# data_path

Fig. 1: data_path, metal 1
Bar = 50 um. Cells faint in the background.
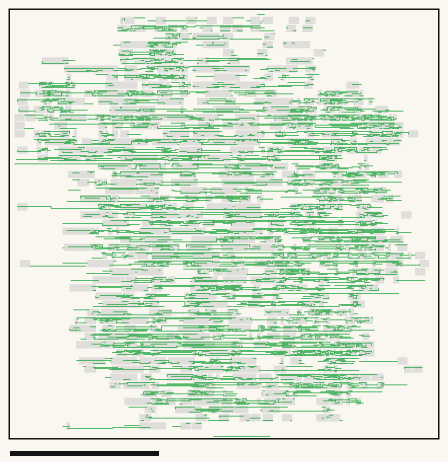

`config.mk`:
```
export PLATFORM = sky130hd
export DESIGN_NAME = data_path
export DESIGN_NICKNAME = d
export VERILOG_FILES = /design/src/rtl/k_and_s_pkg.sv /design/src/rtl/data_path_ula.sv /design/src/rtl/data_path.sv
export SDC_FILE = /design/constraint.sdc
export NUM_CORES = 1
export LEC_CHECK = 0
export CAP_MARGIN = 40
export CORE_UTILIZATION = 38
export CTS_CLUSTER_SIZE = 8
export DETAILED_ROUTE_END_ITERATION = 8
export HOLD_SLACK_MARGIN = 0.03
export RECOVER_POWER = 25
export SYNTH_ARGS = -nofsm -noshare
export SYNTH_HDL_FRONTEND = slang
export SYNTH_SLANG_ARGS = --single-unit
```
`constraint.sdc`:
```
create_clock -name clk -period 13.75 [get_ports clk]
set_clock_uncertainty 0.05 [all_clocks]
set_input_delay 2.0625 -clock clk [delete_from_list [all_inputs] [get_ports clk]]
set_output_delay 2.0625 -clock clk [all_outputs]
set_load 0.01 [all_outputs]
```
`src/rtl/k_and_s_pkg.sv`:
```
// Shared definitions for the K&S datapath: instruction classes, opcodes,
// ALU operation encodings and the opcode decoder.
package k_and_s_pkg;

  typedef enum logic [3:0] {
    I_NOP, I_LOAD, I_STORE, I_MOVE, I_ADD, I_SUB, I_AND, I_OR,
    I_BRANCH, I_BZERO, I_BNZERO, I_BNEG, I_BNNEG, I_BOV, I_BNOV, I_HALT
  } decoded_instruction_type;

  localparam logic [7:0] OP_BRANCH = 8'h01;
  localparam logic [7:0] OP_BZERO  = 8'h02;
  localparam logic [7:0] OP_BNEG   = 8'h03;
  localparam logic [7:0] OP_BOV    = 8'h05;
  localparam logic [7:0] OP_BNOV   = 8'h06;
  localparam logic [7:0] OP_BNNEG  = 8'h0A;
  localparam logic [7:0] OP_BNZERO = 8'h0B;
  localparam logic [7:0] OP_LOAD   = 8'h81;
  localparam logic [7:0] OP_STORE  = 8'h82;
  localparam logic [7:0] OP_MOVE   = 8'h91;
  localparam logic [7:0] OP_ADD    = 8'hA1;
  localparam logic [7:0] OP_SUB    = 8'hA2;
  localparam logic [7:0] OP_AND    = 8'hA3;
  localparam logic [7:0] OP_OR     = 8'hA4;
  localparam logic [7:0] OP_HALT   = 8'hFF;

  localparam logic [1:0] ALU_ADD = 2'b00;
  localparam logic [1:0] ALU_SUB = 2'b01;
  localparam logic [1:0] ALU_AND = 2'b10;
  localparam logic [1:0] ALU_OR  = 2'b11;

  // Map the opcode byte to an instruction class; unknown opcodes are NOPs.
  function automatic decoded_instruction_type decode_opcode(input logic [7:0] op);
    case (op)
      OP_BRANCH: return I_BRANCH;
      OP_BZERO:  return I_BZERO;
      OP_BNEG:   return I_BNEG;
      OP_BOV:    return I_BOV;
      OP_BNOV:   return I_BNOV;
      OP_BNNEG:  return I_BNNEG;
      OP_BNZERO: return I_BNZERO;
      OP_LOAD:   return I_LOAD;
      OP_STORE:  return I_STORE;
      OP_MOVE:   return I_MOVE;
      OP_ADD:    return I_ADD;
      OP_SUB:    return I_SUB;
      OP_AND:    return I_AND;
      OP_OR:     return I_OR;
      OP_HALT:   return I_HALT;
      default:   return I_NOP;
    endcase
  endfunction

endpackage

```
`src/rtl/data_path_ula.sv`:
```
// Combinational ALU: add/sub/and/or with zero, negative, carry/borrow and
// two's-complement overflow flags.
module ula
  import k_and_s_pkg::*;
#(
  parameter int DATA_W = 16
) (
  input  logic [DATA_W-1:0] i_a,
  input  logic [DATA_W-1:0] i_b,
  input  logic [1:0]        i_operation,
  output logic [DATA_W-1:0] o_result,
  output logic              o_zero,
  output logic              o_neg,
  output logic              o_unsigned_overflow,
  output logic              o_signed_overflow
);

  localparam int MSB = DATA_W - 1;

  logic [DATA_W:0] w_sum;
  logic [DATA_W:0] w_diff;

  // The extra top bit carries the carry-out (add) or borrow (sub).
  assign w_sum  = {1'b0, i_a} + {1'b0, i_b};
  assign w_diff = {1'b0, i_a} - {1'b0, i_b};

  // Select the result and overflow flags for the requested operation.
  always_comb begin
    o_result            = '0;
    o_unsigned_overflow = 1'b0;
    o_signed_overflow   = 1'b0;
    case (i_operation)
      ALU_ADD: begin
        o_result            = w_sum[MSB:0];
        o_unsigned_overflow = w_sum[DATA_W];
        o_signed_overflow   = (i_a[MSB] == i_b[MSB]) && (w_sum[MSB] != i_a[MSB]);
      end
      ALU_SUB: begin
        o_result            = w_diff[MSB:0];
        o_unsigned_overflow = w_diff[DATA_W];
        o_signed_overflow   = (i_a[MSB] != i_b[MSB]) && (w_diff[MSB] != i_a[MSB]);
      end
      ALU_AND: o_result = i_a & i_b;
      ALU_OR:  o_result = i_a | i_b;
      default: o_result = '0;
    endcase
  end

  assign o_zero = (o_result == '0);
  assign o_neg  = o_result[MSB];

endmodule

```
`src/rtl/data_path.sv`:
```
// K&S processor datapath: PC, IR, 4x16 register file, ALU and flag register,
// driven by strobes from an external control unit.
module data_path
  import k_and_s_pkg::*;
#(
  parameter int DATA_W = 16,
  parameter int ADDR_W = 5
) (
  input  logic                    clk,
  input  logic                    rst_n,
  input  logic                    branch,
  input  logic                    pc_enable,
  input  logic                    ir_enable,
  input  logic                    write_reg_enable,
  input  logic                    addr_sel,
  input  logic                    c_sel,
  input  logic                    flags_reg_enable,
  input  logic [1:0]              operation,
  output decoded_instruction_type decoded_instruction,
  output logic                    zero_op,
  output logic                    neg_op,
  output logic                    unsigned_overflow,
  output logic                    signed_overflow,
  output logic [ADDR_W-1:0]       ram_addr,
  output logic [DATA_W-1:0]       data_out,
  input  logic [DATA_W-1:0]       data_in
);

  logic [ADDR_W-1:0] r_pc;
  logic [DATA_W-1:0] r_ir;
  logic [DATA_W-1:0] r_rf [4];
  logic              r_zero, r_neg, r_uov, r_sov;

  decoded_instruction_type w_dec;
  logic [1:0]        w_c, w_a, w_b;
  logic              w_b_zero;
  logic [ADDR_W-1:0] w_mem_addr;
  logic [DATA_W-1:0] w_alu_b, w_alu_result;
  logic              w_alu_zero, w_alu_neg, w_alu_uov, w_alu_sov;
  logic              w_unused;

  assign w_dec      = decode_opcode(r_ir[15:8]);
  assign w_mem_addr = r_ir[ADDR_W-1:0];
  assign w_unused   = r_ir[7];

  // Register-field extraction; layout depends on the instruction class.
  always_comb begin
    w_c      = r_ir[5:4];
    w_a      = r_ir[3:2];
    w_b      = r_ir[1:0];
    w_b_zero = 1'b0;
    case (w_dec)
      I_MOVE: begin
        w_c      = r_ir[3:2];
        w_a      = r_ir[1:0];
        w_b_zero = 1'b1;
      end
      I_LOAD:  w_c = r_ir[6:5];
      I_STORE: w_a = r_ir[6:5];
      default: ;
    endcase
  end

  // Register reads are asynchronous, so the ALU sees pre-edge values even
  // when the destination register is also a source.
  assign w_alu_b             = w_b_zero ? '0 : r_rf[w_b];
  assign data_out            = r_rf[w_a];
  assign ram_addr            = addr_sel ? w_mem_addr : r_pc;
  assign decoded_instruction = w_dec;

  ula #(.DATA_W(DATA_W)) u_ula (
    .i_a                 (r_rf[w_a]),
    .i_b                 (w_alu_b),
    .i_operation         (operation),
    .o_result            (w_alu_result),
    .o_zero              (w_alu_zero),
    .o_neg               (w_alu_neg),
    .o_unsigned_overflow (w_alu_uov),
    .o_signed_overflow   (w_alu_sov)
  );

  // Program counter and instruction register; IR captures the word fetched
  // from the pre-edge PC even when PC advances on the same edge.
  always_ff @(posedge clk or negedge rst_n) begin
    if (!rst_n) begin
      r_pc <= '0;
      r_ir <= '0;
    end else begin
      if (pc_enable) r_pc <= branch ? w_mem_addr : r_pc + 1'b1;
      if (ir_enable) r_ir <= data_in;
    end
  end

  // Register file write port: memory data for loads, ALU result otherwise.
  always_ff @(posedge clk or negedge rst_n) begin
    if (!rst_n) begin
      for (int i = 0; i < 4; i++) r_rf[i] <= '0;
    end else if (write_reg_enable) begin
      r_rf[w_c] <= c_sel ? data_in : w_alu_result;
    end
  end

  // Flag register latches the current ALU flags on request.
  always_ff @(posedge clk or negedge rst_n) begin
    if (!rst_n) begin
      r_zero <= 1'b0;
      r_neg  <= 1'b0;
      r_uov  <= 1'b0;
      r_sov  <= 1'b0;
    end else if (flags_reg_enable) begin
      r_zero <= w_alu_zero;
      r_neg  <= w_alu_neg;
      r_uov  <= w_alu_uov;
      r_sov  <= w_alu_sov;
    end
  end

  assign zero_op           = r_zero;
  assign neg_op            = r_neg;
  assign unsigned_overflow = r_uov;
  assign signed_overflow   = r_sov;

endmodule

```
# uart_bps_gen_flat

`src/rtl/uart_bps_gen_if.sv`:
```
// Bit-timing bus for uart_bps_gen: run/baud controls in, strobes and frame status out.
// The master drives the controls; the slave (the generator) drives the timing outputs.
interface uart_bps_gen_if;
    logic       Count_Sig;
    logic [1:0] Baud_Sel;
    logic       BPS_CLK;
    logic       Bit_End;
    logic       Ovs_Tick;
    logic [3:0] Bit_Idx;
    logic       Frame_Done;
    logic       Busy;

    modport master (
        output Count_Sig,
        output Baud_Sel,
        input  BPS_CLK,
        input  Bit_End,
        input  Ovs_Tick,
        input  Bit_Idx,
        input  Frame_Done,
        input  Busy
    );

    modport slave (
        input  Count_Sig,
        input  Baud_Sel,
        output BPS_CLK,
        output Bit_End,
        output Ovs_Tick,
        output Bit_Idx,
        output Frame_Done,
        output Busy
    );
endinterface

```
`src/rtl/uart_bps_gen.sv`:
```
// UART bit-period generator: mid-bit sample strobe, bit-end strobe, oversample ticks
// and frame sequencing over FRAME_BITS bit periods at one of four selectable divisors.
module uart_bps_gen #(
    parameter int unsigned CNT_W      = 16,
    parameter int unsigned DIV0       = 5208,
    parameter int unsigned DIV1       = 2604,
    parameter int unsigned DIV2       = 1736,
    parameter int unsigned DIV3       = 434,
    parameter int unsigned FRAME_BITS = 10,
    parameter int unsigned OVS_LOG2   = 4
) (
    input  logic          CLK,
    input  logic          RSTn,
    uart_bps_gen_if.slave bps_if
);

    typedef enum logic [1:0] {
        StIdle,
        StRun,
        StDone
    } state_e;

    localparam logic [CNT_W-1:0]  Div0     = CNT_W'(DIV0);
    localparam logic [CNT_W-1:0]  Div1     = CNT_W'(DIV1);
    localparam logic [CNT_W-1:0]  Div2     = CNT_W'(DIV2);
    localparam logic [CNT_W-1:0]  Div3     = CNT_W'(DIV3);
    localparam logic [3:0]        LastBit  = 4'(FRAME_BITS - 1);
    localparam logic [OVS_LOG2:0] OvsTicks = (OVS_LOG2 + 1)'(1 << OVS_LOG2);

    state_e              r_state;
    logic [CNT_W-1:0]    r_div;
    logic [CNT_W-1:0]    r_count;
    logic [CNT_W-1:0]    r_ovs_cnt;
    logic [OVS_LOG2:0]   r_ovs_num;
    logic [3:0]          r_bit_idx;
    logic                r_frame_done;

    state_e              w_state_d;
    logic [CNT_W-1:0]    w_div_d;
    logic [CNT_W-1:0]    w_count_d;
    logic [CNT_W-1:0]    w_ovs_cnt_d;
    logic [OVS_LOG2:0]   w_ovs_num_d;
    logic [3:0]          w_bit_idx_d;
    logic                w_frame_done_d;

    logic [CNT_W-1:0]    w_div_sel;
    logic [CNT_W-1:0]    w_ovs_div;
    logic                w_run;
    logic                w_bit_last;
    logic                w_ovs_last;
    logic                w_ovs_tick;

    always_comb begin
        w_div_sel = Div0;
        unique case (bps_if.Baud_Sel)
            2'd0: w_div_sel = Div0;
            2'd1: w_div_sel = Div1;
            2'd2: w_div_sel = Div2;
            2'd3: w_div_sel = Div3;
        endcase
    end

    assign w_run      = (r_state == StRun);
    assign w_ovs_div  = r_div >> OVS_LOG2;
    assign w_bit_last = (r_count == r_div - CNT_W'(1));
    assign w_ovs_last = (r_ovs_cnt == w_ovs_div - CNT_W'(1));
    // Ticks stop once the full count is reached, so remainder cycles of a bit stay quiet.
    assign w_ovs_tick = w_run && w_ovs_last && (r_ovs_num < OvsTicks);

    always_comb begin
        w_state_d      = r_state;
        w_div_d        = r_div;
        w_count_d      = '0;
        w_ovs_cnt_d    = '0;
        w_ovs_num_d    = '0;
        w_bit_idx_d    = '0;
        w_frame_done_d = 1'b0;

        unique case (r_state)
            StIdle: begin
                w_div_d = w_div_sel;
                if (bps_if.Count_Sig) begin
                    w_state_d = StRun;
                end
            end
            StRun: begin
                if (!bps_if.Count_Sig) begin
                    w_state_d = StIdle;
                end else if (w_bit_last) begin
                    if (r_bit_idx == LastBit) begin
                        w_state_d      = StDone;
                        w_frame_done_d = 1'b1;
                    end else begin
                        w_bit_idx_d = r_bit_idx + 4'd1;
                    end
                end else begin
                    w_count_d   = r_count + CNT_W'(1);
                    w_bit_idx_d = r_bit_idx;
                    if (w_ovs_last) begin
                        w_ovs_num_d = w_ovs_tick ? r_ovs_num + 1'b1 : r_ovs_num;
                    end else begin
                        w_ovs_cnt_d = r_ovs_cnt + CNT_W'(1);
                        w_ovs_num_d = r_ovs_num;
                    end
                end
            end
            StDone: begin
                if (!bps_if.Count_Sig) begin
                    w_state_d = StIdle;
                end
            end
            default: w_state_d = StIdle;
        endcase
    end

    always_ff @(posedge CLK or negedge RSTn) begin
        if (!RSTn) begin
            r_state      <= StIdle;
            r_div        <= Div0;
            r_count      <= '0;
            r_ovs_cnt    <= '0;
            r_ovs_num    <= '0;
            r_bit_idx    <= '0;
            r_frame_done <= 1'b0;
        end else begin
            r_state      <= w_state_d;
            r_div        <= w_div_d;
            r_count      <= w_count_d;
            r_ovs_cnt    <= w_ovs_cnt_d;
            r_ovs_num    <= w_ovs_num_d;
            r_bit_idx    <= w_bit_idx_d;
            r_frame_done <= w_frame_done_d;
        end
    end

    assign bps_if.BPS_CLK    = w_run && (r_count == (r_div >> 1));
    assign bps_if.Bit_End    = w_run && w_bit_last;
    assign bps_if.Ovs_Tick   = w_ovs_tick;
    assign bps_if.Bit_Idx    = r_bit_idx;
    assign bps_if.Frame_Done = r_frame_done;
    assign bps_if.Busy       = w_run;

endmodule

```
`src/flat_wrapper.sv`:
```
// flat-port wrapper written by rule: the top's interface ports become plain ports
module uart_bps_gen_flat 
#(
    parameter int unsigned CNT_W      = 16,
    parameter int unsigned DIV0       = 5208,
    parameter int unsigned DIV1       = 2604,
    parameter int unsigned DIV2       = 1736,
    parameter int unsigned DIV3       = 434,
    parameter int unsigned FRAME_BITS = 10,
    parameter int unsigned OVS_LOG2   = 4
)
  (CLK, RSTn, bps_if_Count_Sig, bps_if_Baud_Sel, bps_if_BPS_CLK, bps_if_Bit_End, bps_if_Ovs_Tick, bps_if_Bit_Idx, bps_if_Frame_Done, bps_if_Busy);
  uart_bps_gen_if bps_if_i ();
  input  logic CLK;
  input  logic RSTn;
  input wire logic [$bits(bps_if_i.Count_Sig)-1:0] bps_if_Count_Sig;
  input wire logic [$bits(bps_if_i.Baud_Sel)-1:0] bps_if_Baud_Sel;
  output wire logic [$bits(bps_if_i.BPS_CLK)-1:0] bps_if_BPS_CLK;
  output wire logic [$bits(bps_if_i.Bit_End)-1:0] bps_if_Bit_End;
  output wire logic [$bits(bps_if_i.Ovs_Tick)-1:0] bps_if_Ovs_Tick;
  output wire logic [$bits(bps_if_i.Bit_Idx)-1:0] bps_if_Bit_Idx;
  output wire logic [$bits(bps_if_i.Frame_Done)-1:0] bps_if_Frame_Done;
  output wire logic [$bits(bps_if_i.Busy)-1:0] bps_if_Busy;
  assign bps_if_i.Count_Sig = bps_if_Count_Sig;
  assign bps_if_i.Baud_Sel = bps_if_Baud_Sel;
  assign bps_if_BPS_CLK = bps_if_i.BPS_CLK;
  assign bps_if_Bit_End = bps_if_i.Bit_End;
  assign bps_if_Ovs_Tick = bps_if_i.Ovs_Tick;
  assign bps_if_Bit_Idx = bps_if_i.Bit_Idx;
  assign bps_if_Frame_Done = bps_if_i.Frame_Done;
  assign bps_if_Busy = bps_if_i.Busy;
  uart_bps_gen #(.CNT_W(CNT_W), .DIV0(DIV0), .DIV1(DIV1), .DIV2(DIV2), .DIV3(DIV3), .FRAME_BITS(FRAME_BITS), .OVS_LOG2(OVS_LOG2)) u_core (.CLK(CLK), .RSTn(RSTn), .bps_if(bps_if_i));
endmodule
```
`config.mk`:
```
export PLATFORM = sky130hd
export DESIGN_NAME = uart_bps_gen_flat
export DESIGN_NICKNAME = d
export VERILOG_FILES = /design/src/rtl/uart_bps_gen_if.sv /design/src/rtl/uart_bps_gen.sv /design/src/flat_wrapper.sv
export SDC_FILE = /design/constraint.sdc
export NUM_CORES = 1
export LEC_CHECK = 0
export ABC_AREA = 1
export CAP_MARGIN = 20
export CORE_UTILIZATION = 53
export CTS_CLUSTER_DIAMETER = 30
export DETAILED_ROUTE_END_ITERATION = 10
export GPL_ROUTABILITY_DRIVEN = 0
export PLACE_DENSITY_LB_ADDON = 0.25
export SLEW_MARGIN = 20
export SYNTH_ARGS = -nofsm -noshare
export SYNTH_HDL_FRONTEND = slang
export SYNTH_SLANG_ARGS = --single-unit
```
`constraint.sdc`:
```
create_clock -name CLK -period 3.21 [get_ports CLK]
set_input_delay 0.963 -clock CLK [delete_from_list [all_inputs] [get_ports CLK]]
set_output_delay 0.963 -clock CLK [all_outputs]
set_load 0.005 [all_outputs]
```
# control_fsm

## src/rtl/control_fsm.sv

```systemverilog
// control_fsm: multi-cycle control sequencer for the accumulator CPU.
// Walks each instruction through FETCH/DECODE/(MEM|EXEC)/WB phases.
// It drives the PC enable, the IR load and the datapath strobes.
// Outputs are decoded from the state and the internal IR.
// The one exception is the SW completion pcEnable, which follows memReady
// in the same cycle.
//
// Ports:
//   clk, reset (async, active-high), init (sync hold/restart)
//   instruction  : ROM word, captured into IR during FETCH
//   memReady     : data-memory completion, honoured only in MEM
//   pcEnable, irLoad, writeEnable, OP, memRead, memWrite, branch,
//   ALUSrc, MemToReg : datapath control
//   done, memErr : sticky halt / memory-timeout flags, cleared by init
//
// Optional macro CTRL_PERF_CNT_EN adds the cycleCount/instrCount outputs.
// Both are saturating 16-bit counters.
module control_fsm #(
    parameter int unsigned         INSTR_W     = 9,
    parameter int unsigned         OP_W        = 3,
    parameter logic [INSTR_W-1:0]  HALT_WORD   = {INSTR_W{1'b1}},
    parameter int unsigned         MEM_TIMEOUT = 15
) (
    input  logic               clk,
    input  logic               reset,
    input  logic               init,
    input  logic [INSTR_W-1:0] instruction,
    input  logic               memReady,
    output logic               pcEnable,
    output logic               irLoad,
    output logic               writeEnable,
    output logic [OP_W-1:0]    OP,
    output logic               memRead,
    output logic               memWrite,
    output logic               branch,
    output logic               ALUSrc,
    output logic               MemToReg,
    output logic               done,
    output logic               memErr
`ifdef CTRL_PERF_CNT_EN
    ,
    output logic [15:0]        cycleCount,
    output logic [15:0]        instrCount
`endif
);

    localparam int unsigned CNT_W = $clog2(MEM_TIMEOUT + 1);

    typedef enum logic [2:0] {
        S_IDLE, S_FETCH, S_DECODE, S_MEM, S_EXEC, S_WB, S_HALT
    } state_t;

    state_t             state_q, state_d;
    logic [INSTR_W-1:0] ir_q, ir_d;
    logic [CNT_W-1:0]   cnt_q, cnt_d;
    logic               done_q, done_d;
    logic               err_q, err_d;

    logic [OP_W-1:0] opc;
    logic            is_alu, is_lw, is_sw, is_br, is_halt;

    assign opc     = ir_q[INSTR_W-1 -: OP_W];
    assign is_halt = (ir_q == HALT_WORD);
    assign is_alu  = (opc <= OP_W'(4));
    assign is_lw   = (opc == OP_W'(5));
    assign is_sw   = (opc == OP_W'(6));
    assign is_br   = (opc == OP_W'(7));

    // State, IR, timeout counter and sticky flags
    always_ff @(posedge clk or posedge reset) begin
        if (reset) begin
            state_q <= S_IDLE;
            ir_q    <= '0;
            cnt_q   <= '0;
            done_q  <= 1'b0;
            err_q   <= 1'b0;
        end else begin
            state_q <= state_d;
            ir_q    <= ir_d;
            cnt_q   <= cnt_d;
            done_q  <= done_d;
            err_q   <= err_d;
        end
    end

    // Next-state logic; init overrides every transition
    always_comb begin
        state_d = state_q;
        ir_d    = ir_q;
        cnt_d   = cnt_q;
        done_d  = done_q;
        err_d   = err_q;
        case (state_q)
            S_IDLE:   if (!init) state_d = S_FETCH;
            S_FETCH: begin
                ir_d    = instruction;
                state_d = S_DECODE;
            end
            S_DECODE: begin
                // halt word takes priority over its opcode field
                if (is_halt)            state_d = S_HALT;
                else if (is_alu)        state_d = S_WB;
                else if (is_lw || is_sw) begin
                    state_d = S_MEM;
                    cnt_d   = '0;
                end
                else if (is_br)         state_d = S_EXEC;
                else                    state_d = S_FETCH;
            end
            S_MEM: begin
                if (memReady) begin
                    state_d = is_lw ? S_WB : S_FETCH;
                end else if (cnt_q == CNT_W'(MEM_TIMEOUT - 1)) begin
                    err_d   = 1'b1;
                    state_d = S_HALT;
                end else begin
                    cnt_d = cnt_q + CNT_W'(1);
                end
            end
            S_EXEC:   state_d = S_FETCH;
            S_WB:     state_d = S_FETCH;
            S_HALT:   state_d = S_HALT;
            default:  state_d = S_IDLE;
        endcase
        if (state_d == S_HALT) done_d = 1'b1;
        if (init) begin
            state_d = S_IDLE;
            done_d  = 1'b0;
            err_d   = 1'b0;
        end
    end

    // Output decode from state and IR
    always_comb begin
        pcEnable    = 1'b0;
        irLoad      = 1'b0;
        writeEnable = 1'b0;
        OP          = '0;
        memRead     = 1'b0;
        memWrite    = 1'b0;
        branch      = 1'b0;
        ALUSrc      = 1'b0;
        MemToReg    = 1'b0;
        case (state_q)
            S_FETCH:  irLoad = 1'b1;
            S_DECODE: begin
                OP = opc;
                // NOP retires directly from DECODE
                if (!is_halt && !is_alu && !is_lw && !is_sw && !is_br)
                    pcEnable = 1'b1;
            end
            S_MEM: begin
                OP     = opc;
                ALUSrc = 1'b1;
                if (is_lw) begin
                    memRead  = 1'b1;
                    MemToReg = 1'b1;
                end else begin
                    memWrite = 1'b1;
                    pcEnable = memReady;
                end
            end
            S_EXEC: begin
                OP       = opc;
                branch   = 1'b1;
                pcEnable = 1'b1;
            end
            S_WB: begin
                OP          = opc;
                writeEnable = 1'b1;
                pcEnable    = 1'b1;
                if (is_lw) begin
                    MemToReg = 1'b1;
                    ALUSrc   = 1'b1;
                end
            end
            default: ;
        endcase
    end

    assign done   = done_q;
    assign memErr = err_q;

`ifdef CTRL_PERF_CNT_EN
    logic [15:0] cyc_q, ins_q;

    // Saturating activity counters
    always_ff @(posedge clk or posedge reset) begin
        if (reset) begin
            cyc_q <= '0;
            ins_q <= '0;
        end else if (init) begin
            cyc_q <= '0;
            ins_q <= '0;
        end else begin
            if (state_q != S_IDLE && state_q != S_HALT && cyc_q != 16'hFFFF)
                cyc_q <= cyc_q + 16'd1;
            if (pcEnable && ins_q != 16'hFFFF)
                ins_q <= ins_q + 16'd1;
        end
    end

    assign cycleCount = cyc_q;
    assign instrCount = ins_q;
`endif

endmodule

```

## config.mk

```make
export PLATFORM = sky130hd
export DESIGN_NAME = control_fsm
export DESIGN_NICKNAME = d
export VERILOG_FILES = /design/src/rtl/control_fsm.sv
export SDC_FILE = /design/constraint.sdc
export NUM_CORES = 1
export LEC_CHECK = 0
export CAP_MARGIN = 10
export CORE_MARGIN = 3
export CORE_UTILIZATION = 65
export DETAILED_ROUTE_END_ITERATION = 7
export DONT_BUFFER_PORTS = 1
export HOLD_SLACK_MARGIN = 0.02
export PLACE_DENSITY = 0.81
export REMOVE_ABC_BUFFERS = 1
export SYNTH_ARGS = -nofsm -noshare
export SYNTH_HDL_FRONTEND = slang
export SYNTH_SLANG_ARGS = --single-unit
```

## constraint.sdc

```tcl
create_clock -name clk -period 2.62 [get_ports clk]
set_input_delay 0.393 -clock clk [delete_from_list [all_inputs] [get_ports clk]]
set_output_delay 0.393 -clock clk [all_outputs]
set_load 0.03 [all_outputs]
```

# lemmings_world

==> src/rtl/lemmings_pkg.sv <==
// lemmings_pkg: world state encoding and walker status layout shared by world, walker and benches.
package lemmings_pkg;
  localparam logic [1:0] ST_GROUND = 2'd0;
  localparam logic [1:0] ST_DIG    = 2'd1;
  localparam logic [1:0] ST_FALL   = 2'd2;
  typedef struct packed {
    logic walk_left;
    logic walk_right;
    logic aaah;
    logic digging;
  } walker_status_t;
  localparam walker_status_t WS_SPLAT = '0;
  function automatic int max3(input int a, input int b, input int c);
    int m;
    m = (a > b) ? a : b;
    return (m > c) ? m : c;
  endfunction
endpackage

==> src/rtl/lemmings_hole_map.sv <==
// lemmings_hole_map: per-cell pit map, reloaded on reset, single-bit clear when a pit is filled.
module lemmings_hole_map #(
  parameter int TRACK_LEN = 16,
  parameter int POS_W = 4,
  parameter logic [TRACK_LEN-1:0] HOLE_MASK = '0
) (
  input  logic             clk,
  input  logic             rst,
  input  logic             clr,
  input  logic [POS_W-1:0] idx,
  output logic             hole
);
  logic [TRACK_LEN-1:0] map;
  always_ff @(posedge clk)
    if (rst) map <= HOLE_MASK;
    else if (clr) map[idx] <= 1'b0;
  assign hole = map[idx];
endmodule

==> src/rtl/lemmings_world.sv <==
// lemmings_world: 1-D terrain responder producing bump/ground/dig sensor inputs for the lemming walker.
module lemmings_world
  import lemmings_pkg::*;
#(
  parameter int TRACK_LEN = 16,
  parameter int START_POS = 0,
  parameter logic [TRACK_LEN-1:0] HOLE_MASK = '0,
  parameter int STEP_CYCLES = 4,
  parameter int PIT_DEPTH = 4,
  parameter int DIG_CYCLES = 3,
  parameter int DIG_DEPTH = 12,
  localparam int POS_W = $clog2(TRACK_LEN)
) (
  input  logic             sys_clk,
  input  logic             sys_rst,
  input  logic             walk_left,
  input  logic             walk_right,
  input  logic             aaah,
  input  logic             digging,
  input  logic             dig_cmd,
  output logic             bump_left,
  output logic             bump_right,
  output logic             ground,
  output logic             dig,
  output logic [POS_W-1:0] pos
);
  localparam int CNT_W = $clog2(max3(PIT_DEPTH, DIG_DEPTH, DIG_CYCLES) + 1);
  localparam int STEP_W = $clog2(STEP_CYCLES + 1);
  localparam logic [POS_W-1:0] LAST = POS_W'(TRACK_LEN - 1);
  logic [1:0] state;
  logic [CNT_W-1:0] fall_cnt, dig_cnt;
  logic [STEP_W-1:0] step_cnt;
  logic hole, clr, move_l, move_r, step_hit;
  walker_status_t ws;
  assign ws = '{walk_left, walk_right, aaah, digging};
  // a screaming walker is airborne, so its stale walk bits never move it
  assign move_l = ws.walk_left & ~ws.walk_right & ~ws.aaah;
  assign move_r = ws.walk_right & ~ws.walk_left & ~ws.aaah;
  assign step_hit = step_cnt == STEP_W'(STEP_CYCLES - 1);
  assign clr = (state == ST_FALL) && (fall_cnt == CNT_W'(1));
  assign ground = state != ST_FALL;
  lemmings_hole_map #(.TRACK_LEN(TRACK_LEN), .POS_W(POS_W), .HOLE_MASK(HOLE_MASK)) u_hole_map (
    .clk(sys_clk),
    .rst(sys_rst),
    .clr(clr),
    .idx(pos),
    .hole(hole)
  );
  always_ff @(posedge sys_clk) begin
    if (sys_rst) begin
      state <= ST_GROUND;
      pos <= POS_W'(START_POS);
      fall_cnt <= '0;
      dig_cnt <= '0;
      step_cnt <= '0;
      bump_left <= 1'b0;
      bump_right <= 1'b0;
      dig <= 1'b0;
    end else begin
      bump_left <= 1'b0;
      bump_right <= 1'b0;
      dig <= dig_cmd & (state == ST_GROUND);
      step_cnt <= '0;
      if (state == ST_GROUND) begin
        if (hole) begin
          state <= ST_FALL;
          fall_cnt <= CNT_W'(PIT_DEPTH);
        end else if (ws.digging) begin
          if (DIG_CYCLES == 1) begin
            state <= ST_FALL;
            fall_cnt <= CNT_W'(DIG_DEPTH);
          end else begin
            state <= ST_DIG;
            dig_cnt <= CNT_W'(1);
          end
        end else if (ws.walk_left && ws.walk_right) begin
          step_cnt <= step_cnt;
        end else if (move_l || move_r) begin
          if (!step_hit) step_cnt <= step_cnt + 1'b1;
          else if (move_l) begin
            if (pos == '0) bump_left <= 1'b1;
            else pos <= pos - 1'b1;
          end else begin
            if (pos == LAST) bump_right <= 1'b1;
            else pos <= pos + 1'b1;
          end
        end
      end else if (state == ST_DIG) begin
        if (!ws.digging) begin
          state <= ST_GROUND;
          dig_cnt <= '0;
        end else if (dig_cnt == CNT_W'(DIG_CYCLES - 1)) begin
          state <= ST_FALL;
          fall_cnt <= CNT_W'(DIG_DEPTH);
          dig_cnt <= '0;
        end else dig_cnt <= dig_cnt + 1'b1;
      end else if (state == ST_FALL) begin
        fall_cnt <= fall_cnt - 1'b1;
        if (fall_cnt == CNT_W'(1)) state <= ST_GROUND;
      end else state <= ST_GROUND;
    end
  end
endmodule

==> config.mk <==
export PLATFORM = sky130hd
export DESIGN_NAME = lemmings_world
export DESIGN_NICKNAME = d
export VERILOG_FILES = /design/src/rtl/lemmings_pkg.sv /design/src/rtl/lemmings_hole_map.sv /design/src/rtl/lemmings_world.sv
export SDC_FILE = /design/constraint.sdc
export NUM_CORES = 1
export LEC_CHECK = 0
export ABC_AREA = 1
export ABC_CLOCK_PERIOD_IN_PS = 1900
export CORE_MARGIN = 8
export CORE_UTILIZATION = 57
export CTS_CLUSTER_DIAMETER = 40
export DETAILED_ROUTE_END_ITERATION = 7
export PLACE_DENSITY = 0.83
export SYNTH_ARGS = -nofsm -noshare
export SYNTH_HDL_FRONTEND = slang
export SYNTH_HIERARCHICAL = 1
export SYNTH_SLANG_ARGS = --single-unit
==> constraint.sdc <==
create_clock -name sys_clk -period 1.9 [get_ports sys_clk]
set_clock_uncertainty 0.1 [all_clocks]
set_input_delay 0.38 -clock sys_clk [delete_from_list [all_inputs] [get_ports sys_clk]]
set_output_delay 0.38 -clock sys_clk [all_outputs]
set_load 0.02 [all_outputs]
Fig. 2: control_fsm, congestion heat map
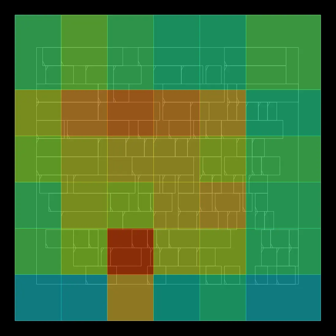
busiest layer in global routing: met2
Overall Global Routing Usage: 19.7%
WL/cell: 15.6 um

==> flow_summary.html, control_fsm <==
<h3>Run summary</h3>
<table>
<tr><th>Metric</th><th>Value</th></tr>
<tr><th colspan="2">Finish</th></tr>
<tr><td>Diodes inserted</td><td>0</td></tr>
<tr><td>Most used logic cell in the final layout</td><td>dfrtp_1</td></tr>
<tr><td>Multi-input gate count</td><td>68</td></tr>
<tr><th colspan="2">Yosys</th></tr>
<tr><td>Post-synthesis sequential element count</td><td>18</td></tr>
<tr><td>Top-count cell post-synth</td><td>dfrtp_1</td></tr>
<tr><td>Main synth FF type</td><td>dfrtp_1</td></tr>
<tr><th colspan="2">Placed design</th></tr>
<tr><td>Post-Place Cell Area</td><td>995 um^2</td></tr>
<tr><td>Place WS</td><td>0.681 ns</td></tr>
<tr><td>Last weighted congestion value of the routability-driven placer</td><td>0.837</td></tr>
<tr><th colspan="2">Detailed routing</th></tr>
<tr><td>Iteration count of the initial detailed-routing pass</td><td>4</td></tr>
<tr><td>Overall routed net length</td><td>1.80 mm</td></tr>
<tr><th colspan="2">Clock tree</th></tr>
<tr><td>Hold buffers post-CTS</td><td>0</td></tr>
<tr><td>Depth of the CTS H-tree</td><td>1</td></tr>
<tr><td>CTS sink cnt</td><td>18</td></tr>
<tr><td>Number of buffers created by CTS</td><td>3</td></tr>
<tr><th colspan="2">Power and ir drop</th></tr>
<tr><td>Sequential Power Share</td><td>51.0%</td></tr>
<tr><td>Flip-flop and latch power</td><td>0.443 mW</td></tr>
<tr><td>Switching portion of total power</td><td>35.8%</td></tr>
<tr><td>Pwr/cell area</td><td>843 mW/mm^2</td></tr>
<tr><td>Combinational Power</td><td>0.263 mW</td></tr>
<tr><th colspan="2">Timing</th></tr>
<tr><td>Endpoints failing setup</td><td>0</td></tr>
<tr><td>Minimum clock period after layout</td><td>2.26 ns</td></tr>
<tr><th colspan="2">GRT</th></tr>
<tr><td>Met1 GRT Util</td><td>23.8%</td></tr>
<tr><td>First-pass GRT wire length</td><td>2.88 mm</td></tr>
<tr><th colspan="2">Critical path</th></tr>
<tr><td>Critical path launch point</td><td>state_q[0]</td></tr>
<tr><td>Category of the most critical setup path</td><td>reg -&gt; out</td></tr>
<tr><td>Category of the worst setup path capture point</td><td>primary output</td></tr>
<tr><td>Logic depth of the worst path, buffers included</td><td>2</td></tr>
<tr><td>Depth of the most critical reg-to-reg path</td><td>3</td></tr>
<tr><th colspan="2">Status</th></tr>
<tr><td>Result of the run</td><td>complete, no violations</td></tr>
</table>
[control_fsm: sequential cells by signal (all words and copies together), names as in the netlist]
name,cells
cnt_q,4
done,1
ir_q,9
memErr,1
state_q,3
[control_fsm: cells by family after synthesis]
group                    count (synthesis)  synth area share (%)
AND/OR/NAND/NOR                         32                  17.7
AND-OR/OR-AND                           22                  14.1
flip-flops                              18                  44.1
buffers and inverters                   14                  8.93
multiplexers                            11                  11.9
adder cells (fa/ha/maj)                  2                  2.45
XOR/XNOR                                 1                 0.857
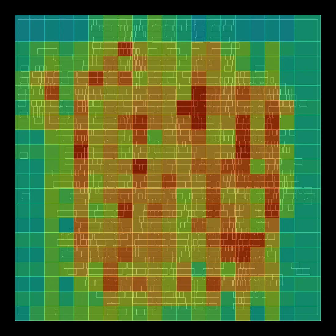
Fig. 3. Congestion heat map (data_path).
final core utilization: 45.0%
WL/cell: 19.0 um
met3 Use GR: 3.00%
Overall Global Routing Usage: 21.6%

Notes on Fig. 1 above:
833 nets have wire on it. The longest straight run is 71.8 um. The wires run mostly horizontal. The layer holds 48% of the routed length.
vias after detailed routing: 6357
overall routed net length: 21.2 mm

==> flow_summary.html, data_path <==
<h3>Run summary</h3>
<table>
<tr><th>Metric</th><th>Value</th></tr>
<tr><th colspan="2">Yosys</th></tr>
<tr><td>Synthesized-area fraction occupied by and/or/nand/nor cells</td><td>13.4%</td></tr>
<tr><td>Synthesized area</td><td>0.00761 mm^2</td></tr>
<tr><td>Cell count after synthesis</td><td>815</td></tr>
<tr><td>Post-synthesis sequential element count</td><td>88</td></tr>
<tr><th colspan="2">Die</th></tr>
<tr><td>Die area</td><td>0.0206 mm^2</td></tr>
<tr><td>Die boundary height</td><td>144 um</td></tr>
<tr><td>Effective utilization at floorplan</td><td>39.0%</td></tr>
<tr><th colspan="2">Clock tree</th></tr>
<tr><td>Clock transition at path regs</td><td>0.07 ns</td></tr>
<tr><td>Post-CTS setup buffer count</td><td>0</td></tr>
<tr><td>Maximum clock path buffer count</td><td>2</td></tr>
<tr><th colspan="2">Placed design</th></tr>
<tr><td>Last weighted congestion value of the routability-driven placer</td><td>0.866</td></tr>
<tr><th colspan="2">Finish</th></tr>
<tr><td>Register Area</td><td>0.00220 mm^2</td></tr>
<tr><td>ClkCell Share</td><td>4.47%</td></tr>
<tr><td>Fraction of final layout cells sized beyond drive strength 1</td><td>19.6%</td></tr>
<tr><th colspan="2">Worst hold path</th></tr>
<tr><td>Number of stages on the worst hold path</td><td>2</td></tr>
<tr><th colspan="2">Status</th></tr>
<tr><td>Result of the run</td><td>finished with violations</td></tr>
<tr><td>Violations in the final reports</td><td>capacitance limit, slew limit</td></tr>
<tr><th colspan="2">Critical path</th></tr>
<tr><td>Largest delay contributor family on the critical path</td><td>buffers and inverters</td></tr>
<tr><td>Category of the worst setup path capture point</td><td>asynchronous set/reset pin</td></tr>
<tr><th colspan="2">Job</th></tr>
<tr><td>Count of maximum capacitance violations</td><td>2</td></tr>
<tr><th colspan="2">Power and ir drop</th></tr>
<tr><td>Switching portion of total power</td><td>44.9%</td></tr>
<tr><th colspan="2">Timing</th></tr>
<tr><td>Max-slew violation count</td><td>91</td></tr>
</table>
[data_path: kinds of logic (layout without fill, tap and decap cells)]
family | Yosys count | after routing
AOI/OAI and AO/OA | 208 | 208
xor gates and xnor gates | 12 | 12
adders and majority gates | 42 | 42
buffers and inverters | 110 | 144
DFF | 88 | 88
muxes | 142 | 142
and+or+nand+nor | 213 | 213
[data_path: registers in the layout, summed over array words and instances (netlist names)]
signal             count
r_ir                  15
signed_overflow        1
r_rf                  64
r_pc                   5
zero_op                1
unsigned_overflow      1
neg_op                 1
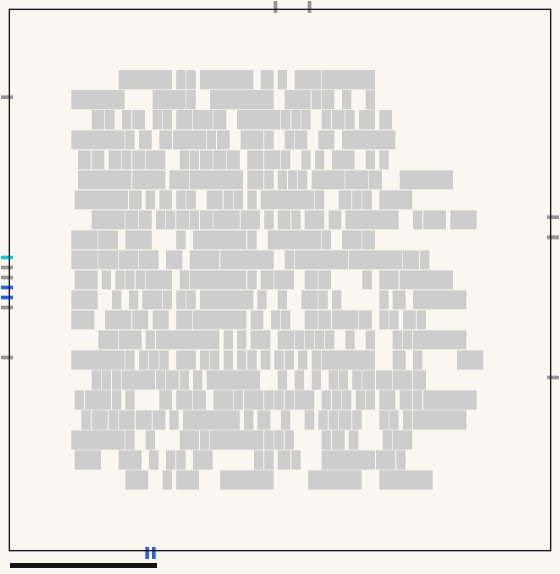
Fig. 4. I/O pins on the die edge (lemmings_world).
Bar = 20 um. Pins as bars across the die edge, other pins in grey.
Cyan stands for walk_right, pins 1, direction input, edge left. Blue stands for pos, pins 4, direction output, edge 2 bottom, 2 left.
All pins by edge: 8 left, 3 right, 2 top, 2 bottom.
port buffer count: 14
die boundary height: 73.4 um
width of the chip: 73.4 um

==> flow_summary.html, lemmings_world <==
<h3>Run summary</h3>
<table>
<tr><th>Metric</th><th>Value</th></tr>
<tr><th colspan="2">Finish</th></tr>
<tr><td>Count of buffers not belonging to the clock network in the layout</td><td>31</td></tr>
<tr><th colspan="2">Critical path</th></tr>
<tr><td>Peak fanout along the critical path</td><td>10</td></tr>
<tr><td>Arrival time reported for the critical path endpoint</td><td>2.03 ns</td></tr>
<tr><td>Library cell appearing most often on the critical path</td><td>nand2_1</td></tr>
<tr><th colspan="2">Yosys</th></tr>
<tr><td>Ys cells</td><td>282</td></tr>
<tr><td>Cell count after synthesis</td><td>282</td></tr>
<tr><td>Synthesized-area fraction occupied by and/or/nand/nor cells</td><td>33.9%</td></tr>
<tr><td>Post-Syn Area per Cell</td><td>6.66 um^2</td></tr>
<tr><td>Arithmetic-cell share of the synthesized area counting full adders, half adders and majority gates</td><td>4.00%</td></tr>
<tr><td>Xor/xnor share of the synthesized area</td><td>0.933%</td></tr>
<tr><th colspan="2">Placed design</th></tr>
<tr><td>Place WS</td><td>-0.306 ns</td></tr>
<tr><th colspan="2">Clock tree</th></tr>
<tr><td>Clock latency reported for the late side of the worst-skew pair</td><td>0.34 ns</td></tr>
<tr><td>Cell resize tally after clock tree synthesis</td><td>6</td></tr>
<tr><th colspan="2">Status</th></tr>
<tr><td>Result of the run</td><td>complete, no violations</td></tr>
<tr><th colspan="2">Detailed routing</th></tr>
<tr><td>Met1 wire length</td><td>1.87 mm</td></tr>
</table>
[lemmings_world: power breakdown]
part | switching, mW | total (mW) | internal, mW
sequential | 0.0571 | 0.889 | 0.832
combinational | 0.353 | 0.561 | 0.208
clock | 0.260 | 0.402 | 0.142
total | 0.670 | 1.85 | 1.18
[lemmings_world: flip-flops by register name, indices dropped and copies added (netlist names)]
name,count
u_hole_map/map,16
dig_cnt,4
fall_cnt,4
pos,4
step_cnt,3
state,2
bump_left,1
bump_right,1
dig,1
Fig. 5: uart_bps_gen_flat, met4 routing
Bar = 20 um.
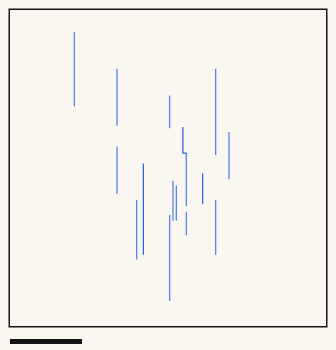
The wires run mostly vertical. The longest straight run is 25.2 um. 14 nets have wire on it. The layer holds 2.4% of the routed length. The layer carries 232 um of wire.

==> flow_summary.html, uart_bps_gen_flat <==
<h3>Run summary</h3>
<table>
<tr><th>Metric</th><th>Value</th></tr>
<tr><th colspan="2">Yosys</th></tr>
<tr><td>Post-synthesis sequential element count</td><td>53</td></tr>
<tr><td>Ys cells</td><td>571</td></tr>
<tr><td>Total number of yosys warnings</td><td>0</td></tr>
<tr><td>Post-synth ARST share</td><td>100%</td></tr>
<tr><td>Synthesized-area fraction occupied by and/or/nand/nor cells</td><td>37.7%</td></tr>
<tr><td>Xor/xnor share of the synthesized area</td><td>7.77%</td></tr>
<tr><th colspan="2">Status</th></tr>
<tr><td>Result of the run</td><td>complete, no violations</td></tr>
<tr><th colspan="2">GRT</th></tr>
<tr><td>Largest net degree at the start of global routing</td><td>28</td></tr>
<tr><th colspan="2">Detailed routing</th></tr>
<tr><td>Overall routed net length</td><td>9.55 mm</td></tr>
<tr><td>Vias after detailed routing</td><td>3702</td></tr>
<tr><th colspan="2">Critical path</th></tr>
<tr><td>Logic depth of the worst path, buffers included</td><td>13</td></tr>
<tr><td>Setup slack of the most critical reg-to-reg path</td><td>0.14 ns</td></tr>
<tr><td>Category of the most critical setup path</td><td>reg -&gt; out</td></tr>
<tr><th colspan="2">Timing</th></tr>
<tr><td>Final Cycle Share</td><td>97.2%</td></tr>
<tr><td>Maximum clock rate</td><td>0.320 GHz</td></tr>
<tr><th colspan="2">Finish</th></tr>
<tr><td>Top cell category</td><td>logic gates</td></tr>
<tr><td>Register Area</td><td>0.00133 mm^2</td></tr>
<tr><td>Number of ordinary inverters in the final layout</td><td>90</td></tr>
<tr><th colspan="2">Clock tree</th></tr>
<tr><td>CTS sink cnt</td><td>53</td></tr>
<tr><th colspan="2">Placed design</th></tr>
<tr><td>Placed instance count</td><td>692</td></tr>
<tr><td>Port buffer count</td><td>13</td></tr>
<tr><th colspan="2">Worst hold path</th></tr>
<tr><td>Worst Hold End</td><td>u_core.r_ovs_cnt[0]</td></tr>
<tr><td>HP Start</td><td>u_core.r_ovs_cnt[0]</td></tr>
</table>
## uart_bps_gen_flat: layer usage
metal | track usage (%) | wire length (um) | share of wire [%] | vias to the layer above
met2 | 42.9 | 4520 | 47 | 99
met4 | 8.06 | 232 | 2.4 | 0
met3 | 4.29 | 390 | 4.1 | 30
met1 | 33.3 | 4410 | 46 | 1702
met5 | 0 | 0 | 0 | -
li1 | - | - | - | 1871

# mem_port_arbiter

Fig. 6: mem_port_arbiter, metal 1
Bar = 100 um. Cells faint in the background.
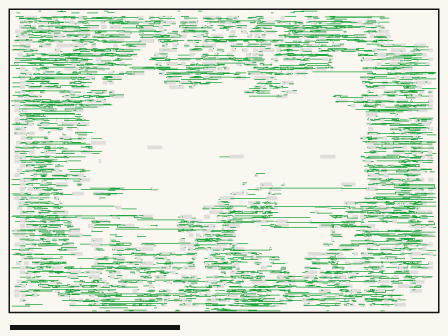

$ cat src/rtl/mem_port_arbiter.sv
// rtl/mem_port_arbiter.sv - arbitrates fetch and load/store requesters onto one single-ported RAM.
// Define ARB_RR_EN for round-robin tie-break; default build gives the data port fixed priority.
module mem_port_arbiter #(
  parameter int RAM_LAT = 1
) (
  input  logic        clk,
  input  logic        rst,
  input  logic        if_req,
  input  logic [63:0] if_addr,
  output logic        if_ready,
  output logic        if_resp,
  output logic [63:0] if_rdata,
  input  logic        mem_req,
  input  logic        mem_we,
  input  logic [63:0] mem_addr,
  input  logic [63:0] mem_wdata,
  input  logic [7:0]  mem_wmask,
  output logic        mem_ready,
  output logic        mem_resp,
  output logic [63:0] mem_rdata,
  output logic        ram_en,
  output logic        ram_we,
  output logic [63:0] ram_addr,
  output logic [63:0] ram_wdata,
  output logic [7:0]  ram_wmask,
  input  logic [63:0] ram_rdata
);

  typedef enum logic [1:0] {IDLE, ISSUE, WAIT, RESP} state_t;

  state_t      r_state;
  logic        r_port_mem;
  logic [1:0]  r_cnt;
  logic        r_ram_en;
  logic        r_ram_we;
  logic [63:0] r_ram_addr;
  logic [63:0] r_ram_wdata;
  logic [7:0]  r_ram_wmask;
  logic        r_if_resp;
  logic        r_mem_resp;
  logic [63:0] r_if_rdata;
  logic [63:0] r_mem_rdata;

  logic        w_idle;
  logic        w_pick_mem;
  logic        w_if_hs;
  logic        w_mem_hs;

`ifdef ARB_RR_EN
  logic r_last_mem;

  // On a tie the port that did not win last time goes first.
  assign w_pick_mem = mem_req && (!if_req || !r_last_mem);

  always_ff @(posedge clk) begin
    if (!rst) begin
      r_last_mem <= 1'b1;
    end else if (w_mem_hs) begin
      r_last_mem <= 1'b1;
    end else if (w_if_hs) begin
      r_last_mem <= 1'b0;
    end
  end
`else
  assign w_pick_mem = mem_req;
`endif

  assign w_idle    = rst && (r_state == IDLE);
  assign w_mem_hs  = w_idle && w_pick_mem;
  assign w_if_hs   = w_idle && if_req && !w_pick_mem;
  assign if_ready  = w_if_hs;
  assign mem_ready = w_mem_hs;

  assign ram_en    = r_ram_en;
  assign ram_we    = r_ram_we;
  assign ram_addr  = r_ram_addr;
  assign ram_wdata = r_ram_wdata;
  assign ram_wmask = r_ram_wmask;
  assign if_resp   = r_if_resp;
  assign if_rdata  = r_if_rdata;
  assign mem_resp  = r_mem_resp;
  assign mem_rdata = r_mem_rdata;

  always_ff @(posedge clk) begin
    if (!rst) begin
      r_state     <= IDLE;
      r_port_mem  <= 1'b0;
      r_cnt       <= 2'd0;
      r_ram_en    <= 1'b0;
      r_ram_we    <= 1'b0;
      r_ram_addr  <= 64'd0;
      r_ram_wdata <= 64'd0;
      r_ram_wmask <= 8'd0;
      r_if_resp   <= 1'b0;
      r_mem_resp  <= 1'b0;
      r_if_rdata  <= 64'd0;
      r_mem_rdata <= 64'd0;
    end else begin
      r_ram_en   <= 1'b0;
      r_ram_we   <= 1'b0;
      r_if_resp  <= 1'b0;
      r_mem_resp <= 1'b0;
      case (r_state)
        IDLE: begin
          if (w_mem_hs) begin
            r_state     <= ISSUE;
            r_port_mem  <= 1'b1;
            r_ram_en    <= 1'b1;
            r_ram_we    <= mem_we;
            r_ram_addr  <= mem_addr;
            r_ram_wdata <= mem_we ? mem_wdata : 64'd0;
            r_ram_wmask <= mem_we ? mem_wmask : 8'd0;
          end else if (w_if_hs) begin
            r_state     <= ISSUE;
            r_port_mem  <= 1'b0;
            r_ram_en    <= 1'b1;
            r_ram_we    <= 1'b0;
            r_ram_addr  <= if_addr;
            r_ram_wdata <= 64'd0;
            r_ram_wmask <= 8'd0;
          end
        end
        ISSUE: begin
          // Only the data port can store, so a write always completes on mem_resp.
          if (r_ram_we) begin
            r_state     <= RESP;
            r_mem_resp  <= 1'b1;
            r_mem_rdata <= 64'd0;
          end else begin
            r_state <= WAIT;
            r_cnt   <= 2'(RAM_LAT - 1);
          end
        end
        WAIT: begin
          if (r_cnt == 2'd0) begin
            r_state <= RESP;
            if (r_port_mem) begin
              r_mem_resp  <= 1'b1;
              r_mem_rdata <= ram_rdata;
            end else begin
              r_if_resp  <= 1'b1;
              r_if_rdata <= ram_rdata;
            end
          end else begin
            r_cnt <= r_cnt - 2'd1;
          end
        end
        RESP:    r_state <= IDLE;
        default: r_state <= IDLE;
      endcase
    end
  end

endmodule

$ cat config.mk
export PLATFORM = sky130hd
export DESIGN_NAME = mem_port_arbiter
export DESIGN_NICKNAME = d
export VERILOG_FILES = /design/src/rtl/mem_port_arbiter.sv
export SDC_FILE = /design/constraint.sdc
export NUM_CORES = 1
export LEC_CHECK = 0
export CAP_MARGIN = 0
export CORE_ASPECT_RATIO = 0.7
export CORE_MARGIN = 2
export CORE_UTILIZATION = 25
export CTS_CLUSTER_SIZE = 10
export DETAILED_ROUTE_END_ITERATION = 12
export GPL_ROUTABILITY_DRIVEN = 0
export PLACE_DENSITY = 0.61
export RECOVER_POWER = 100
export SYNTH_ARGS = -nofsm -noshare
export SYNTH_HDL_FRONTEND = slang
export SYNTH_SLANG_ARGS = --single-unit
export TNS_END_PERCENT = 30
$ cat constraint.sdc
create_clock -name clk -period 2.1 [get_ports clk]
set_input_delay 0.42 -clock clk [delete_from_list [all_inputs] [get_ports clk]]
set_output_delay 0.42 -clock clk [all_outputs]
set_load 0.05 [all_outputs]
# axi_lite_wbuf

**src/rtl/sp_axi_pkg.sv**
```systemverilog
// rtl/sp_axi_pkg.sv - shared AXI W-channel beat types and strobe-width helper
package sp_axi_pkg;

  localparam int AXI_WDATA_WIDTH_DEFAULT = 32;

  function automatic int strb_width(input int data_width);
    return data_width / 8;
  endfunction

  // One beat type per legal data width; the buffer picks the one matching its parameter.
  typedef struct packed {
    logic [31:0] wdata;
    logic [3:0]  wstrb;
  } wbeat32_t;

  typedef struct packed {
    logic [63:0] wdata;
    logic [7:0]  wstrb;
  } wbeat64_t;

endpackage

```
**src/rtl/axi_lite_wbuf_ram.sv**
```systemverilog
// rtl/axi_lite_wbuf_ram.sv - beat storage array, one write port, async read port
module axi_lite_wbuf_ram
  import sp_axi_pkg::*;
#(
  parameter int  DEPTH  = 4,
  parameter int  AW     = 2,
  parameter type beat_t = wbeat32_t
) (
  input  logic          aclk,
  input  logic          we,
  input  logic [AW-1:0] waddr,
  input  beat_t         wbeat,
  input  logic [AW-1:0] raddr,
  output beat_t         rbeat
);

  beat_t mem [DEPTH];

  always_ff @(posedge aclk) begin
    if (we) mem[waddr] <= wbeat;
  end

  assign rbeat = mem[raddr];

endmodule

```
**src/rtl/axi_lite_wbuf.sv**
```systemverilog
// rtl/axi_lite_wbuf.sv - AXI W-channel FIFO buffer; AXI_LITE_WBUF_STRB_MASK_EN zeroes unstrobed bytes at write
module axi_lite_wbuf
  import sp_axi_pkg::*;
#(
  parameter int AXI_WDATA_WIDTH = 32,
  parameter int DEPTH           = 4
) (
  input  logic                                   aclk,
  input  logic                                   aresetn,
  input  logic                                   flush,
  input  logic                                   s_wvalid,
  output logic                                   s_wready,
  input  logic [AXI_WDATA_WIDTH-1:0]             s_wdata,
  input  logic [strb_width(AXI_WDATA_WIDTH)-1:0] s_wstrb,
  output logic                                   m_wvalid,
  input  logic                                   m_wready,
  output logic [AXI_WDATA_WIDTH-1:0]             m_wdata,
  output logic [strb_width(AXI_WDATA_WIDTH)-1:0] m_wstrb,
  output logic [$clog2(DEPTH+1)-1:0]             level
);

  localparam int SW = strb_width(AXI_WDATA_WIDTH);
  localparam int AW = $clog2(DEPTH);
  localparam int LW = $clog2(DEPTH+1);

  logic [AW-1:0]              wr_ptr, rd_ptr;
  logic                       ready_en;
  logic                       push, pop;
  logic [AXI_WDATA_WIDTH-1:0] wdata_in;

  // ready_en keeps s_wready low until the first edge with aresetn sampled high
  assign s_wready = aresetn && ready_en && (level != LW'(DEPTH)) && !flush;
  assign m_wvalid = aresetn && (level != '0);
  assign push     = s_wvalid && s_wready;
  assign pop      = m_wvalid && m_wready && !flush;

  always_ff @(posedge aclk) begin
    if (!aresetn) begin
      wr_ptr   <= '0;
      rd_ptr   <= '0;
      level    <= '0;
      ready_en <= 1'b0;
    end else begin
      ready_en <= 1'b1;
      if (flush) begin
        wr_ptr <= '0;
        rd_ptr <= '0;
        level  <= '0;
      end else begin
        if (push) wr_ptr <= wr_ptr + 1'b1;
        if (pop)  rd_ptr <= rd_ptr + 1'b1;
        case ({push, pop})
          2'b10:   level <= level + 1'b1;
          2'b01:   level <= level - 1'b1;
          default: level <= level;
        endcase
      end
    end
  end

  always_comb begin
    wdata_in = s_wdata;
`ifdef AXI_LITE_WBUF_STRB_MASK_EN
    for (int i = 0; i < SW; i++) begin
      if (!s_wstrb[i]) wdata_in[8*i +: 8] = 8'h00;
    end
`else
`endif
  end

  if (AXI_WDATA_WIDTH == 64) begin : g_w64
    wbeat64_t wbeat, rbeat;
    assign wbeat.wdata = wdata_in;
    assign wbeat.wstrb = s_wstrb;
    axi_lite_wbuf_ram #(.DEPTH(DEPTH), .AW(AW), .beat_t(wbeat64_t)) u_ram (
      .aclk  (aclk),
      .we    (push),
      .waddr (wr_ptr),
      .wbeat (wbeat),
      .raddr (rd_ptr),
      .rbeat (rbeat)
    );
    assign m_wdata = rbeat.wdata;
    assign m_wstrb = rbeat.wstrb;
  end else begin : g_w32
    wbeat32_t wbeat, rbeat;
    assign wbeat.wdata = wdata_in;
    assign wbeat.wstrb = s_wstrb;
    axi_lite_wbuf_ram #(.DEPTH(DEPTH), .AW(AW), .beat_t(wbeat32_t)) u_ram (
      .aclk  (aclk),
      .we    (push),
      .waddr (wr_ptr),
      .wbeat (wbeat),
      .raddr (rd_ptr),
      .rbeat (rbeat)
    );
    assign m_wdata = rbeat.wdata;
    assign m_wstrb = rbeat.wstrb;
  end

endmodule

```
**config.mk**
```make
export PLATFORM = sky130hd
export DESIGN_NAME = axi_lite_wbuf
export DESIGN_NICKNAME = d
export VERILOG_FILES = /design/src/rtl/sp_axi_pkg.sv /design/src/rtl/axi_lite_wbuf_ram.sv /design/src/rtl/axi_lite_wbuf.sv
export SDC_FILE = /design/constraint.sdc
export NUM_CORES = 1
export LEC_CHECK = 0
export ABC_CLOCK_PERIOD_IN_PS = 3100
export CORE_MARGIN = 3
export CORE_UTILIZATION = 54
export DETAILED_ROUTE_END_ITERATION = 8
export GPL_ROUTABILITY_DRIVEN = 0
export PLACE_DENSITY = 0.87
export SLEW_MARGIN = 20
export SYNTH_ARGS = -nofsm -noshare
export SYNTH_HDL_FRONTEND = slang
export SYNTH_SLANG_ARGS = --single-unit
```
**constraint.sdc**
```tcl
create_clock -name aclk -period 3.1 [get_ports aclk]
set_input_delay 0.93 -clock aclk [delete_from_list [all_inputs] [get_ports aclk]]
set_output_delay 0.93 -clock aclk [all_outputs]
set_load 0.03 [all_outputs]
```
Fig. 7: axi_lite_wbuf, metal 1
Bar = 20 um. Cells faint in the background.
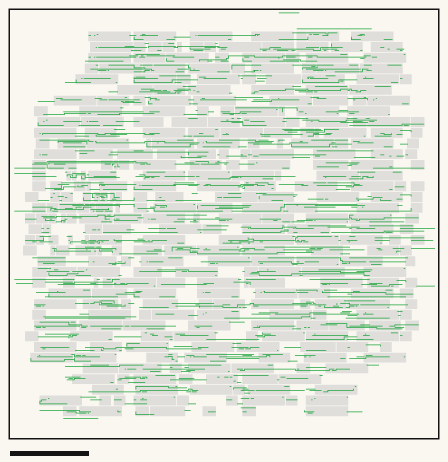
The layer carries 4150 um of wire. The longest straight run is 25.3 um. The layer holds 40% of the routed length. The wires run mostly horizontal.
met1 GRT Util: 23.5%
vias after detailed routing: 2707

==> flow_summary.html, axi_lite_wbuf <==
<h3>Run summary</h3>
<table>
<tr><th>Metric</th><th>Value</th></tr>
<tr><th colspan="2">Status</th></tr>
<tr><td>Result of the run</td><td>complete, no violations</td></tr>
<tr><th colspan="2">GRT</th></tr>
<tr><td>Global route overflow</td><td>0</td></tr>
<tr><th colspan="2">Yosys</th></tr>
<tr><td>Post-synth ARST share</td><td>0%</td></tr>
<tr><td>Synthesized area</td><td>0.00569 mm^2</td></tr>
<tr><td>Top-count cell post-synth</td><td>edfxtp_1</td></tr>
<tr><th colspan="2">Critical path</th></tr>
<tr><td>Arrival time reported for the critical path endpoint</td><td>2.11 ns</td></tr>
<tr><td>Peak fanout along the critical path</td><td>6</td></tr>
<tr><th colspan="2">Finish</th></tr>
<tr><td>Registers with the highest flip-flop counts</td><td>g_w32.u_ram.mem x144, level x3</td></tr>
<tr><td>Post-synthesis to final-layout area growth</td><td>28.9%</td></tr>
<tr><td>Sequential portion of the cell area</td><td>61.7%</td></tr>
<tr><td>Number of ordinary inverters in the final layout</td><td>6</td></tr>
<tr><th colspan="2">Die</th></tr>
<tr><td>Die area</td><td>0.0118 mm^2</td></tr>
<tr><td>Core Rows</td><td>36</td></tr>
<tr><th colspan="2">Worst hold path</th></tr>
<tr><td>Worst Hold End</td><td>wr_ptr[0]</td></tr>
<tr><th colspan="2">Timing</th></tr>
<tr><td>Worst slew slack as a fraction of its limit</td><td>68.6%</td></tr>
<tr><td>Minimum clock period after layout</td><td>3.04 ns</td></tr>
<tr><td>Number of failing hold endpoints at the final stage</td><td>0</td></tr>
<tr><th colspan="2">Clock tree</th></tr>
<tr><td>CTS sink cnt</td><td>154</td></tr>
<tr><th colspan="2">Job</th></tr>
<tr><td>Stage-log warning count</td><td>29</td></tr>
<tr><th colspan="2">Detailed routing</th></tr>
<tr><td>Overall routed net length</td><td>10.4 mm</td></tr>
</table>
[axi_lite_wbuf: kinds of logic after synthesis]
| family | Yosys count | share of synthesized area [%] |
|---|---|---|
| AND-OR/OR-AND | 6 | 0.703 |
| XOR/XNOR | 4 | 0.615 |
| adder cells (fa/ha/maj) | 6 | 1.45 |
| buffers and inverters | 16 | 1.27 |
| flip-flops | 154 | 79.5 |
| multiplexers | 38 | 14.7 |
| AND/OR/NAND/NOR | 19 | 1.82 |
[axi_lite_wbuf: layer usage]
metal	track usage, %	wire length (um)
met4	8.93	193
met3	5.51	573
met5	0	0
met1	23.5	4150
met2	33.1	5440
Fig. 8: mem_port_arbiter, M3 wires
Bar = 100 um. Cells faint in the background.
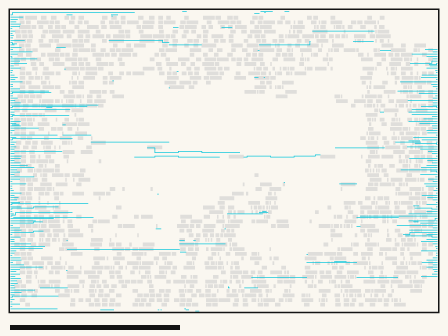
256 nets have wire on it. The layer holds 7.2% of the routed length. The layer carries 2710 um of wire. The wires run mostly horizontal.
overall routed net length: 37.8 mm
met3 Use GR: 4.78%
vias after detailed routing: 9617

Fig. 9: mem_port_arbiter, congestion heat map
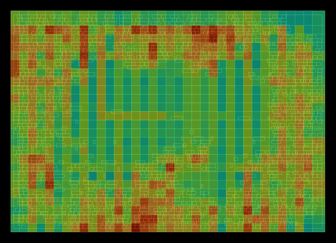
met1 GRT Util: 19.0%
routing usage on met2: 28.0%
Overall Global Routing Usage: 15.9%
WL/cell: 17.8 um

## Picture notes: Fig. 6
The layer carries 15600 um of wire. The wires run mostly horizontal. The longest straight run is 56.1 um. 1654 nets have wire on it.

==> flow_summary.html, mem_port_arbiter <==
<h3>Run summary</h3>
<table>
<tr><th>Metric</th><th>Value</th></tr>
<tr><th colspan="2">Status</th></tr>
<tr><td>Result of the run</td><td>complete, no violations</td></tr>
<tr><th colspan="2">Timing</th></tr>
<tr><td>Unrepaired setup endpoints after global routing</td><td>no</td></tr>
<tr><td>Final Cycle Share</td><td>94.5%</td></tr>
<tr><td>Max-slew violation count</td><td>0</td></tr>
<tr><td>Number of failing hold endpoints at the final stage</td><td>0</td></tr>
<tr><th colspan="2">Critical path</th></tr>
<tr><td>Peak fanout along the critical path</td><td>7</td></tr>
<tr><td>Depth of the most critical reg-to-reg path</td><td>7</td></tr>
<tr><td>Category of the most critical setup path</td><td>reg -&gt; out</td></tr>
<tr><td>Critical path launch point</td><td>r_state[0]</td></tr>
<tr><th colspan="2">Detailed routing</th></tr>
<tr><td>Metal3 WL</td><td>2.71 mm</td></tr>
<tr><td>Met1 wire length</td><td>15.6 mm</td></tr>
<tr><td>Iteration count of the initial detailed-routing pass</td><td>4</td></tr>
<tr><th colspan="2">Yosys</th></tr>
<tr><td>Cell count after synthesis</td><td>1068</td></tr>
<tr><td>Post-synthesis cell type with the largest combined area</td><td>dfxtp_1</td></tr>
<tr><td>Synthesized-area fraction occupied by and/or/nand/nor cells</td><td>13.1%</td></tr>
<tr><td>Post-synthesis sequential element count</td><td>273</td></tr>
<tr><td>Synthesized area</td><td>0.0107 mm^2</td></tr>
<tr><td>Xor/xnor share of the synthesized area</td><td>0%</td></tr>
<tr><th colspan="2">Finish</th></tr>
<tr><td>Fill cell instance count of the final layout</td><td>4254</td></tr>
<tr><th colspan="2">Worst hold path</th></tr>
<tr><td>HP Start</td><td>mem_req</td></tr>
<tr><th colspan="2">Power and ir drop</th></tr>
<tr><td>Switching portion of total power</td><td>41.0%</td></tr>
<tr><td>Internal cell power</td><td>11.1 mW</td></tr>
<tr><td>Pwr/cell area</td><td>1110 mW/mm^2</td></tr>
<tr><th colspan="2">Job</th></tr>
<tr><td>Stage-log warning count</td><td>34</td></tr>
</table>
[mem_port_arbiter: through the flow]
step	std cells	hold WS, ns	area [um^2]	setup slack [ns]
2_1_floorplan	1068	0.462	10700	0.214
3_3_place_gp	2090	0.442	16600	0.207
3_5_place_dp	2090	0.449	16600	0.128
4_1_cts	2126	0.300	17100	-0.0465
5_1_grt	2126	0.332	16900	0.0170
6_report	2127	0.344	16900	0.115
[mem_port_arbiter: worst max-delay path, delay by kind of cell (launching register included)]
family / cells / cell delay, ns
DFF: 1 / 0.34
adders and majority gates: 1 / 0.18
and+or+nand+nor: 1 / 0.25
buffers and inverters: 2 / 0.24

==> screenshots <==
Met4 routing.
(a)
Bar = 20 um.
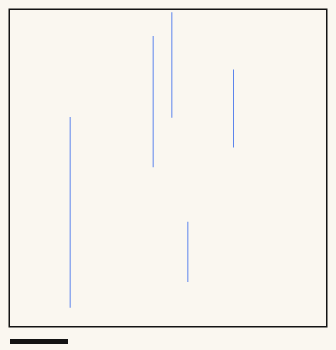
(b)
Bar = 100 um.
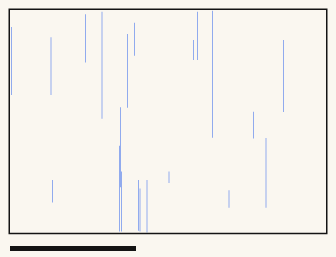
The one with the largest die is (b).
- (b) = mem_port_arbiter
- (a) = axi_lite_wbuf

Key to (a):
3 nets have wire on it. The layer holds 1.9% of the routed length. The wires run mostly vertical.


# keypad_scanner_flat

Fig. 10: keypad_scanner_flat, met4 routing
Bar = 50 um.
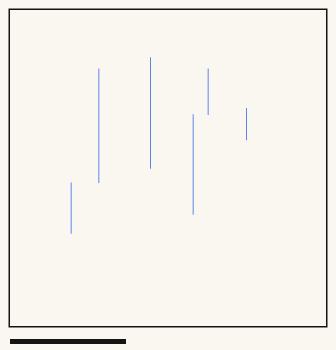

### src/rtl/keypad_scanner_if.sv
// Keypad-side bundle: column strobes out, row senses in, decoded key events out.
// Latency: n/a (wiring only).
// Backpressure: none; key_valid is a fire-and-forget pulse with no ready.
//
// Signals:
//   col       - column drive, active-low, one bit low at a time (scanner -> keypad)
//   row       - row sense, active-low with pull-ups, asynchronous (keypad -> scanner)
//   key       - code of the last accepted key, row*4 + col
//   key_valid - one-cycle pulse when key updates
//   key_down  - level, high while any debounced key is held
interface keypad_scanner_if;
    logic [3:0] col;
    logic [3:0] row;
    logic [3:0] key;
    logic       key_valid;
    logic       key_down;

    // master: the scanner. slave: the keypad / board side.
    modport master (output col, key, key_valid, key_down, input row);
    modport slave  (input col, key, key_valid, key_down, output row);
endinterface

### src/rtl/keypad_scanner.sv
// 4x4 matrix keypad scanner with a row synchroniser, full-scan debounce and press events.
// Latency: a press is accepted after DEBOUNCE_SCANS identical full scans; key_valid follows one cycle later.
// Backpressure: none; the scan never stalls, and key_valid is a single-cycle pulse.
//
// Ports:
//   clk - system clock
//   rst - asynchronous active-high reset
//   kp  - keypad_scanner_if.master (col/row/key/key_valid/key_down)
module keypad_scanner #(
    parameter logic [15:0] SCAN_DIV       = 16'd50000,
    parameter int          DEBOUNCE_SCANS = 4
) (
    input  logic              clk,
    input  logic              rst,
    keypad_scanner_if.master  kp
);
    localparam int            CW      = $clog2(DEBOUNCE_SCANS + 1);
    localparam logic [CW-1:0] CNT_MAX = CW'(DEBOUNCE_SCANS);

    logic [3:0]    row_meta_q, row_sync_q;
    logic [15:0]   div_q, div_d;
    logic [1:0]    col_idx_q, col_idx_d;
    logic [15:0]   snap_q, snap_d;        // scan being assembled, bit r*4+c = row r, col c pressed
    logic [15:0]   last_q, last_d;        // previous full scan
    logic [15:0]   stable_q, stable_d;    // debounced key state
    logic [CW-1:0] cnt_q, cnt_d;          // consecutive identical full scans, saturating
    logic          upd_q, upd_d;          // stable changed on the previous cycle
    logic          was_idle_q, was_idle_d;// stable was all-released just before that change
    logic [3:0]    key_q, key_d;
    logic          key_valid_q, key_valid_d;
    logic          key_down_q, key_down_d;

    logic          wrap;
    logic          stable_onehot;
    logic [3:0]    stable_idx;

    assign wrap = (div_q == SCAN_DIV - 16'd1);

    // Exactly one key held: non-zero with only a single bit set.
    assign stable_onehot = (stable_q != 16'd0) && ((stable_q & (stable_q - 16'd1)) == 16'd0);

    always_comb begin
        stable_idx = 4'd0;
        for (int i = 0; i < 16; i++) begin
            if (stable_q[i]) stable_idx = 4'(i);
        end
    end

    always_comb begin
        div_d       = wrap ? 16'd0 : div_q + 16'd1;
        col_idx_d   = wrap ? col_idx_q + 2'd1 : col_idx_q;
        snap_d      = snap_q;
        last_d      = last_q;
        stable_d    = stable_q;
        cnt_d       = cnt_q;
        upd_d       = 1'b0;
        was_idle_d  = was_idle_q;
        key_d       = key_q;
        key_valid_d = 1'b0;
        key_down_d  = (stable_q != 16'd0);

        // Last cycle of the column slot: rows have had SCAN_DIV-1 cycles to settle.
        if (wrap) begin
            for (int r = 0; r < 4; r++) begin
                snap_d[r*4 + int'(col_idx_q)] = ~row_sync_q[r];
            end
            // Column 3 completes the scan; snap_d now holds the full snapshot.
            if (col_idx_q == 2'd3) begin
                if (snap_d == last_q) begin
                    cnt_d = (cnt_q == CNT_MAX) ? cnt_q : cnt_q + CW'(1);
                end else begin
                    cnt_d = CW'(1);
                end
                last_d = snap_d;
                if (cnt_d == CNT_MAX && snap_d != stable_q) begin
                    stable_d   = snap_d;
                    upd_d      = 1'b1;
                    was_idle_d = (stable_q == 16'd0);
                end
            end
        end

        // Only a single key appearing out of the all-released state counts as a new press.
        if (upd_q && was_idle_q && stable_onehot) begin
            key_d       = stable_idx;
            key_valid_d = 1'b1;
        end
    end

    always_ff @(posedge clk or posedge rst) begin
        if (rst) begin
            row_meta_q  <= 4'hF;
            row_sync_q  <= 4'hF;
            div_q       <= 16'd0;
            col_idx_q   <= 2'd0;
            snap_q      <= 16'd0;
            last_q      <= 16'd0;
            stable_q    <= 16'd0;
            cnt_q       <= '0;
            upd_q       <= 1'b0;
            was_idle_q  <= 1'b0;
            key_q       <= 4'd0;
            key_valid_q <= 1'b0;
            key_down_q  <= 1'b0;
        end else begin
            row_meta_q  <= kp.row;
            row_sync_q  <= row_meta_q;
            div_q       <= div_d;
            col_idx_q   <= col_idx_d;
            snap_q      <= snap_d;
            last_q      <= last_d;
            stable_q    <= stable_d;
            cnt_q       <= cnt_d;
            upd_q       <= upd_d;
            was_idle_q  <= was_idle_d;
            key_q       <= key_d;
            key_valid_q <= key_valid_d;
            key_down_q  <= key_down_d;
        end
    end

    assign kp.col       = ~(4'b0001 << col_idx_q);
    assign kp.key       = key_q;
    assign kp.key_valid = key_valid_q;
    assign kp.key_down  = key_down_q;
endmodule
### src/flat_wrapper.sv
// flat-port wrapper written by rule: the top's interface ports become plain ports
module keypad_scanner_flat 
#(
    parameter logic [15:0] SCAN_DIV       = 16'd50000,
    parameter int          DEBOUNCE_SCANS = 4
)
  (clk, rst, kp_col, kp_key, kp_key_valid, kp_key_down, kp_row);
  keypad_scanner_if kp_i ();
  input  logic clk;
  input  logic rst;
  output wire logic [$bits(kp_i.col)-1:0] kp_col;
  output wire logic [$bits(kp_i.key)-1:0] kp_key;
  output wire logic [$bits(kp_i.key_valid)-1:0] kp_key_valid;
  output wire logic [$bits(kp_i.key_down)-1:0] kp_key_down;
  input wire logic [$bits(kp_i.row)-1:0] kp_row;
  assign kp_col = kp_i.col;
  assign kp_key = kp_i.key;
  assign kp_key_valid = kp_i.key_valid;
  assign kp_key_down = kp_i.key_down;
  assign kp_i.row = kp_row;
  keypad_scanner #(.SCAN_DIV(SCAN_DIV), .DEBOUNCE_SCANS(DEBOUNCE_SCANS)) u_core (.clk(clk), .rst(rst), .kp(kp_i));
endmodule
### config.mk
export PLATFORM = sky130hd
export DESIGN_NAME = keypad_scanner_flat
export DESIGN_NICKNAME = d
export VERILOG_FILES = /design/src/rtl/keypad_scanner_if.sv /design/src/rtl/keypad_scanner.sv /design/src/flat_wrapper.sv
export SDC_FILE = /design/constraint.sdc
export NUM_CORES = 1
export LEC_CHECK = 0
export ABC_AREA = 0
export CORE_MARGIN = 8
export CORE_UTILIZATION = 30
export CTS_BUF_LIST = sky130_fd_sc_hd__clkbuf_8 sky130_fd_sc_hd__clkbuf_16
export CTS_CLUSTER_DIAMETER = 200
export DETAILED_ROUTE_END_ITERATION = 8
export HOLD_SLACK_MARGIN = 0.12
export PLACE_DENSITY = 0.46
export SYNTH_ARGS = -nofsm -noshare
export SYNTH_HDL_FRONTEND = slang
export SYNTH_SLANG_ARGS = --single-unit
### constraint.sdc
create_clock -name clk -period 6.6 [get_ports clk]
set_clock_uncertainty 0.1 [all_clocks]
set_input_delay 0.66 -clock clk [delete_from_list [all_inputs] [get_ports clk]]
set_output_delay 0.66 -clock clk [all_outputs]
set_load 0.02 [all_outputs]
# pic_core_sync

**src/rtl/pic_pkg.sv**
```systemverilog
// Shared constants for the synchronous programmable interrupt controller core.
// Holds the FSM state codes, the OCW2 command encodings and the field positions
// of the ICW1/ICW4/OCW3 control bytes.
package pic_pkg;

  // Interrupt ids are at most 3 bits wide (up to 8 request lines).
  localparam int ID_W = 3;

  // Initialisation / operating states.
  localparam logic [1:0] S_ICW1  = 2'd0;
  localparam logic [1:0] S_ICW2  = 2'd1;
  localparam logic [1:0] S_ICW4  = 2'd2;
  localparam logic [1:0] S_READY = 2'd3;

  // OCW2 commands, din[7:5].
  localparam logic [2:0] OCW2_CLR_RAEOI = 3'b000;
  localparam logic [2:0] OCW2_NS_EOI    = 3'b001;
  localparam logic [2:0] OCW2_NOP       = 3'b010;
  localparam logic [2:0] OCW2_SP_EOI    = 3'b011;
  localparam logic [2:0] OCW2_SET_RAEOI = 3'b100;
  localparam logic [2:0] OCW2_NS_ROT    = 3'b101;
  localparam logic [2:0] OCW2_SET_PRIO  = 3'b110;
  localparam logic [2:0] OCW2_SP_ROT    = 3'b111;

  // Control word selector, din[4:3] when a0 = 0 and din[4] = 0.
  localparam logic [1:0] OCW_KIND_OCW2 = 2'b00;
  localparam logic [1:0] OCW_KIND_OCW3 = 2'b01;

  // Bit positions inside the control bytes.
  localparam int ICW1_SEL_BIT  = 4;
  localparam int ICW1_LTIM_BIT = 3;
  localparam int ICW1_IC4_BIT  = 0;
  localparam int ICW4_AEOI_BIT = 1;
  localparam int OCW3_RR_BIT   = 1;
  localparam int OCW3_RIS_BIT  = 0;

endpackage

```
**src/rtl/pic_prio_rotate.sv**
```systemverilog
// Circular priority resolver: finds the highest-priority set bit of req, where
// priority starts at lowest+1 and wraps. Purely combinational. rank is one-hot at
// the winner's position in that order (bit 0 = highest), so ranks compare numerically.
module pic_prio_rotate
  import pic_pkg::*;
#(
  parameter int NUM_IRQ = 8
) (
  input  logic [NUM_IRQ-1:0] req,
  input  logic [ID_W-1:0]    lowest,
  output logic               valid,
  output logic [ID_W-1:0]    id,
  output logic [NUM_IRQ-1:0] rank
);

  int start;
  int idx;

  // Scan from lowest priority to highest so the highest-priority hit is the last write.
  always_comb begin
    start = (int'(lowest) >= NUM_IRQ - 1) ? 0 : int'(lowest) + 1;
    idx   = 0;
    valid = 1'b0;
    id    = '0;
    rank  = '0;
    for (int k = NUM_IRQ - 1; k >= 0; k--) begin
      idx = start + k;
      if (idx >= NUM_IRQ) idx = idx - NUM_IRQ;
      if (req[idx]) begin
        valid = 1'b1;
        id    = ID_W'(idx);
        rank  = NUM_IRQ'(1) << k;
      end
    end
  end

endmodule

```
**src/rtl/pic_core_sync.sv**
```systemverilog
// Single-clock 8259-style interrupt controller core: IRR/ISR/IMR, ICW/OCW decode,
// fixed or rotating priority and the two-pulse INTA vector handshake.
// Outputs are registered; reads and vectors appear the cycle after their strobe.
module pic_core_sync
  import pic_pkg::*;
#(
  parameter int NUM_IRQ = 8,
  parameter int DW      = 8
) (
  input  logic               clk,
  input  logic               rst,
  input  logic               wr_en,
  input  logic               rd_en,
  input  logic               a0,
  input  logic [DW-1:0]      din,
  input  logic [NUM_IRQ-1:0] irq,
  input  logic               inta,
  output logic               int_o,
  output logic [DW-1:0]      dout,
  output logic               dout_oe
);

  localparam logic [ID_W-1:0]    ID_LAST = ID_W'(NUM_IRQ - 1);
  localparam logic [NUM_IRQ-1:0] ONE     = NUM_IRQ'(1);

  logic [1:0]         state, state_n;
  logic               ic4, ic4_n;
  logic               ltim, ltim_n;
  logic               aeoi, aeoi_n;
  logic               rot_aeoi, rot_aeoi_n;
  logic               rd_isr, rd_isr_n;
  logic [4:0]         base, base_n;
  logic [ID_W-1:0]    lowest, lowest_n;
  logic [NUM_IRQ-1:0] irr, irr_n;
  logic [NUM_IRQ-1:0] isr, isr_n;
  logic [NUM_IRQ-1:0] imr, imr_n;
  logic [NUM_IRQ-1:0] irq_q;
  logic               ack_pend, ack_pend_n;
  logic               ack_spur, ack_spur_n;
  logic [ID_W-1:0]    ack_id, ack_id_n;
  logic               int_n;
  logic [DW-1:0]      dout_n;
  logic               dout_oe_n;
  logic               icw1_wr;
  logic [NUM_IRQ-1:0] ack_clr;

  logic               cand_vld, isr_vld;
  logic [ID_W-1:0]    cand_id, isr_id;
  logic [NUM_IRQ-1:0] cand_rank, isr_rank;

  // Highest unmasked pending request.
  pic_prio_rotate #(.NUM_IRQ(NUM_IRQ)) u_cand (
    .req    (irr & ~imr),
    .lowest (lowest),
    .valid  (cand_vld),
    .id     (cand_id),
    .rank   (cand_rank)
  );

  // Highest in-service level, used for nesting and non-specific EOI.
  pic_prio_rotate #(.NUM_IRQ(NUM_IRQ)) u_isr (
    .req    (isr),
    .lowest (lowest),
    .valid  (isr_vld),
    .id     (isr_id),
    .rank   (isr_rank)
  );

  // Next-state: register read, then the CPU write, then the acknowledge, then request capture.
  always_comb begin
    state_n    = state;
    ic4_n      = ic4;
    ltim_n     = ltim;
    aeoi_n     = aeoi;
    rot_aeoi_n = rot_aeoi;
    rd_isr_n   = rd_isr;
    base_n     = base;
    lowest_n   = lowest;
    irr_n      = irr;
    isr_n      = isr;
    imr_n      = imr;
    ack_pend_n = ack_pend;
    ack_spur_n = ack_spur;
    ack_id_n   = ack_id;
    ack_clr    = '0;
    dout_n     = dout;
    dout_oe_n  = 1'b0;
    icw1_wr    = wr_en && !a0 && din[ICW1_SEL_BIT];

    // A candidate interrupts only if it outranks everything already in service.
    int_n = (state == S_READY) && cand_vld && (!isr_vld || (cand_rank < isr_rank));

    if (rd_en) begin
      dout_oe_n = 1'b1;
      if (a0)          dout_n = DW'(imr);
      else if (rd_isr) dout_n = DW'(isr);
      else             dout_n = DW'(irr);
    end

    if (icw1_wr) begin
      ic4_n      = din[ICW1_IC4_BIT];
      ltim_n     = din[ICW1_LTIM_BIT];
      irr_n      = '0;
      isr_n      = '0;
      imr_n      = '0;
      ack_pend_n = 1'b0;
      ack_spur_n = 1'b0;
      lowest_n   = ID_LAST;
      rd_isr_n   = 1'b0;
      aeoi_n     = 1'b0;
      rot_aeoi_n = 1'b0;
      state_n    = S_ICW2;
      int_n      = 1'b0;
    end else if (wr_en && a0) begin
      case (state)
        S_ICW2: begin
          base_n  = din[7:3];
          state_n = ic4 ? S_ICW4 : S_READY;
        end
        S_ICW4: begin
          aeoi_n  = din[ICW4_AEOI_BIT];
          state_n = S_READY;
        end
        S_READY: imr_n = din[NUM_IRQ-1:0];
        default: ;
      endcase
    end else if (wr_en && (state == S_READY)) begin
      if (din[4:3] == OCW_KIND_OCW2) begin
        case (din[7:5])
          OCW2_NS_EOI:    if (isr_vld) isr_n = isr_n & ~(ONE << isr_id);
          OCW2_SP_EOI:    isr_n = isr_n & ~(ONE << din[2:0]);
          OCW2_NS_ROT: begin
            if (isr_vld) begin
              isr_n    = isr_n & ~(ONE << isr_id);
              lowest_n = isr_id;
            end
          end
          OCW2_SP_ROT: begin
            isr_n    = isr_n & ~(ONE << din[2:0]);
            lowest_n = din[2:0];
          end
          OCW2_SET_RAEOI: rot_aeoi_n = 1'b1;
          OCW2_CLR_RAEOI: rot_aeoi_n = 1'b0;
          OCW2_SET_PRIO:  lowest_n   = din[2:0];
          OCW2_NOP:       ;
          default:        ;
        endcase
      end else if (din[4:3] == OCW_KIND_OCW3) begin
        if (din[OCW3_RR_BIT]) rd_isr_n = din[OCW3_RIS_BIT];
      end
    end

    // ICW1 restarts the controller, so a concurrent inta is dropped.
    if (inta && !icw1_wr) begin
      if (!ack_pend) begin
        ack_pend_n = 1'b1;
        int_n      = 1'b0;
        if (cand_vld) begin
          ack_id_n   = cand_id;
          ack_spur_n = 1'b0;
          isr_n      = isr_n | (ONE << cand_id);
          ack_clr    = ONE << cand_id;
        end else begin
          ack_id_n   = ID_LAST;
          ack_spur_n = 1'b1;
        end
      end else begin
        ack_pend_n = 1'b0;
        dout_oe_n  = 1'b1;
        dout_n     = DW'({base_n, ack_id});
        if (aeoi_n && !ack_spur) begin
          isr_n = isr_n & ~(ONE << ack_id);
          if (rot_aeoi_n) lowest_n = ack_id;
        end
      end
    end

    // A new edge beats the acknowledge clear of the same bit.
    if (!icw1_wr) begin
      if (ltim) irr_n = irq & ~ack_clr;
      else      irr_n = (irr_n & ~ack_clr) | (irq & ~irq_q);
    end
  end

  // State and output registers.
  always_ff @(posedge clk or posedge rst) begin
    if (rst) begin
      state    <= S_ICW1;
      ic4      <= 1'b0;
      ltim     <= 1'b0;
      aeoi     <= 1'b0;
      rot_aeoi <= 1'b0;
      rd_isr   <= 1'b0;
      base     <= '0;
      lowest   <= ID_LAST;
      irr      <= '0;
      isr      <= '0;
      imr      <= '1;
      irq_q    <= '0;
      ack_pend <= 1'b0;
      ack_spur <= 1'b0;
      ack_id   <= '0;
      int_o    <= 1'b0;
      dout     <= '0;
      dout_oe  <= 1'b0;
    end else begin
      state    <= state_n;
      ic4      <= ic4_n;
      ltim     <= ltim_n;
      aeoi     <= aeoi_n;
      rot_aeoi <= rot_aeoi_n;
      rd_isr   <= rd_isr_n;
      base     <= base_n;
      lowest   <= lowest_n;
      irr      <= irr_n;
      isr      <= isr_n;
      imr      <= imr_n;
      irq_q    <= irq;
      ack_pend <= ack_pend_n;
      ack_spur <= ack_spur_n;
      ack_id   <= ack_id_n;
      int_o    <= int_n;
      dout     <= dout_n;
      dout_oe  <= dout_oe_n;
    end
  end

endmodule

```
**config.mk**
```make
export PLATFORM = sky130hd
export DESIGN_NAME = pic_core_sync
export DESIGN_NICKNAME = d
export VERILOG_FILES = /design/src/rtl/pic_pkg.sv /design/src/rtl/pic_prio_rotate.sv /design/src/rtl/pic_core_sync.sv
export SDC_FILE = /design/constraint.sdc
export NUM_CORES = 1
export LEC_CHECK = 0
export CAP_MARGIN = 40
export CORE_MARGIN = 5
export CORE_UTILIZATION = 40
export CTS_CLUSTER_DIAMETER = 150
export DETAILED_ROUTE_END_ITERATION = 10
export PLACE_DENSITY_LB_ADDON = 0.12
export SYNTH_ARGS = -nofsm -noshare
export SYNTH_HDL_FRONTEND = slang
export SYNTH_SLANG_ARGS = --single-unit
export TNS_END_PERCENT = 50
```
**constraint.sdc**
```tcl
create_clock -name clk -period 4.8 [get_ports clk]
set_clock_uncertainty 0.15 [all_clocks]
set_input_delay 0.72 -clock clk [delete_from_list [all_inputs] [get_ports clk]]
set_output_delay 0.72 -clock clk [all_outputs]
set_load 0.02 [all_outputs]
```
# cmd_frame_decoder

## src/rtl/cmd_frame_decoder.sv

```systemverilog
// cmd_frame_decoder: byte-streaming parser for 8-byte control-centre frames
// (EB 90 ID CMD ARG CSUM 09 D7). It validates the header, checksum and trailer,
// then drives host selection, per-CPU reset pulses, per-CPU power control and
// debug mode.
//
// Optional feature macro: CMD_ECHO_EN. When it is defined, every accepted byte
// is echoed one cycle later on tx_valid/tx_data.
//
// Ports:
//   clk, rst              system clock; synchronous active-high reset
//   rx_valid, rx_data     incoming byte stream, one byte per cycle
//   host_cur              index of the CPU currently acting as host
//   host_sel, swi_pulse   commanded host index and its apply strobe
//   reset_cpu             per-CPU reset, RESET_CYCLES long
//   power_on, power_force per-CPU power level and its apply strobe
//   debug_mode            debug mode level
//   frame_ok, frame_err   frame result strobes
//   tx_valid, tx_data     byte echo (CMD_ECHO_EN only, otherwise tied 0)
module cmd_frame_decoder #(
   parameter int unsigned NUM_CPU        = 2,
   parameter logic [7:0]  BOARD_ID       = 8'hAB,
   parameter int unsigned RESET_CYCLES   = 1000,
   parameter int unsigned TIMEOUT_CYCLES = 5000,
   localparam int unsigned SELW          = 2
) (
   input  logic               clk,
   input  logic               rst,
   input  logic               rx_valid,
   input  logic [7:0]         rx_data,
   input  logic [SELW-1:0]    host_cur,
   output logic [SELW-1:0]    host_sel,
   output logic               swi_pulse,
   output logic [NUM_CPU-1:0] reset_cpu,
   output logic [NUM_CPU-1:0] power_on,
   output logic [NUM_CPU-1:0] power_force,
   output logic               debug_mode,
   output logic               frame_ok,
   output logic               frame_err,
   output logic               tx_valid,
   output logic [7:0]         tx_data
);

   localparam int unsigned TW = (TIMEOUT_CYCLES > 1) ? $clog2(TIMEOUT_CYCLES) : 1;
   localparam int unsigned RW = (RESET_CYCLES > 1) ? $clog2(RESET_CYCLES) : 1;

   typedef enum logic [1:0] {
      ST_IDLE,
      ST_HDR2,
      ST_BODY
   } state_t;

   state_t             state, state_nxt;
   logic [2:0]         bcnt, bcnt_nxt;
   logic [7:0]         sum, sum_nxt;
   logic [7:0]         id_q, id_nxt;
   logic [7:0]         cmd_q, cmd_nxt;
   logic               b6_ok, b6_ok_nxt;
   logic [TW-1:0]      idle_cnt, idle_nxt;

   logic [SELW-1:0]    host_sel_nxt;
   logic               swi_nxt;
   logic [NUM_CPU-1:0] power_on_nxt;
   logic [NUM_CPU-1:0] force_nxt;
   logic               debug_nxt;
   logic               ok_nxt;
   logic               err_nxt;
   logic [NUM_CPU-1:0] rst_start;

   logic [RW-1:0]      rcnt [NUM_CPU];

   logic [3:0]         n_idx;
   logic               n_in_range;
   logic               n_not_host;
   logic               timeout;

   assign n_idx      = cmd_q[3:0];
   assign n_in_range = n_idx < 4'(NUM_CPU);
   assign n_not_host = n_idx != 4'(host_cur);
   // Last allowed idle cycle ends the partial frame.
   assign timeout    = !rx_valid && (idle_cnt == TW'(TIMEOUT_CYCLES - 1));

   // State and registered outputs.
   always_ff @(posedge clk) begin
      if (rst) begin
         state       <= ST_IDLE;
         bcnt        <= 3'd0;
         sum         <= 8'h00;
         id_q        <= 8'h00;
         cmd_q       <= 8'h00;
         b6_ok       <= 1'b0;
         idle_cnt    <= '0;
         host_sel    <= '0;
         swi_pulse   <= 1'b0;
         power_on    <= NUM_CPU'(1);
         power_force <= '0;
         debug_mode  <= 1'b0;
         frame_ok    <= 1'b0;
         frame_err   <= 1'b0;
      end else begin
         state       <= state_nxt;
         bcnt        <= bcnt_nxt;
         sum         <= sum_nxt;
         id_q        <= id_nxt;
         cmd_q       <= cmd_nxt;
         b6_ok       <= b6_ok_nxt;
         idle_cnt    <= idle_nxt;
         host_sel    <= host_sel_nxt;
         swi_pulse   <= swi_nxt;
         power_on    <= power_on_nxt;
         power_force <= force_nxt;
         debug_mode  <= debug_nxt;
         frame_ok    <= ok_nxt;
         frame_err   <= err_nxt;
      end
   end

   // Parser next-state, frame check and command execution.
   always_comb begin
      state_nxt    = state;
      bcnt_nxt     = bcnt;
      sum_nxt      = sum;
      id_nxt       = id_q;
      cmd_nxt      = cmd_q;
      b6_ok_nxt    = b6_ok;
      idle_nxt     = rx_valid ? '0 : TW'(idle_cnt + 1'b1);
      host_sel_nxt = host_sel;
      swi_nxt      = 1'b0;
      power_on_nxt = power_on;
      force_nxt    = '0;
      debug_nxt    = debug_mode;
      ok_nxt       = 1'b0;
      err_nxt      = 1'b0;
      rst_start    = '0;

      case (state)
         ST_IDLE: begin
            idle_nxt = '0;
            if (rx_valid && rx_data == 8'hEB) begin
               state_nxt = ST_HDR2;
            end
         end

         ST_HDR2: begin
            if (rx_valid) begin
               if (rx_data == 8'h90) begin
                  state_nxt = ST_BODY;
                  bcnt_nxt  = 3'd2;
                  sum_nxt   = 8'h00;
               end else if (rx_data == 8'hEB) begin
                  // A repeated sync byte may be the start of the real frame.
                  err_nxt = 1'b1;
               end else begin
                  err_nxt   = 1'b1;
                  state_nxt = ST_IDLE;
               end
            end else if (timeout) begin
               err_nxt   = 1'b1;
               state_nxt = ST_IDLE;
               idle_nxt  = '0;
            end
         end

         ST_BODY: begin
            if (rx_valid) begin
               bcnt_nxt = 3'(bcnt + 3'd1);
               case (bcnt)
                  3'd2: begin
                     id_nxt  = rx_data;
                     sum_nxt = 8'(sum + rx_data);
                  end
                  3'd3: begin
                     cmd_nxt = rx_data;
                     sum_nxt = 8'(sum + rx_data);
                  end
                  3'd4, 3'd5: sum_nxt = 8'(sum + rx_data);
                  3'd6: b6_ok_nxt = (rx_data == 8'h09);
                  3'd7: begin
                     // Check and execute on the final byte; no dead cycle.
                     state_nxt = ST_IDLE;
                     if (sum == 8'h00 && b6_ok && rx_data == 8'hD7) begin
                        if (id_q == BOARD_ID) begin
                           ok_nxt = 1'b1;
                           case (cmd_q[7:4])
                              4'h0: begin
                                 if (n_in_range) begin
                                    host_sel_nxt = SELW'(n_idx);
                                    swi_nxt      = 1'b1;
                                 end
                              end
                              4'h1: begin
                                 for (int i = 0; i < NUM_CPU; i++) begin
                                    if (4'(i) == n_idx && n_not_host) rst_start[i] = 1'b1;
                                 end
                              end
                              4'h2: begin
                                 for (int i = 0; i < NUM_CPU; i++) begin
                                    if (4'(i) == n_idx) begin
                                       power_on_nxt[i] = 1'b1;
                                       force_nxt[i]    = 1'b1;
                                    end
                                 end
                              end
                              4'h3: begin
                                 for (int i = 0; i < NUM_CPU; i++) begin
                                    if (4'(i) == n_idx && n_not_host) begin
                                       power_on_nxt[i] = 1'b0;
                                       force_nxt[i]    = 1'b1;
                                    end
                                 end
                              end
                              4'h4: begin
                                 if (n_idx == 4'h0) debug_nxt = 1'b1;
                                 else if (n_idx == 4'h1) debug_nxt = 1'b0;
                              end
                              default: ;
                           endcase
                        end
                     end else begin
                        err_nxt = 1'b1;
                     end
                  end
                  default: state_nxt = ST_IDLE;
               endcase
            end else if (timeout) begin
               err_nxt   = 1'b1;
               state_nxt = ST_IDLE;
               idle_nxt  = '0;
            end
         end

         default: state_nxt = ST_IDLE;
      endcase
   end

   // Per-CPU reset pulse generators; a new start reloads the counter.
   always_ff @(posedge clk) begin
      if (rst) begin
         reset_cpu <= '0;
         for (int i = 0; i < NUM_CPU; i++) rcnt[i] <= '0;
      end else begin
         for (int i = 0; i < NUM_CPU; i++) begin
            if (rst_start[i]) begin
               reset_cpu[i] <= 1'b1;
               rcnt[i]      <= RW'(RESET_CYCLES - 1);
            end else if (reset_cpu[i]) begin
               if (rcnt[i] == '0) reset_cpu[i] <= 1'b0;
               else rcnt[i] <= RW'(rcnt[i] - 1'b1);
            end
         end
      end
   end

`ifdef CMD_ECHO_EN
   // Forward every accepted byte to the host one cycle later.
   always_ff @(posedge clk) begin
      if (rst) begin
         tx_valid <= 1'b0;
         tx_data  <= 8'h00;
      end else begin
         tx_valid <= rx_valid;
         if (rx_valid) tx_data <= rx_data;
      end
   end
`else
   assign tx_valid = 1'b0;
   assign tx_data  = 8'h00;
`endif

endmodule
```

## config.mk

```make
export PLATFORM = sky130hd
export DESIGN_NAME = cmd_frame_decoder
export DESIGN_NICKNAME = d
export VERILOG_FILES = /design/src/rtl/cmd_frame_decoder.sv
export SDC_FILE = /design/constraint.sdc
export NUM_CORES = 1
export LEC_CHECK = 0
export CAP_MARGIN = 20
export CORE_ASPECT_RATIO = 2
export CORE_UTILIZATION = 63
export CTS_CLUSTER_DIAMETER = 80
export DETAILED_ROUTE_END_ITERATION = 6
export PLACE_DENSITY = 0.83
export SYNTH_ARGS = -nofsm -noshare
export SYNTH_HDL_FRONTEND = slang
export SYNTH_SLANG_ARGS = --single-unit
```

## constraint.sdc

```tcl
create_clock -name clk -period 5.1 [get_ports clk]
set_input_delay 0.51 -clock clk [delete_from_list [all_inputs] [get_ports clk]]
set_output_delay 0.51 -clock clk [all_outputs]
set_load 0.03 [all_outputs]
```

# ins_decode_stage

### src/rtl/ins_decode_stage.sv
// Instruction decode stage: classifies a 32-bit uPower instruction, unpacks it into a
// unified sign-extended record, and buffers records in a small flushable FIFO.
module ins_decode_stage #(
  parameter int PC_WIDTH = 32,
  parameter int DEPTH    = 2
) (
  input  logic                  clk,
  input  logic                  rst,
  input  logic                  flush,
  input  logic                  in_valid,
  output logic                  in_ready,
  input  logic [31:0]           instruction,
  input  logic [PC_WIDTH-1:0]   p_count,
  output logic                  out_valid,
  input  logic                  out_ready,
  output logic [2:0]            fmt,
  output logic                  illegal,
  output logic [5:0]            opcode,
  output logic [4:0]            rd,
  output logic [4:0]            rt,
  output logic [4:0]            rs,
  output logic [9:0]            xo,
  output logic [31:0]           imm,
  output logic                  aa,
  output logic                  lk,
  output logic                  rc,
  output logic                  oe,
  output logic [PC_WIDTH-1:0]   pc_out,
  output logic [$clog2(DEPTH):0] count
);

  localparam int PW = $clog2(DEPTH);
  localparam int CW = PW + 1;

  localparam logic [2:0] FMT_XO  = 3'd0;
  localparam logic [2:0] FMT_X   = 3'd1;
  localparam logic [2:0] FMT_D   = 3'd2;
  localparam logic [2:0] FMT_B   = 3'd3;
  localparam logic [2:0] FMT_I   = 3'd4;
  localparam logic [2:0] FMT_DS  = 3'd5;
  localparam logic [2:0] FMT_ILL = 3'd7;

  typedef struct packed {
    logic [2:0]          fmt;
    logic                illegal;
    logic [5:0]          opcode;
    logic [4:0]          rd;
    logic [4:0]          rt;
    logic [4:0]          rs;
    logic [9:0]          xo;
    logic [31:0]         imm;
    logic                aa;
    logic                lk;
    logic                rc;
    logic                oe;
    logic [PC_WIDTH-1:0] pc;
  } rec_t;

  logic [5:0] op;
  logic       is_xo_sub;
  logic       is_d_op;
  rec_t       dec;

  assign op = instruction[31:26];

  always_comb begin
    is_xo_sub = 1'b0;
    case (instruction[9:1])
      9'd266, 9'd40, 9'd235, 9'd491: is_xo_sub = 1'b1;
      default:                       is_xo_sub = 1'b0;
    endcase
  end

  always_comb begin
    is_d_op = 1'b0;
    case (op)
      6'd14, 6'd15, 6'd24, 6'd26, 6'd28, 6'd32, 6'd34,
      6'd36, 6'd37, 6'd38, 6'd40, 6'd42, 6'd44: is_d_op = 1'b1;
      default:                                 is_d_op = 1'b0;
    endcase
  end

  // Anything not matched keeps the illegal defaults: only opcode and pc survive.
  always_comb begin
    dec         = '0;
    dec.opcode  = op;
    dec.pc      = p_count;
    dec.fmt     = FMT_ILL;
    dec.illegal = 1'b1;
    if (op == 6'd31) begin
      dec.illegal = 1'b0;
      dec.rd      = instruction[25:21];
      dec.rt      = instruction[20:16];
      dec.rs      = instruction[15:11];
      dec.rc      = instruction[0];
      if (is_xo_sub) begin
        dec.fmt = FMT_XO;
        dec.xo  = {1'b0, instruction[9:1]};
        dec.oe  = instruction[10];
      end else begin
        dec.fmt = FMT_X;
        dec.xo  = instruction[10:1];
      end
    end else if (is_d_op) begin
      dec.illegal = 1'b0;
      dec.fmt     = FMT_D;
      dec.rd      = instruction[25:21];
      dec.rt      = instruction[20:16];
      dec.imm     = {{16{instruction[15]}}, instruction[15:0]};
    end else if (op == 6'd19) begin
      dec.illegal = 1'b0;
      dec.fmt     = FMT_B;
      dec.rd      = instruction[25:21];
      dec.rt      = instruction[20:16];
      dec.imm     = {{16{instruction[15]}}, instruction[15:2], 2'b00};
      dec.aa      = instruction[1];
      dec.lk      = instruction[0];
    end else if (op == 6'd18) begin
      dec.illegal = 1'b0;
      dec.fmt     = FMT_I;
      dec.imm     = {{6{instruction[25]}}, instruction[25:2], 2'b00};
      dec.aa      = instruction[1];
      dec.lk      = instruction[0];
    end else if (op == 6'd58 || op == 6'd62) begin
      dec.illegal = 1'b0;
      dec.fmt     = FMT_DS;
      dec.rd      = instruction[25:21];
      dec.rt      = instruction[20:16];
      dec.imm     = {{16{instruction[15]}}, instruction[15:2], 2'b00};
      dec.xo      = {8'b0, instruction[1:0]};
    end
  end

  rec_t          mem [DEPTH];
  logic [PW-1:0] wr_ptr;
  logic [PW-1:0] rd_ptr;
  logic          push;
  logic          pop;
  rec_t          head;

  assign in_ready  = (count < CW'(DEPTH)) & ~flush & ~rst;
  assign out_valid = (count != '0);
  assign push      = in_valid & in_ready;
  // A pop in a flush cycle is void; flush already clears everything.
  assign pop       = out_valid & out_ready & ~flush;

  always_ff @(posedge clk) begin
    if (rst || flush) begin
      wr_ptr <= '0;
      rd_ptr <= '0;
      count  <= '0;
    end else begin
      if (push) wr_ptr <= wr_ptr + PW'(1);
      if (pop)  rd_ptr <= rd_ptr + PW'(1);
      case ({push, pop})
        2'b10:   count <= count + CW'(1);
        2'b01:   count <= count - CW'(1);
        default: count <= count;
      endcase
    end
  end

  always_ff @(posedge clk) begin
    if (push) mem[wr_ptr] <= dec;
  end

  assign head    = out_valid ? mem[rd_ptr] : '0;
  assign fmt     = head.fmt;
  assign illegal = head.illegal;
  assign opcode  = head.opcode;
  assign rd      = head.rd;
  assign rt      = head.rt;
  assign rs      = head.rs;
  assign xo      = head.xo;
  assign imm     = head.imm;
  assign aa      = head.aa;
  assign lk      = head.lk;
  assign rc      = head.rc;
  assign oe      = head.oe;
  assign pc_out  = head.pc;

endmodule
### config.mk
export PLATFORM = sky130hd
export DESIGN_NAME = ins_decode_stage
export DESIGN_NICKNAME = d
export VERILOG_FILES = /design/src/rtl/ins_decode_stage.sv
export SDC_FILE = /design/constraint.sdc
export NUM_CORES = 1
export LEC_CHECK = 0
export ABC_AREA = 1
export ABC_CLOCK_PERIOD_IN_PS = 16710
export CAP_MARGIN = 20
export CORE_MARGIN = 8
export CORE_UTILIZATION = 57
export CTS_BUF_LIST = sky130_fd_sc_hd__clkbuf_8
export DETAILED_ROUTE_END_ITERATION = 10
export GPL_TIMING_DRIVEN = 0
export PLACE_DENSITY = 0.95
export SKIP_CTS_REPAIR_TIMING = 1
export SLEW_MARGIN = 30
export SYNTH_ARGS = -nofsm -noshare
export SYNTH_HDL_FRONTEND = slang
export SYNTH_SLANG_ARGS = --single-unit
### constraint.sdc
create_clock -name clk -period 16.71 [get_ports clk]
set_input_delay 2.5065 -clock clk [delete_from_list [all_inputs] [get_ports clk]]
set_output_delay 2.5065 -clock clk [all_outputs]
set_load 0.02 [all_outputs]

==> layout pictures side by side <==
The metal 2 layer.
Plate I
Bar = 50 um. Cells faint in the background.
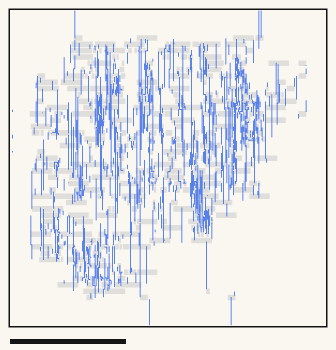
Plate II
Bar = 50 um. Cells faint in the background.
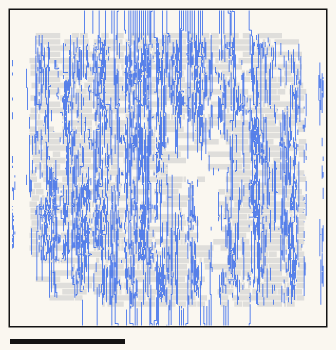
Plate III
Bar = 50 um. Cells faint in the background.
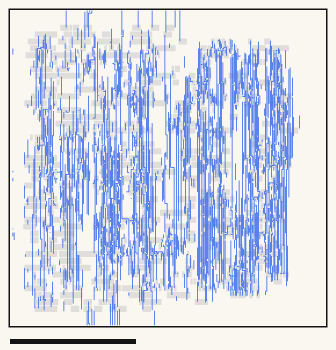
Plate IV
Bar = 20 um. Cells faint in the background.
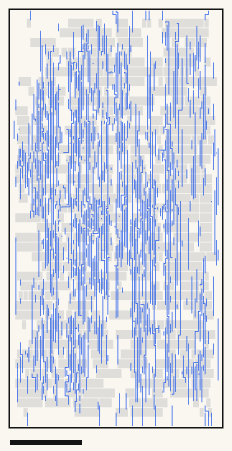
| from | picture |
|---|---|
| cmd_frame_decoder | Plate IV |
| keypad_scanner_flat | Plate I |
| pic_core_sync | Plate III |
| ins_decode_stage | Plate II |
Of these, smallest die: Plate IV

Key to Plate II:
889 nets have wire on it. The layer holds 51% of the routed length.

Fig. 11: cmd_frame_decoder, M3 wires
Bar = 20 um. Cells faint in the background.
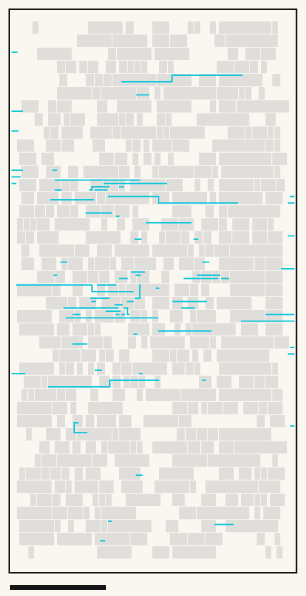
The wires run mostly horizontal. 47 nets have wire on it. The layer holds 3.6% of the routed length.

==> flow_summary.html, cmd_frame_decoder <==
<h3>Run summary</h3>
<table>
<tr><th>Metric</th><th>Value</th></tr>
<tr><th colspan="2">Finish</th></tr>
<tr><td>Data-path buffer share of cell area in the final layout</td><td>5.49%</td></tr>
<tr><td>Most frequently placed logic cells in the final layout</td><td>dfxtp_1, nor2_1, nand2_1</td></tr>
<tr><td>Multi-input gate count</td><td>338</td></tr>
<tr><td>Flip-flop and latch count</td><td>75</td></tr>
<tr><td>Number of flip-flops under the largest register name</td><td>20</td></tr>
<tr><td>Count of clock-net buffers in the final layout</td><td>13</td></tr>
<tr><td>Fill cell instance count of the final layout</td><td>491</td></tr>
<tr><th colspan="2">Placed design</th></tr>
<tr><td>Place WS</td><td>1.60 ns</td></tr>
<tr><th colspan="2">Job</th></tr>
<tr><td>Stage-log warning count</td><td>33</td></tr>
<tr><th colspan="2">Yosys</th></tr>
<tr><td>Share of cell area taken by muxes after synthesis</td><td>3.88%</td></tr>
<tr><td>Synthesized area</td><td>0.00413 mm^2</td></tr>
<tr><td>Post-synthesis cell type with the largest combined area</td><td>dfxtp_1</td></tr>
<tr><td>Post-Syn Area per Cell</td><td>9.14 um^2</td></tr>
<tr><th colspan="2">Die</th></tr>
<tr><td>Placeable Area</td><td>0.00631 mm^2</td></tr>
<tr><td>Effective utilization at floorplan</td><td>65.5%</td></tr>
<tr><td>Width of the chip</td><td>59.3 um</td></tr>
<tr><td>Die area</td><td>0.00691 mm^2</td></tr>
<tr><th colspan="2">Timing</th></tr>
<tr><td>Unrepaired setup endpoints after global routing</td><td>no</td></tr>
<tr><th colspan="2">Clock tree</th></tr>
<tr><td>Clock tree root buffer cell</td><td>clkbuf_16</td></tr>
<tr><td>Cell resize tally after clock tree synthesis</td><td>0</td></tr>
<tr><td>Clock transition at path regs</td><td>0.05 ns</td></tr>
<tr><th colspan="2">Detailed routing</th></tr>
<tr><td>Drt first-iter violations</td><td>107</td></tr>
<tr><td>Max layer used</td><td>met4</td></tr>
<tr><td>Vias after detailed routing</td><td>3354</td></tr>
<tr><th colspan="2">Critical path</th></tr>
<tr><td>Setup crit start kind</td><td>register</td></tr>
<tr><th colspan="2">Status</th></tr>
<tr><td>Result of the run</td><td>complete, no violations</td></tr>
<tr><th colspan="2">GRT</th></tr>
<tr><td>First-pass GRT wire length</td><td>14.4 mm</td></tr>
</table>
## cmd_frame_decoder: final timing paths
check / startpoint / endpoint / slack [ns] / cells after the start
setup / recovery: state[0] / rcnt[0][6] / 1.85 / 7
hold / removal: idle_cnt[0] / idle_cnt[0] / 0.45 / 1
setup reg to reg: state[0] / rcnt[0][6] / 1.85 / 7
hold reg to reg: idle_cnt[0] / idle_cnt[0] / 0.45 / 1
## cmd_frame_decoder: worst max-delay path, cell delays in order, from the launching register on
cell     delay [ns]
dfxtp_1        0.34
inv_1          0.11
ha_1           0.54
nand2_1        0.24
or4_1          0.56
or3_1          0.56
nor2_1         0.19
or3_1          0.37
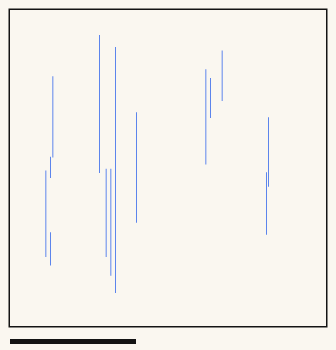
Fig. 12. Met4 routing (pic_core_sync).
Bar = 50 um.
The longest straight run is 97.2 um. 13 nets have wire on it. The layer holds 2.6% of the routed length. The wires run mostly vertical.
overall routed net length: 18.9 mm
vias after detailed routing: 5392

Fig. 13: pic_core_sync, congestion heat map
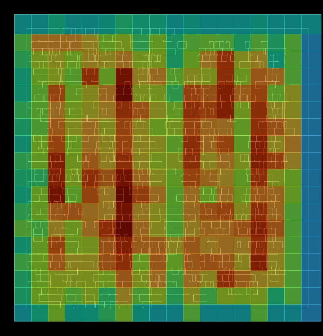
met1 GRT Util: 29.5%
routing usage on met2: 42.1%

==> flow_summary.html, pic_core_sync <==
<h3>Run summary</h3>
<table>
<tr><th>Metric</th><th>Value</th></tr>
<tr><th colspan="2">Critical path</th></tr>
<tr><td>Peak fanout along the critical path</td><td>23</td></tr>
<tr><td>Arrival time reported for the critical path endpoint</td><td>4.62 ns</td></tr>
<tr><td>Critical path buffers and inverters</td><td>3</td></tr>
<tr><td>Category of the worst setup path capture point</td><td>register</td></tr>
<tr><th colspan="2">GRT</th></tr>
<tr><td>Busiest layer in global routing</td><td>met2</td></tr>
<tr><td>Global route overflow</td><td>0</td></tr>
<tr><td>Met3 Use GR</td><td>2.69%</td></tr>
<tr><th colspan="2">Yosys</th></tr>
<tr><td>Share of cell area taken by muxes after synthesis</td><td>15.0%</td></tr>
<tr><td>Post-synthesis cell type with the largest combined area</td><td>dfrtp_1</td></tr>
<tr><td>Synthesized area</td><td>0.00532 mm^2</td></tr>
<tr><th colspan="2">Clock tree</th></tr>
<tr><td>Cell resize tally after clock tree synthesis</td><td>0</td></tr>
<tr><th colspan="2">Power and ir drop</th></tr>
<tr><td>Maximum vdd drop</td><td>0.290 mV</td></tr>
<tr><td>Flip-flop and latch power</td><td>0.860 mW</td></tr>
<tr><td>Relative contribution of the clock network to total power</td><td>15.7%</td></tr>
<tr><th colspan="2">Worst hold path</th></tr>
<tr><td>Number of stages on the worst hold path</td><td>2</td></tr>
<tr><th colspan="2">Status</th></tr>
<tr><td>Result of the run</td><td>complete, no violations</td></tr>
</table>
[pic_core_sync: area by class of cell]
class / count / share of cell area [%]
Timing Repair Buffer: 60 / 8.63
Inverter: 14 / 0.853
Multi-Input combinational cell: 533 / 57.0
Tap cell: 176 / 3.57
Clock inverter: 5 / 0.569
Sequential cell: 62 / 25.4
Clock buffer: 11 / 3.94
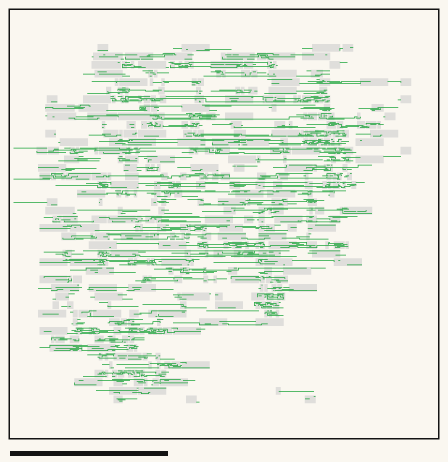
Fig. 14. Metal 1 (keypad_scanner_flat).
Bar = 50 um. Cells faint in the background.
The layer carries 4970 um of wire. The layer holds 50% of the routed length.
met1 GRT Util: 15.7%
vias after detailed routing: 3074
overall routed net length: 9.90 mm

About Fig. 10:
The layer holds 2.0% of the routed length. The wires run mostly vertical.

==> flow_summary.html, keypad_scanner_flat <==
<h3>Run summary</h3>
<table>
<tr><th>Metric</th><th>Value</th></tr>
<tr><th colspan="2">Status</th></tr>
<tr><td>Result of the run</td><td>complete, no violations</td></tr>
<tr><th colspan="2">Yosys</th></tr>
<tr><td>Share of cell area taken by muxes after synthesis</td><td>7.56%</td></tr>
<tr><th colspan="2">Finish</th></tr>
<tr><td>Multi-input gate count</td><td>302</td></tr>
<tr><td>Count of clock-net buffers in the final layout</td><td>9</td></tr>
<tr><td>Sequential portion of the cell area</td><td>43.5%</td></tr>
<tr><td>Most frequently placed logic cells in the final layout</td><td>dfrtp_1, nand2_1, nor2_1</td></tr>
<tr><td>Final core utilization</td><td>35.3%</td></tr>
<tr><th colspan="2">Critical path</th></tr>
<tr><td>Category of the most critical setup path</td><td>reg -&gt; reg</td></tr>
<tr><td>Worst setup path endpoint</td><td>u_core.stable_q[7]</td></tr>
<tr><td>Logic depth of the worst path, buffers included</td><td>10</td></tr>
<tr><td>Category of the worst setup path capture point</td><td>register</td></tr>
<tr><th colspan="2">Detailed routing</th></tr>
<tr><td>Met1 wire length</td><td>4.97 mm</td></tr>
<tr><th colspan="2">Die</th></tr>
<tr><td>Width of the chip</td><td>136 um</td></tr>
<tr><th colspan="2">Power and ir drop</th></tr>
<tr><td>Proportion of power drawn by combinational gates</td><td>2.3%</td></tr>
<tr><td>Pwr/cell area</td><td>212 mW/mm^2</td></tr>
<tr><th colspan="2">GRT</th></tr>
<tr><td>Busiest layer in global routing</td><td>met2</td></tr>
<tr><th colspan="2">Timing</th></tr>
<tr><td>Endpoints failing setup</td><td>0</td></tr>
</table>
## keypad_scanner_flat: cells in the mapped netlist, types with 3 or more instances
master	number
nand4b_1	5
inv_2	5
nand3_1	7
inv_1	28
dfrtp_1	77
nor2_1	33
xor2_1	20
dfstp_2	8
nor4_1	8
o21ai_0	23
or3_1	5
nand2_1	41
and3_1	4
nand4_1	10
or4_1	3
o21ai_1	15
ha_1	8
clkbuf_1	11
and2_1	9
mux2i_1	15
nand2b_1	7
xnor2_1	19
a21oi_1	21
mux2_1	5
nor3_1	9
mux2i_2	7
Fig. 15: ins_decode_stage, M3 wires
Bar = 50 um. Cells faint in the background.
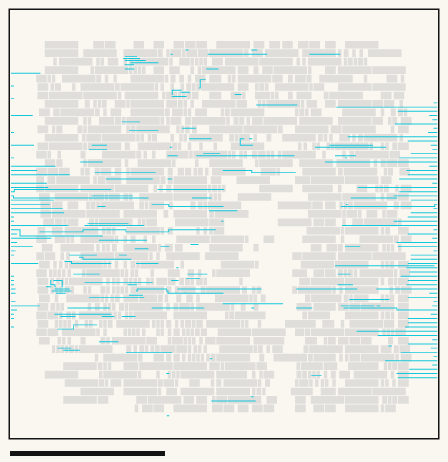
The layer holds 8.8% of the routed length. The wires run mostly horizontal. The longest straight run is 43.2 um. The layer carries 1930 um of wire. 177 nets have wire on it.

==> flow_summary.html, ins_decode_stage <==
<h3>Run summary</h3>
<table>
<tr><th>Metric</th><th>Value</th></tr>
<tr><th colspan="2">Status</th></tr>
<tr><td>Result of the run</td><td>complete, no violations</td></tr>
<tr><th colspan="2">Power and ir drop</th></tr>
<tr><td>Sequential Power Share</td><td>59.6%</td></tr>
<tr><td>Static Leakage</td><td>3.96 nW</td></tr>
<tr><td>Maximum vdd drop</td><td>0.0551 mV</td></tr>
<tr><th colspan="2">Detailed routing</th></tr>
<tr><td>Drt first-iter violations</td><td>605</td></tr>
<tr><td>Iteration count of the initial detailed-routing pass</td><td>5</td></tr>
<tr><td>Vias after detailed routing</td><td>6400</td></tr>
<tr><td>Overall routed net length</td><td>22.0 mm</td></tr>
<tr><th colspan="2">Finish</th></tr>
<tr><td>Most used logic cell in the final layout</td><td>nand2_1</td></tr>
<tr><th colspan="2">Timing</th></tr>
<tr><td>Minimum clock period after layout</td><td>6.58 ns</td></tr>
<tr><td>Unrepaired setup endpoints after global routing</td><td>no</td></tr>
<tr><td>Max-slew violation count</td><td>0</td></tr>
<tr><th colspan="2">Worst hold path</th></tr>
<tr><td>Worst Hold End</td><td>rd_ptr</td></tr>
<tr><td>Type of the tightest min-delay check</td><td>reg -&gt; reg</td></tr>
<tr><th colspan="2">Critical path</th></tr>
<tr><td>Worst setup path endpoint</td><td>in_ready</td></tr>
<tr><td>Worst R2R Start</td><td>count[1]</td></tr>
<tr><th colspan="2">Die</th></tr>
<tr><td>Die area</td><td>0.0189 mm^2</td></tr>
<tr><th colspan="2">Yosys</th></tr>
<tr><td>Post-synthesis cell type with the largest combined area</td><td>edfxtp_1</td></tr>
<tr><td>Top-count cell post-synth</td><td>nand2_1</td></tr>
<tr><th colspan="2">GRT</th></tr>
<tr><td>Overall Global Routing Usage</td><td>23.6%</td></tr>
</table>
-- ins_decode_stage: area by class of cell --
type | count | area [um^2]
fillers | 939 | 3440
inverters | 44 | 165
clock inverters | 13 | 155
multi-input cells | 490 | 2140
flip-flops and latches | 199 | 5930
well taps | 184 | 230
plain buffers | 42 | 223
repair buffers | 183 | 1970
clock buffers | 17 | 234
-- ins_decode_stage: layer usage --
layer  track usage [%]  vias to the layer above  part of all wire, %
li1                  -                     3006                    -
met1              28.5                     3052                   38
met2              40.9                      307                   51
met3              5.62                       35                  8.7
met4              7.18                        0                  1.8
met5                 0                        -                    0


==> gallery <==
M3 wires.
image #1
Bar = 20 um. Cells faint in the background.
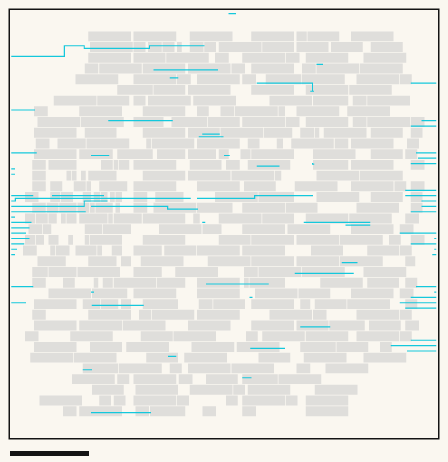
image #2
Bar = 50 um. Cells faint in the background.
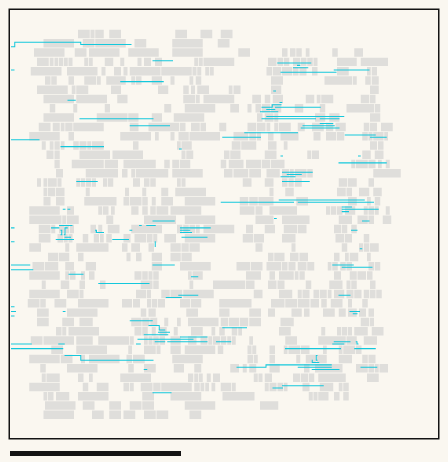
image #3
Bar = 50 um. Cells faint in the background.
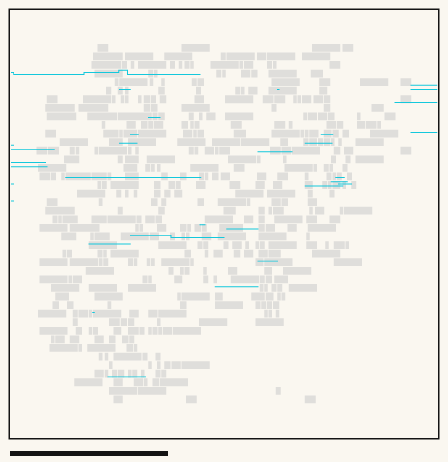
image #4
Bar = 20 um. Cells faint in the background.
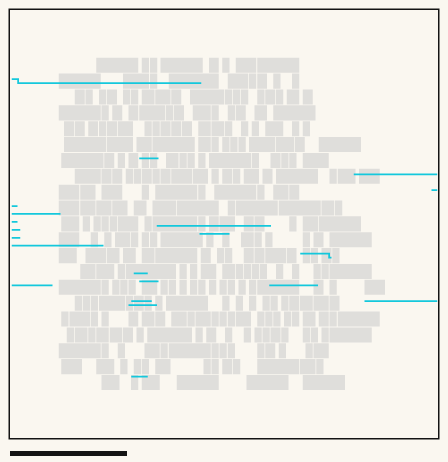
image #5
Bar = 10 um. Cells faint in the background.
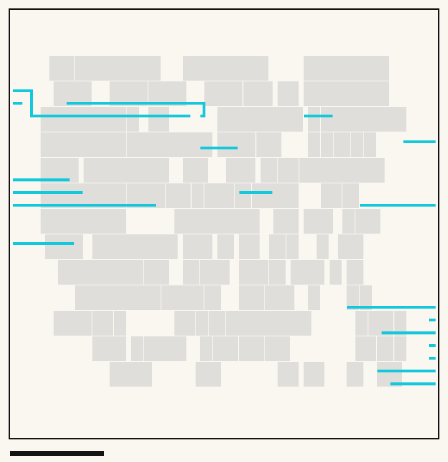
image #6
Bar = 50 um. Cells faint in the background.
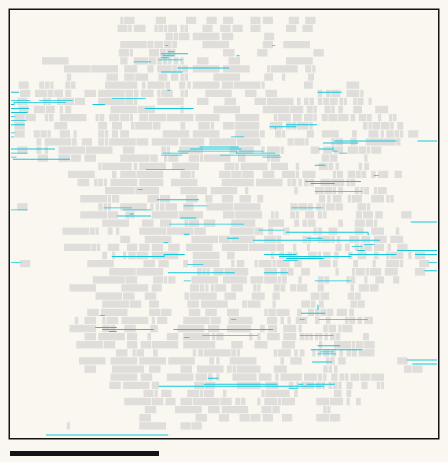
Image #3 comes from keypad_scanner_flat.
Image #4 comes from lemmings_world.
Image #5 comes from control_fsm.
Image #2 comes from pic_core_sync.
Image #1 comes from axi_lite_wbuf.
Image #6 comes from data_path.

Key to image #3:
The wires run mostly horizontal. The layer carries 330 um of wire. 21 nets have wire on it.


==> gallery <==
Metal 1.
picture 1
Bar = 20 um. Cells faint in the background.
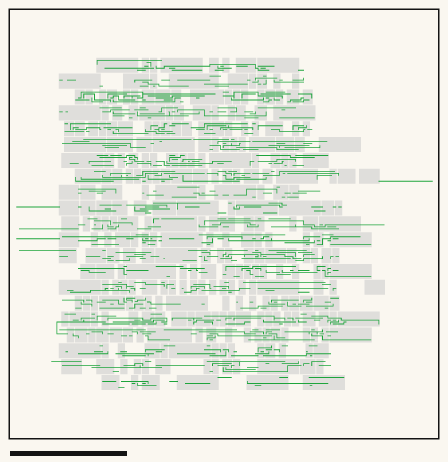
picture 2
Bar = 50 um. Cells faint in the background.
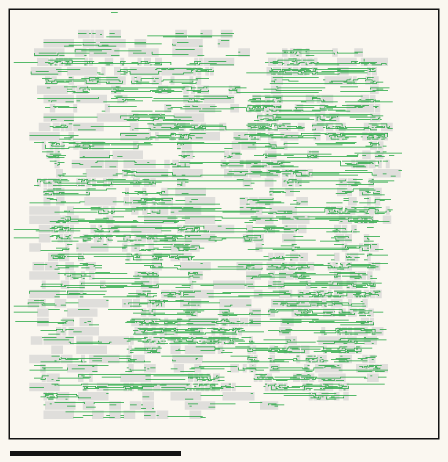
picture 3
Bar = 20 um. Cells faint in the background.
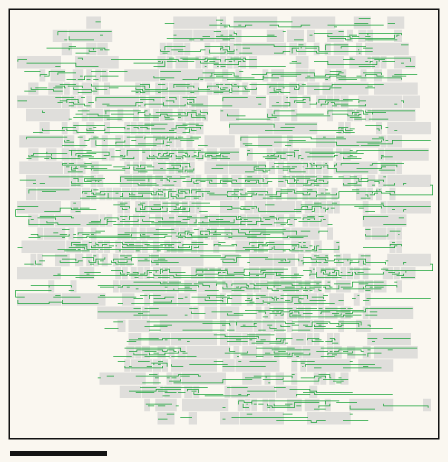
picture 4
Bar = 50 um. Cells faint in the background.
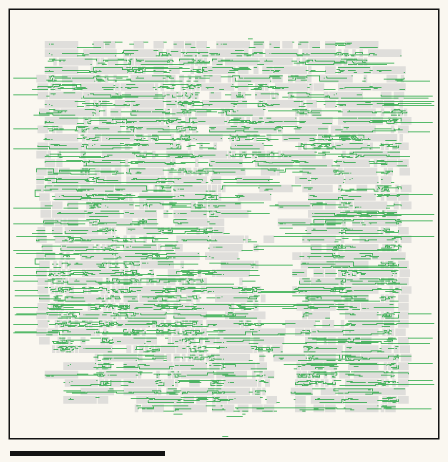
picture 5
Bar = 20 um. Cells faint in the background.
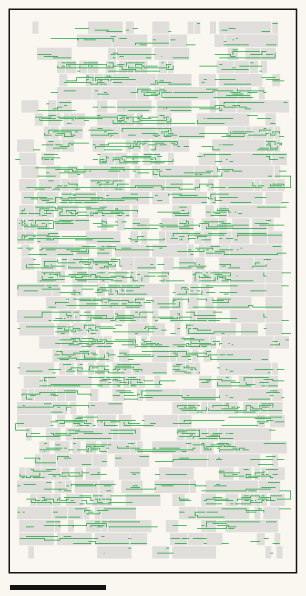
picture 6
Bar = 10 um. Cells faint in the background.
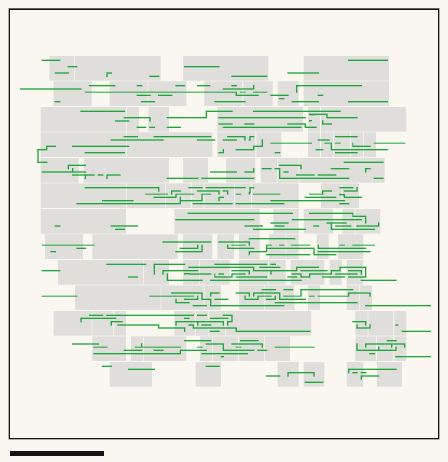
Picture 2 is pic_core_sync.
Picture 4 is ins_decode_stage.
Picture 5 is cmd_frame_decoder.
Picture 3 is uart_bps_gen_flat.
Picture 1 is lemmings_world.
Picture 6 is control_fsm.

Key to picture 2:
The layer holds 42% of the routed length. The layer carries 7920 um of wire. The wires run mostly horizontal. 675 nets have wire on it.

No activity file was given, so power comes from the tool's default toggle rates.
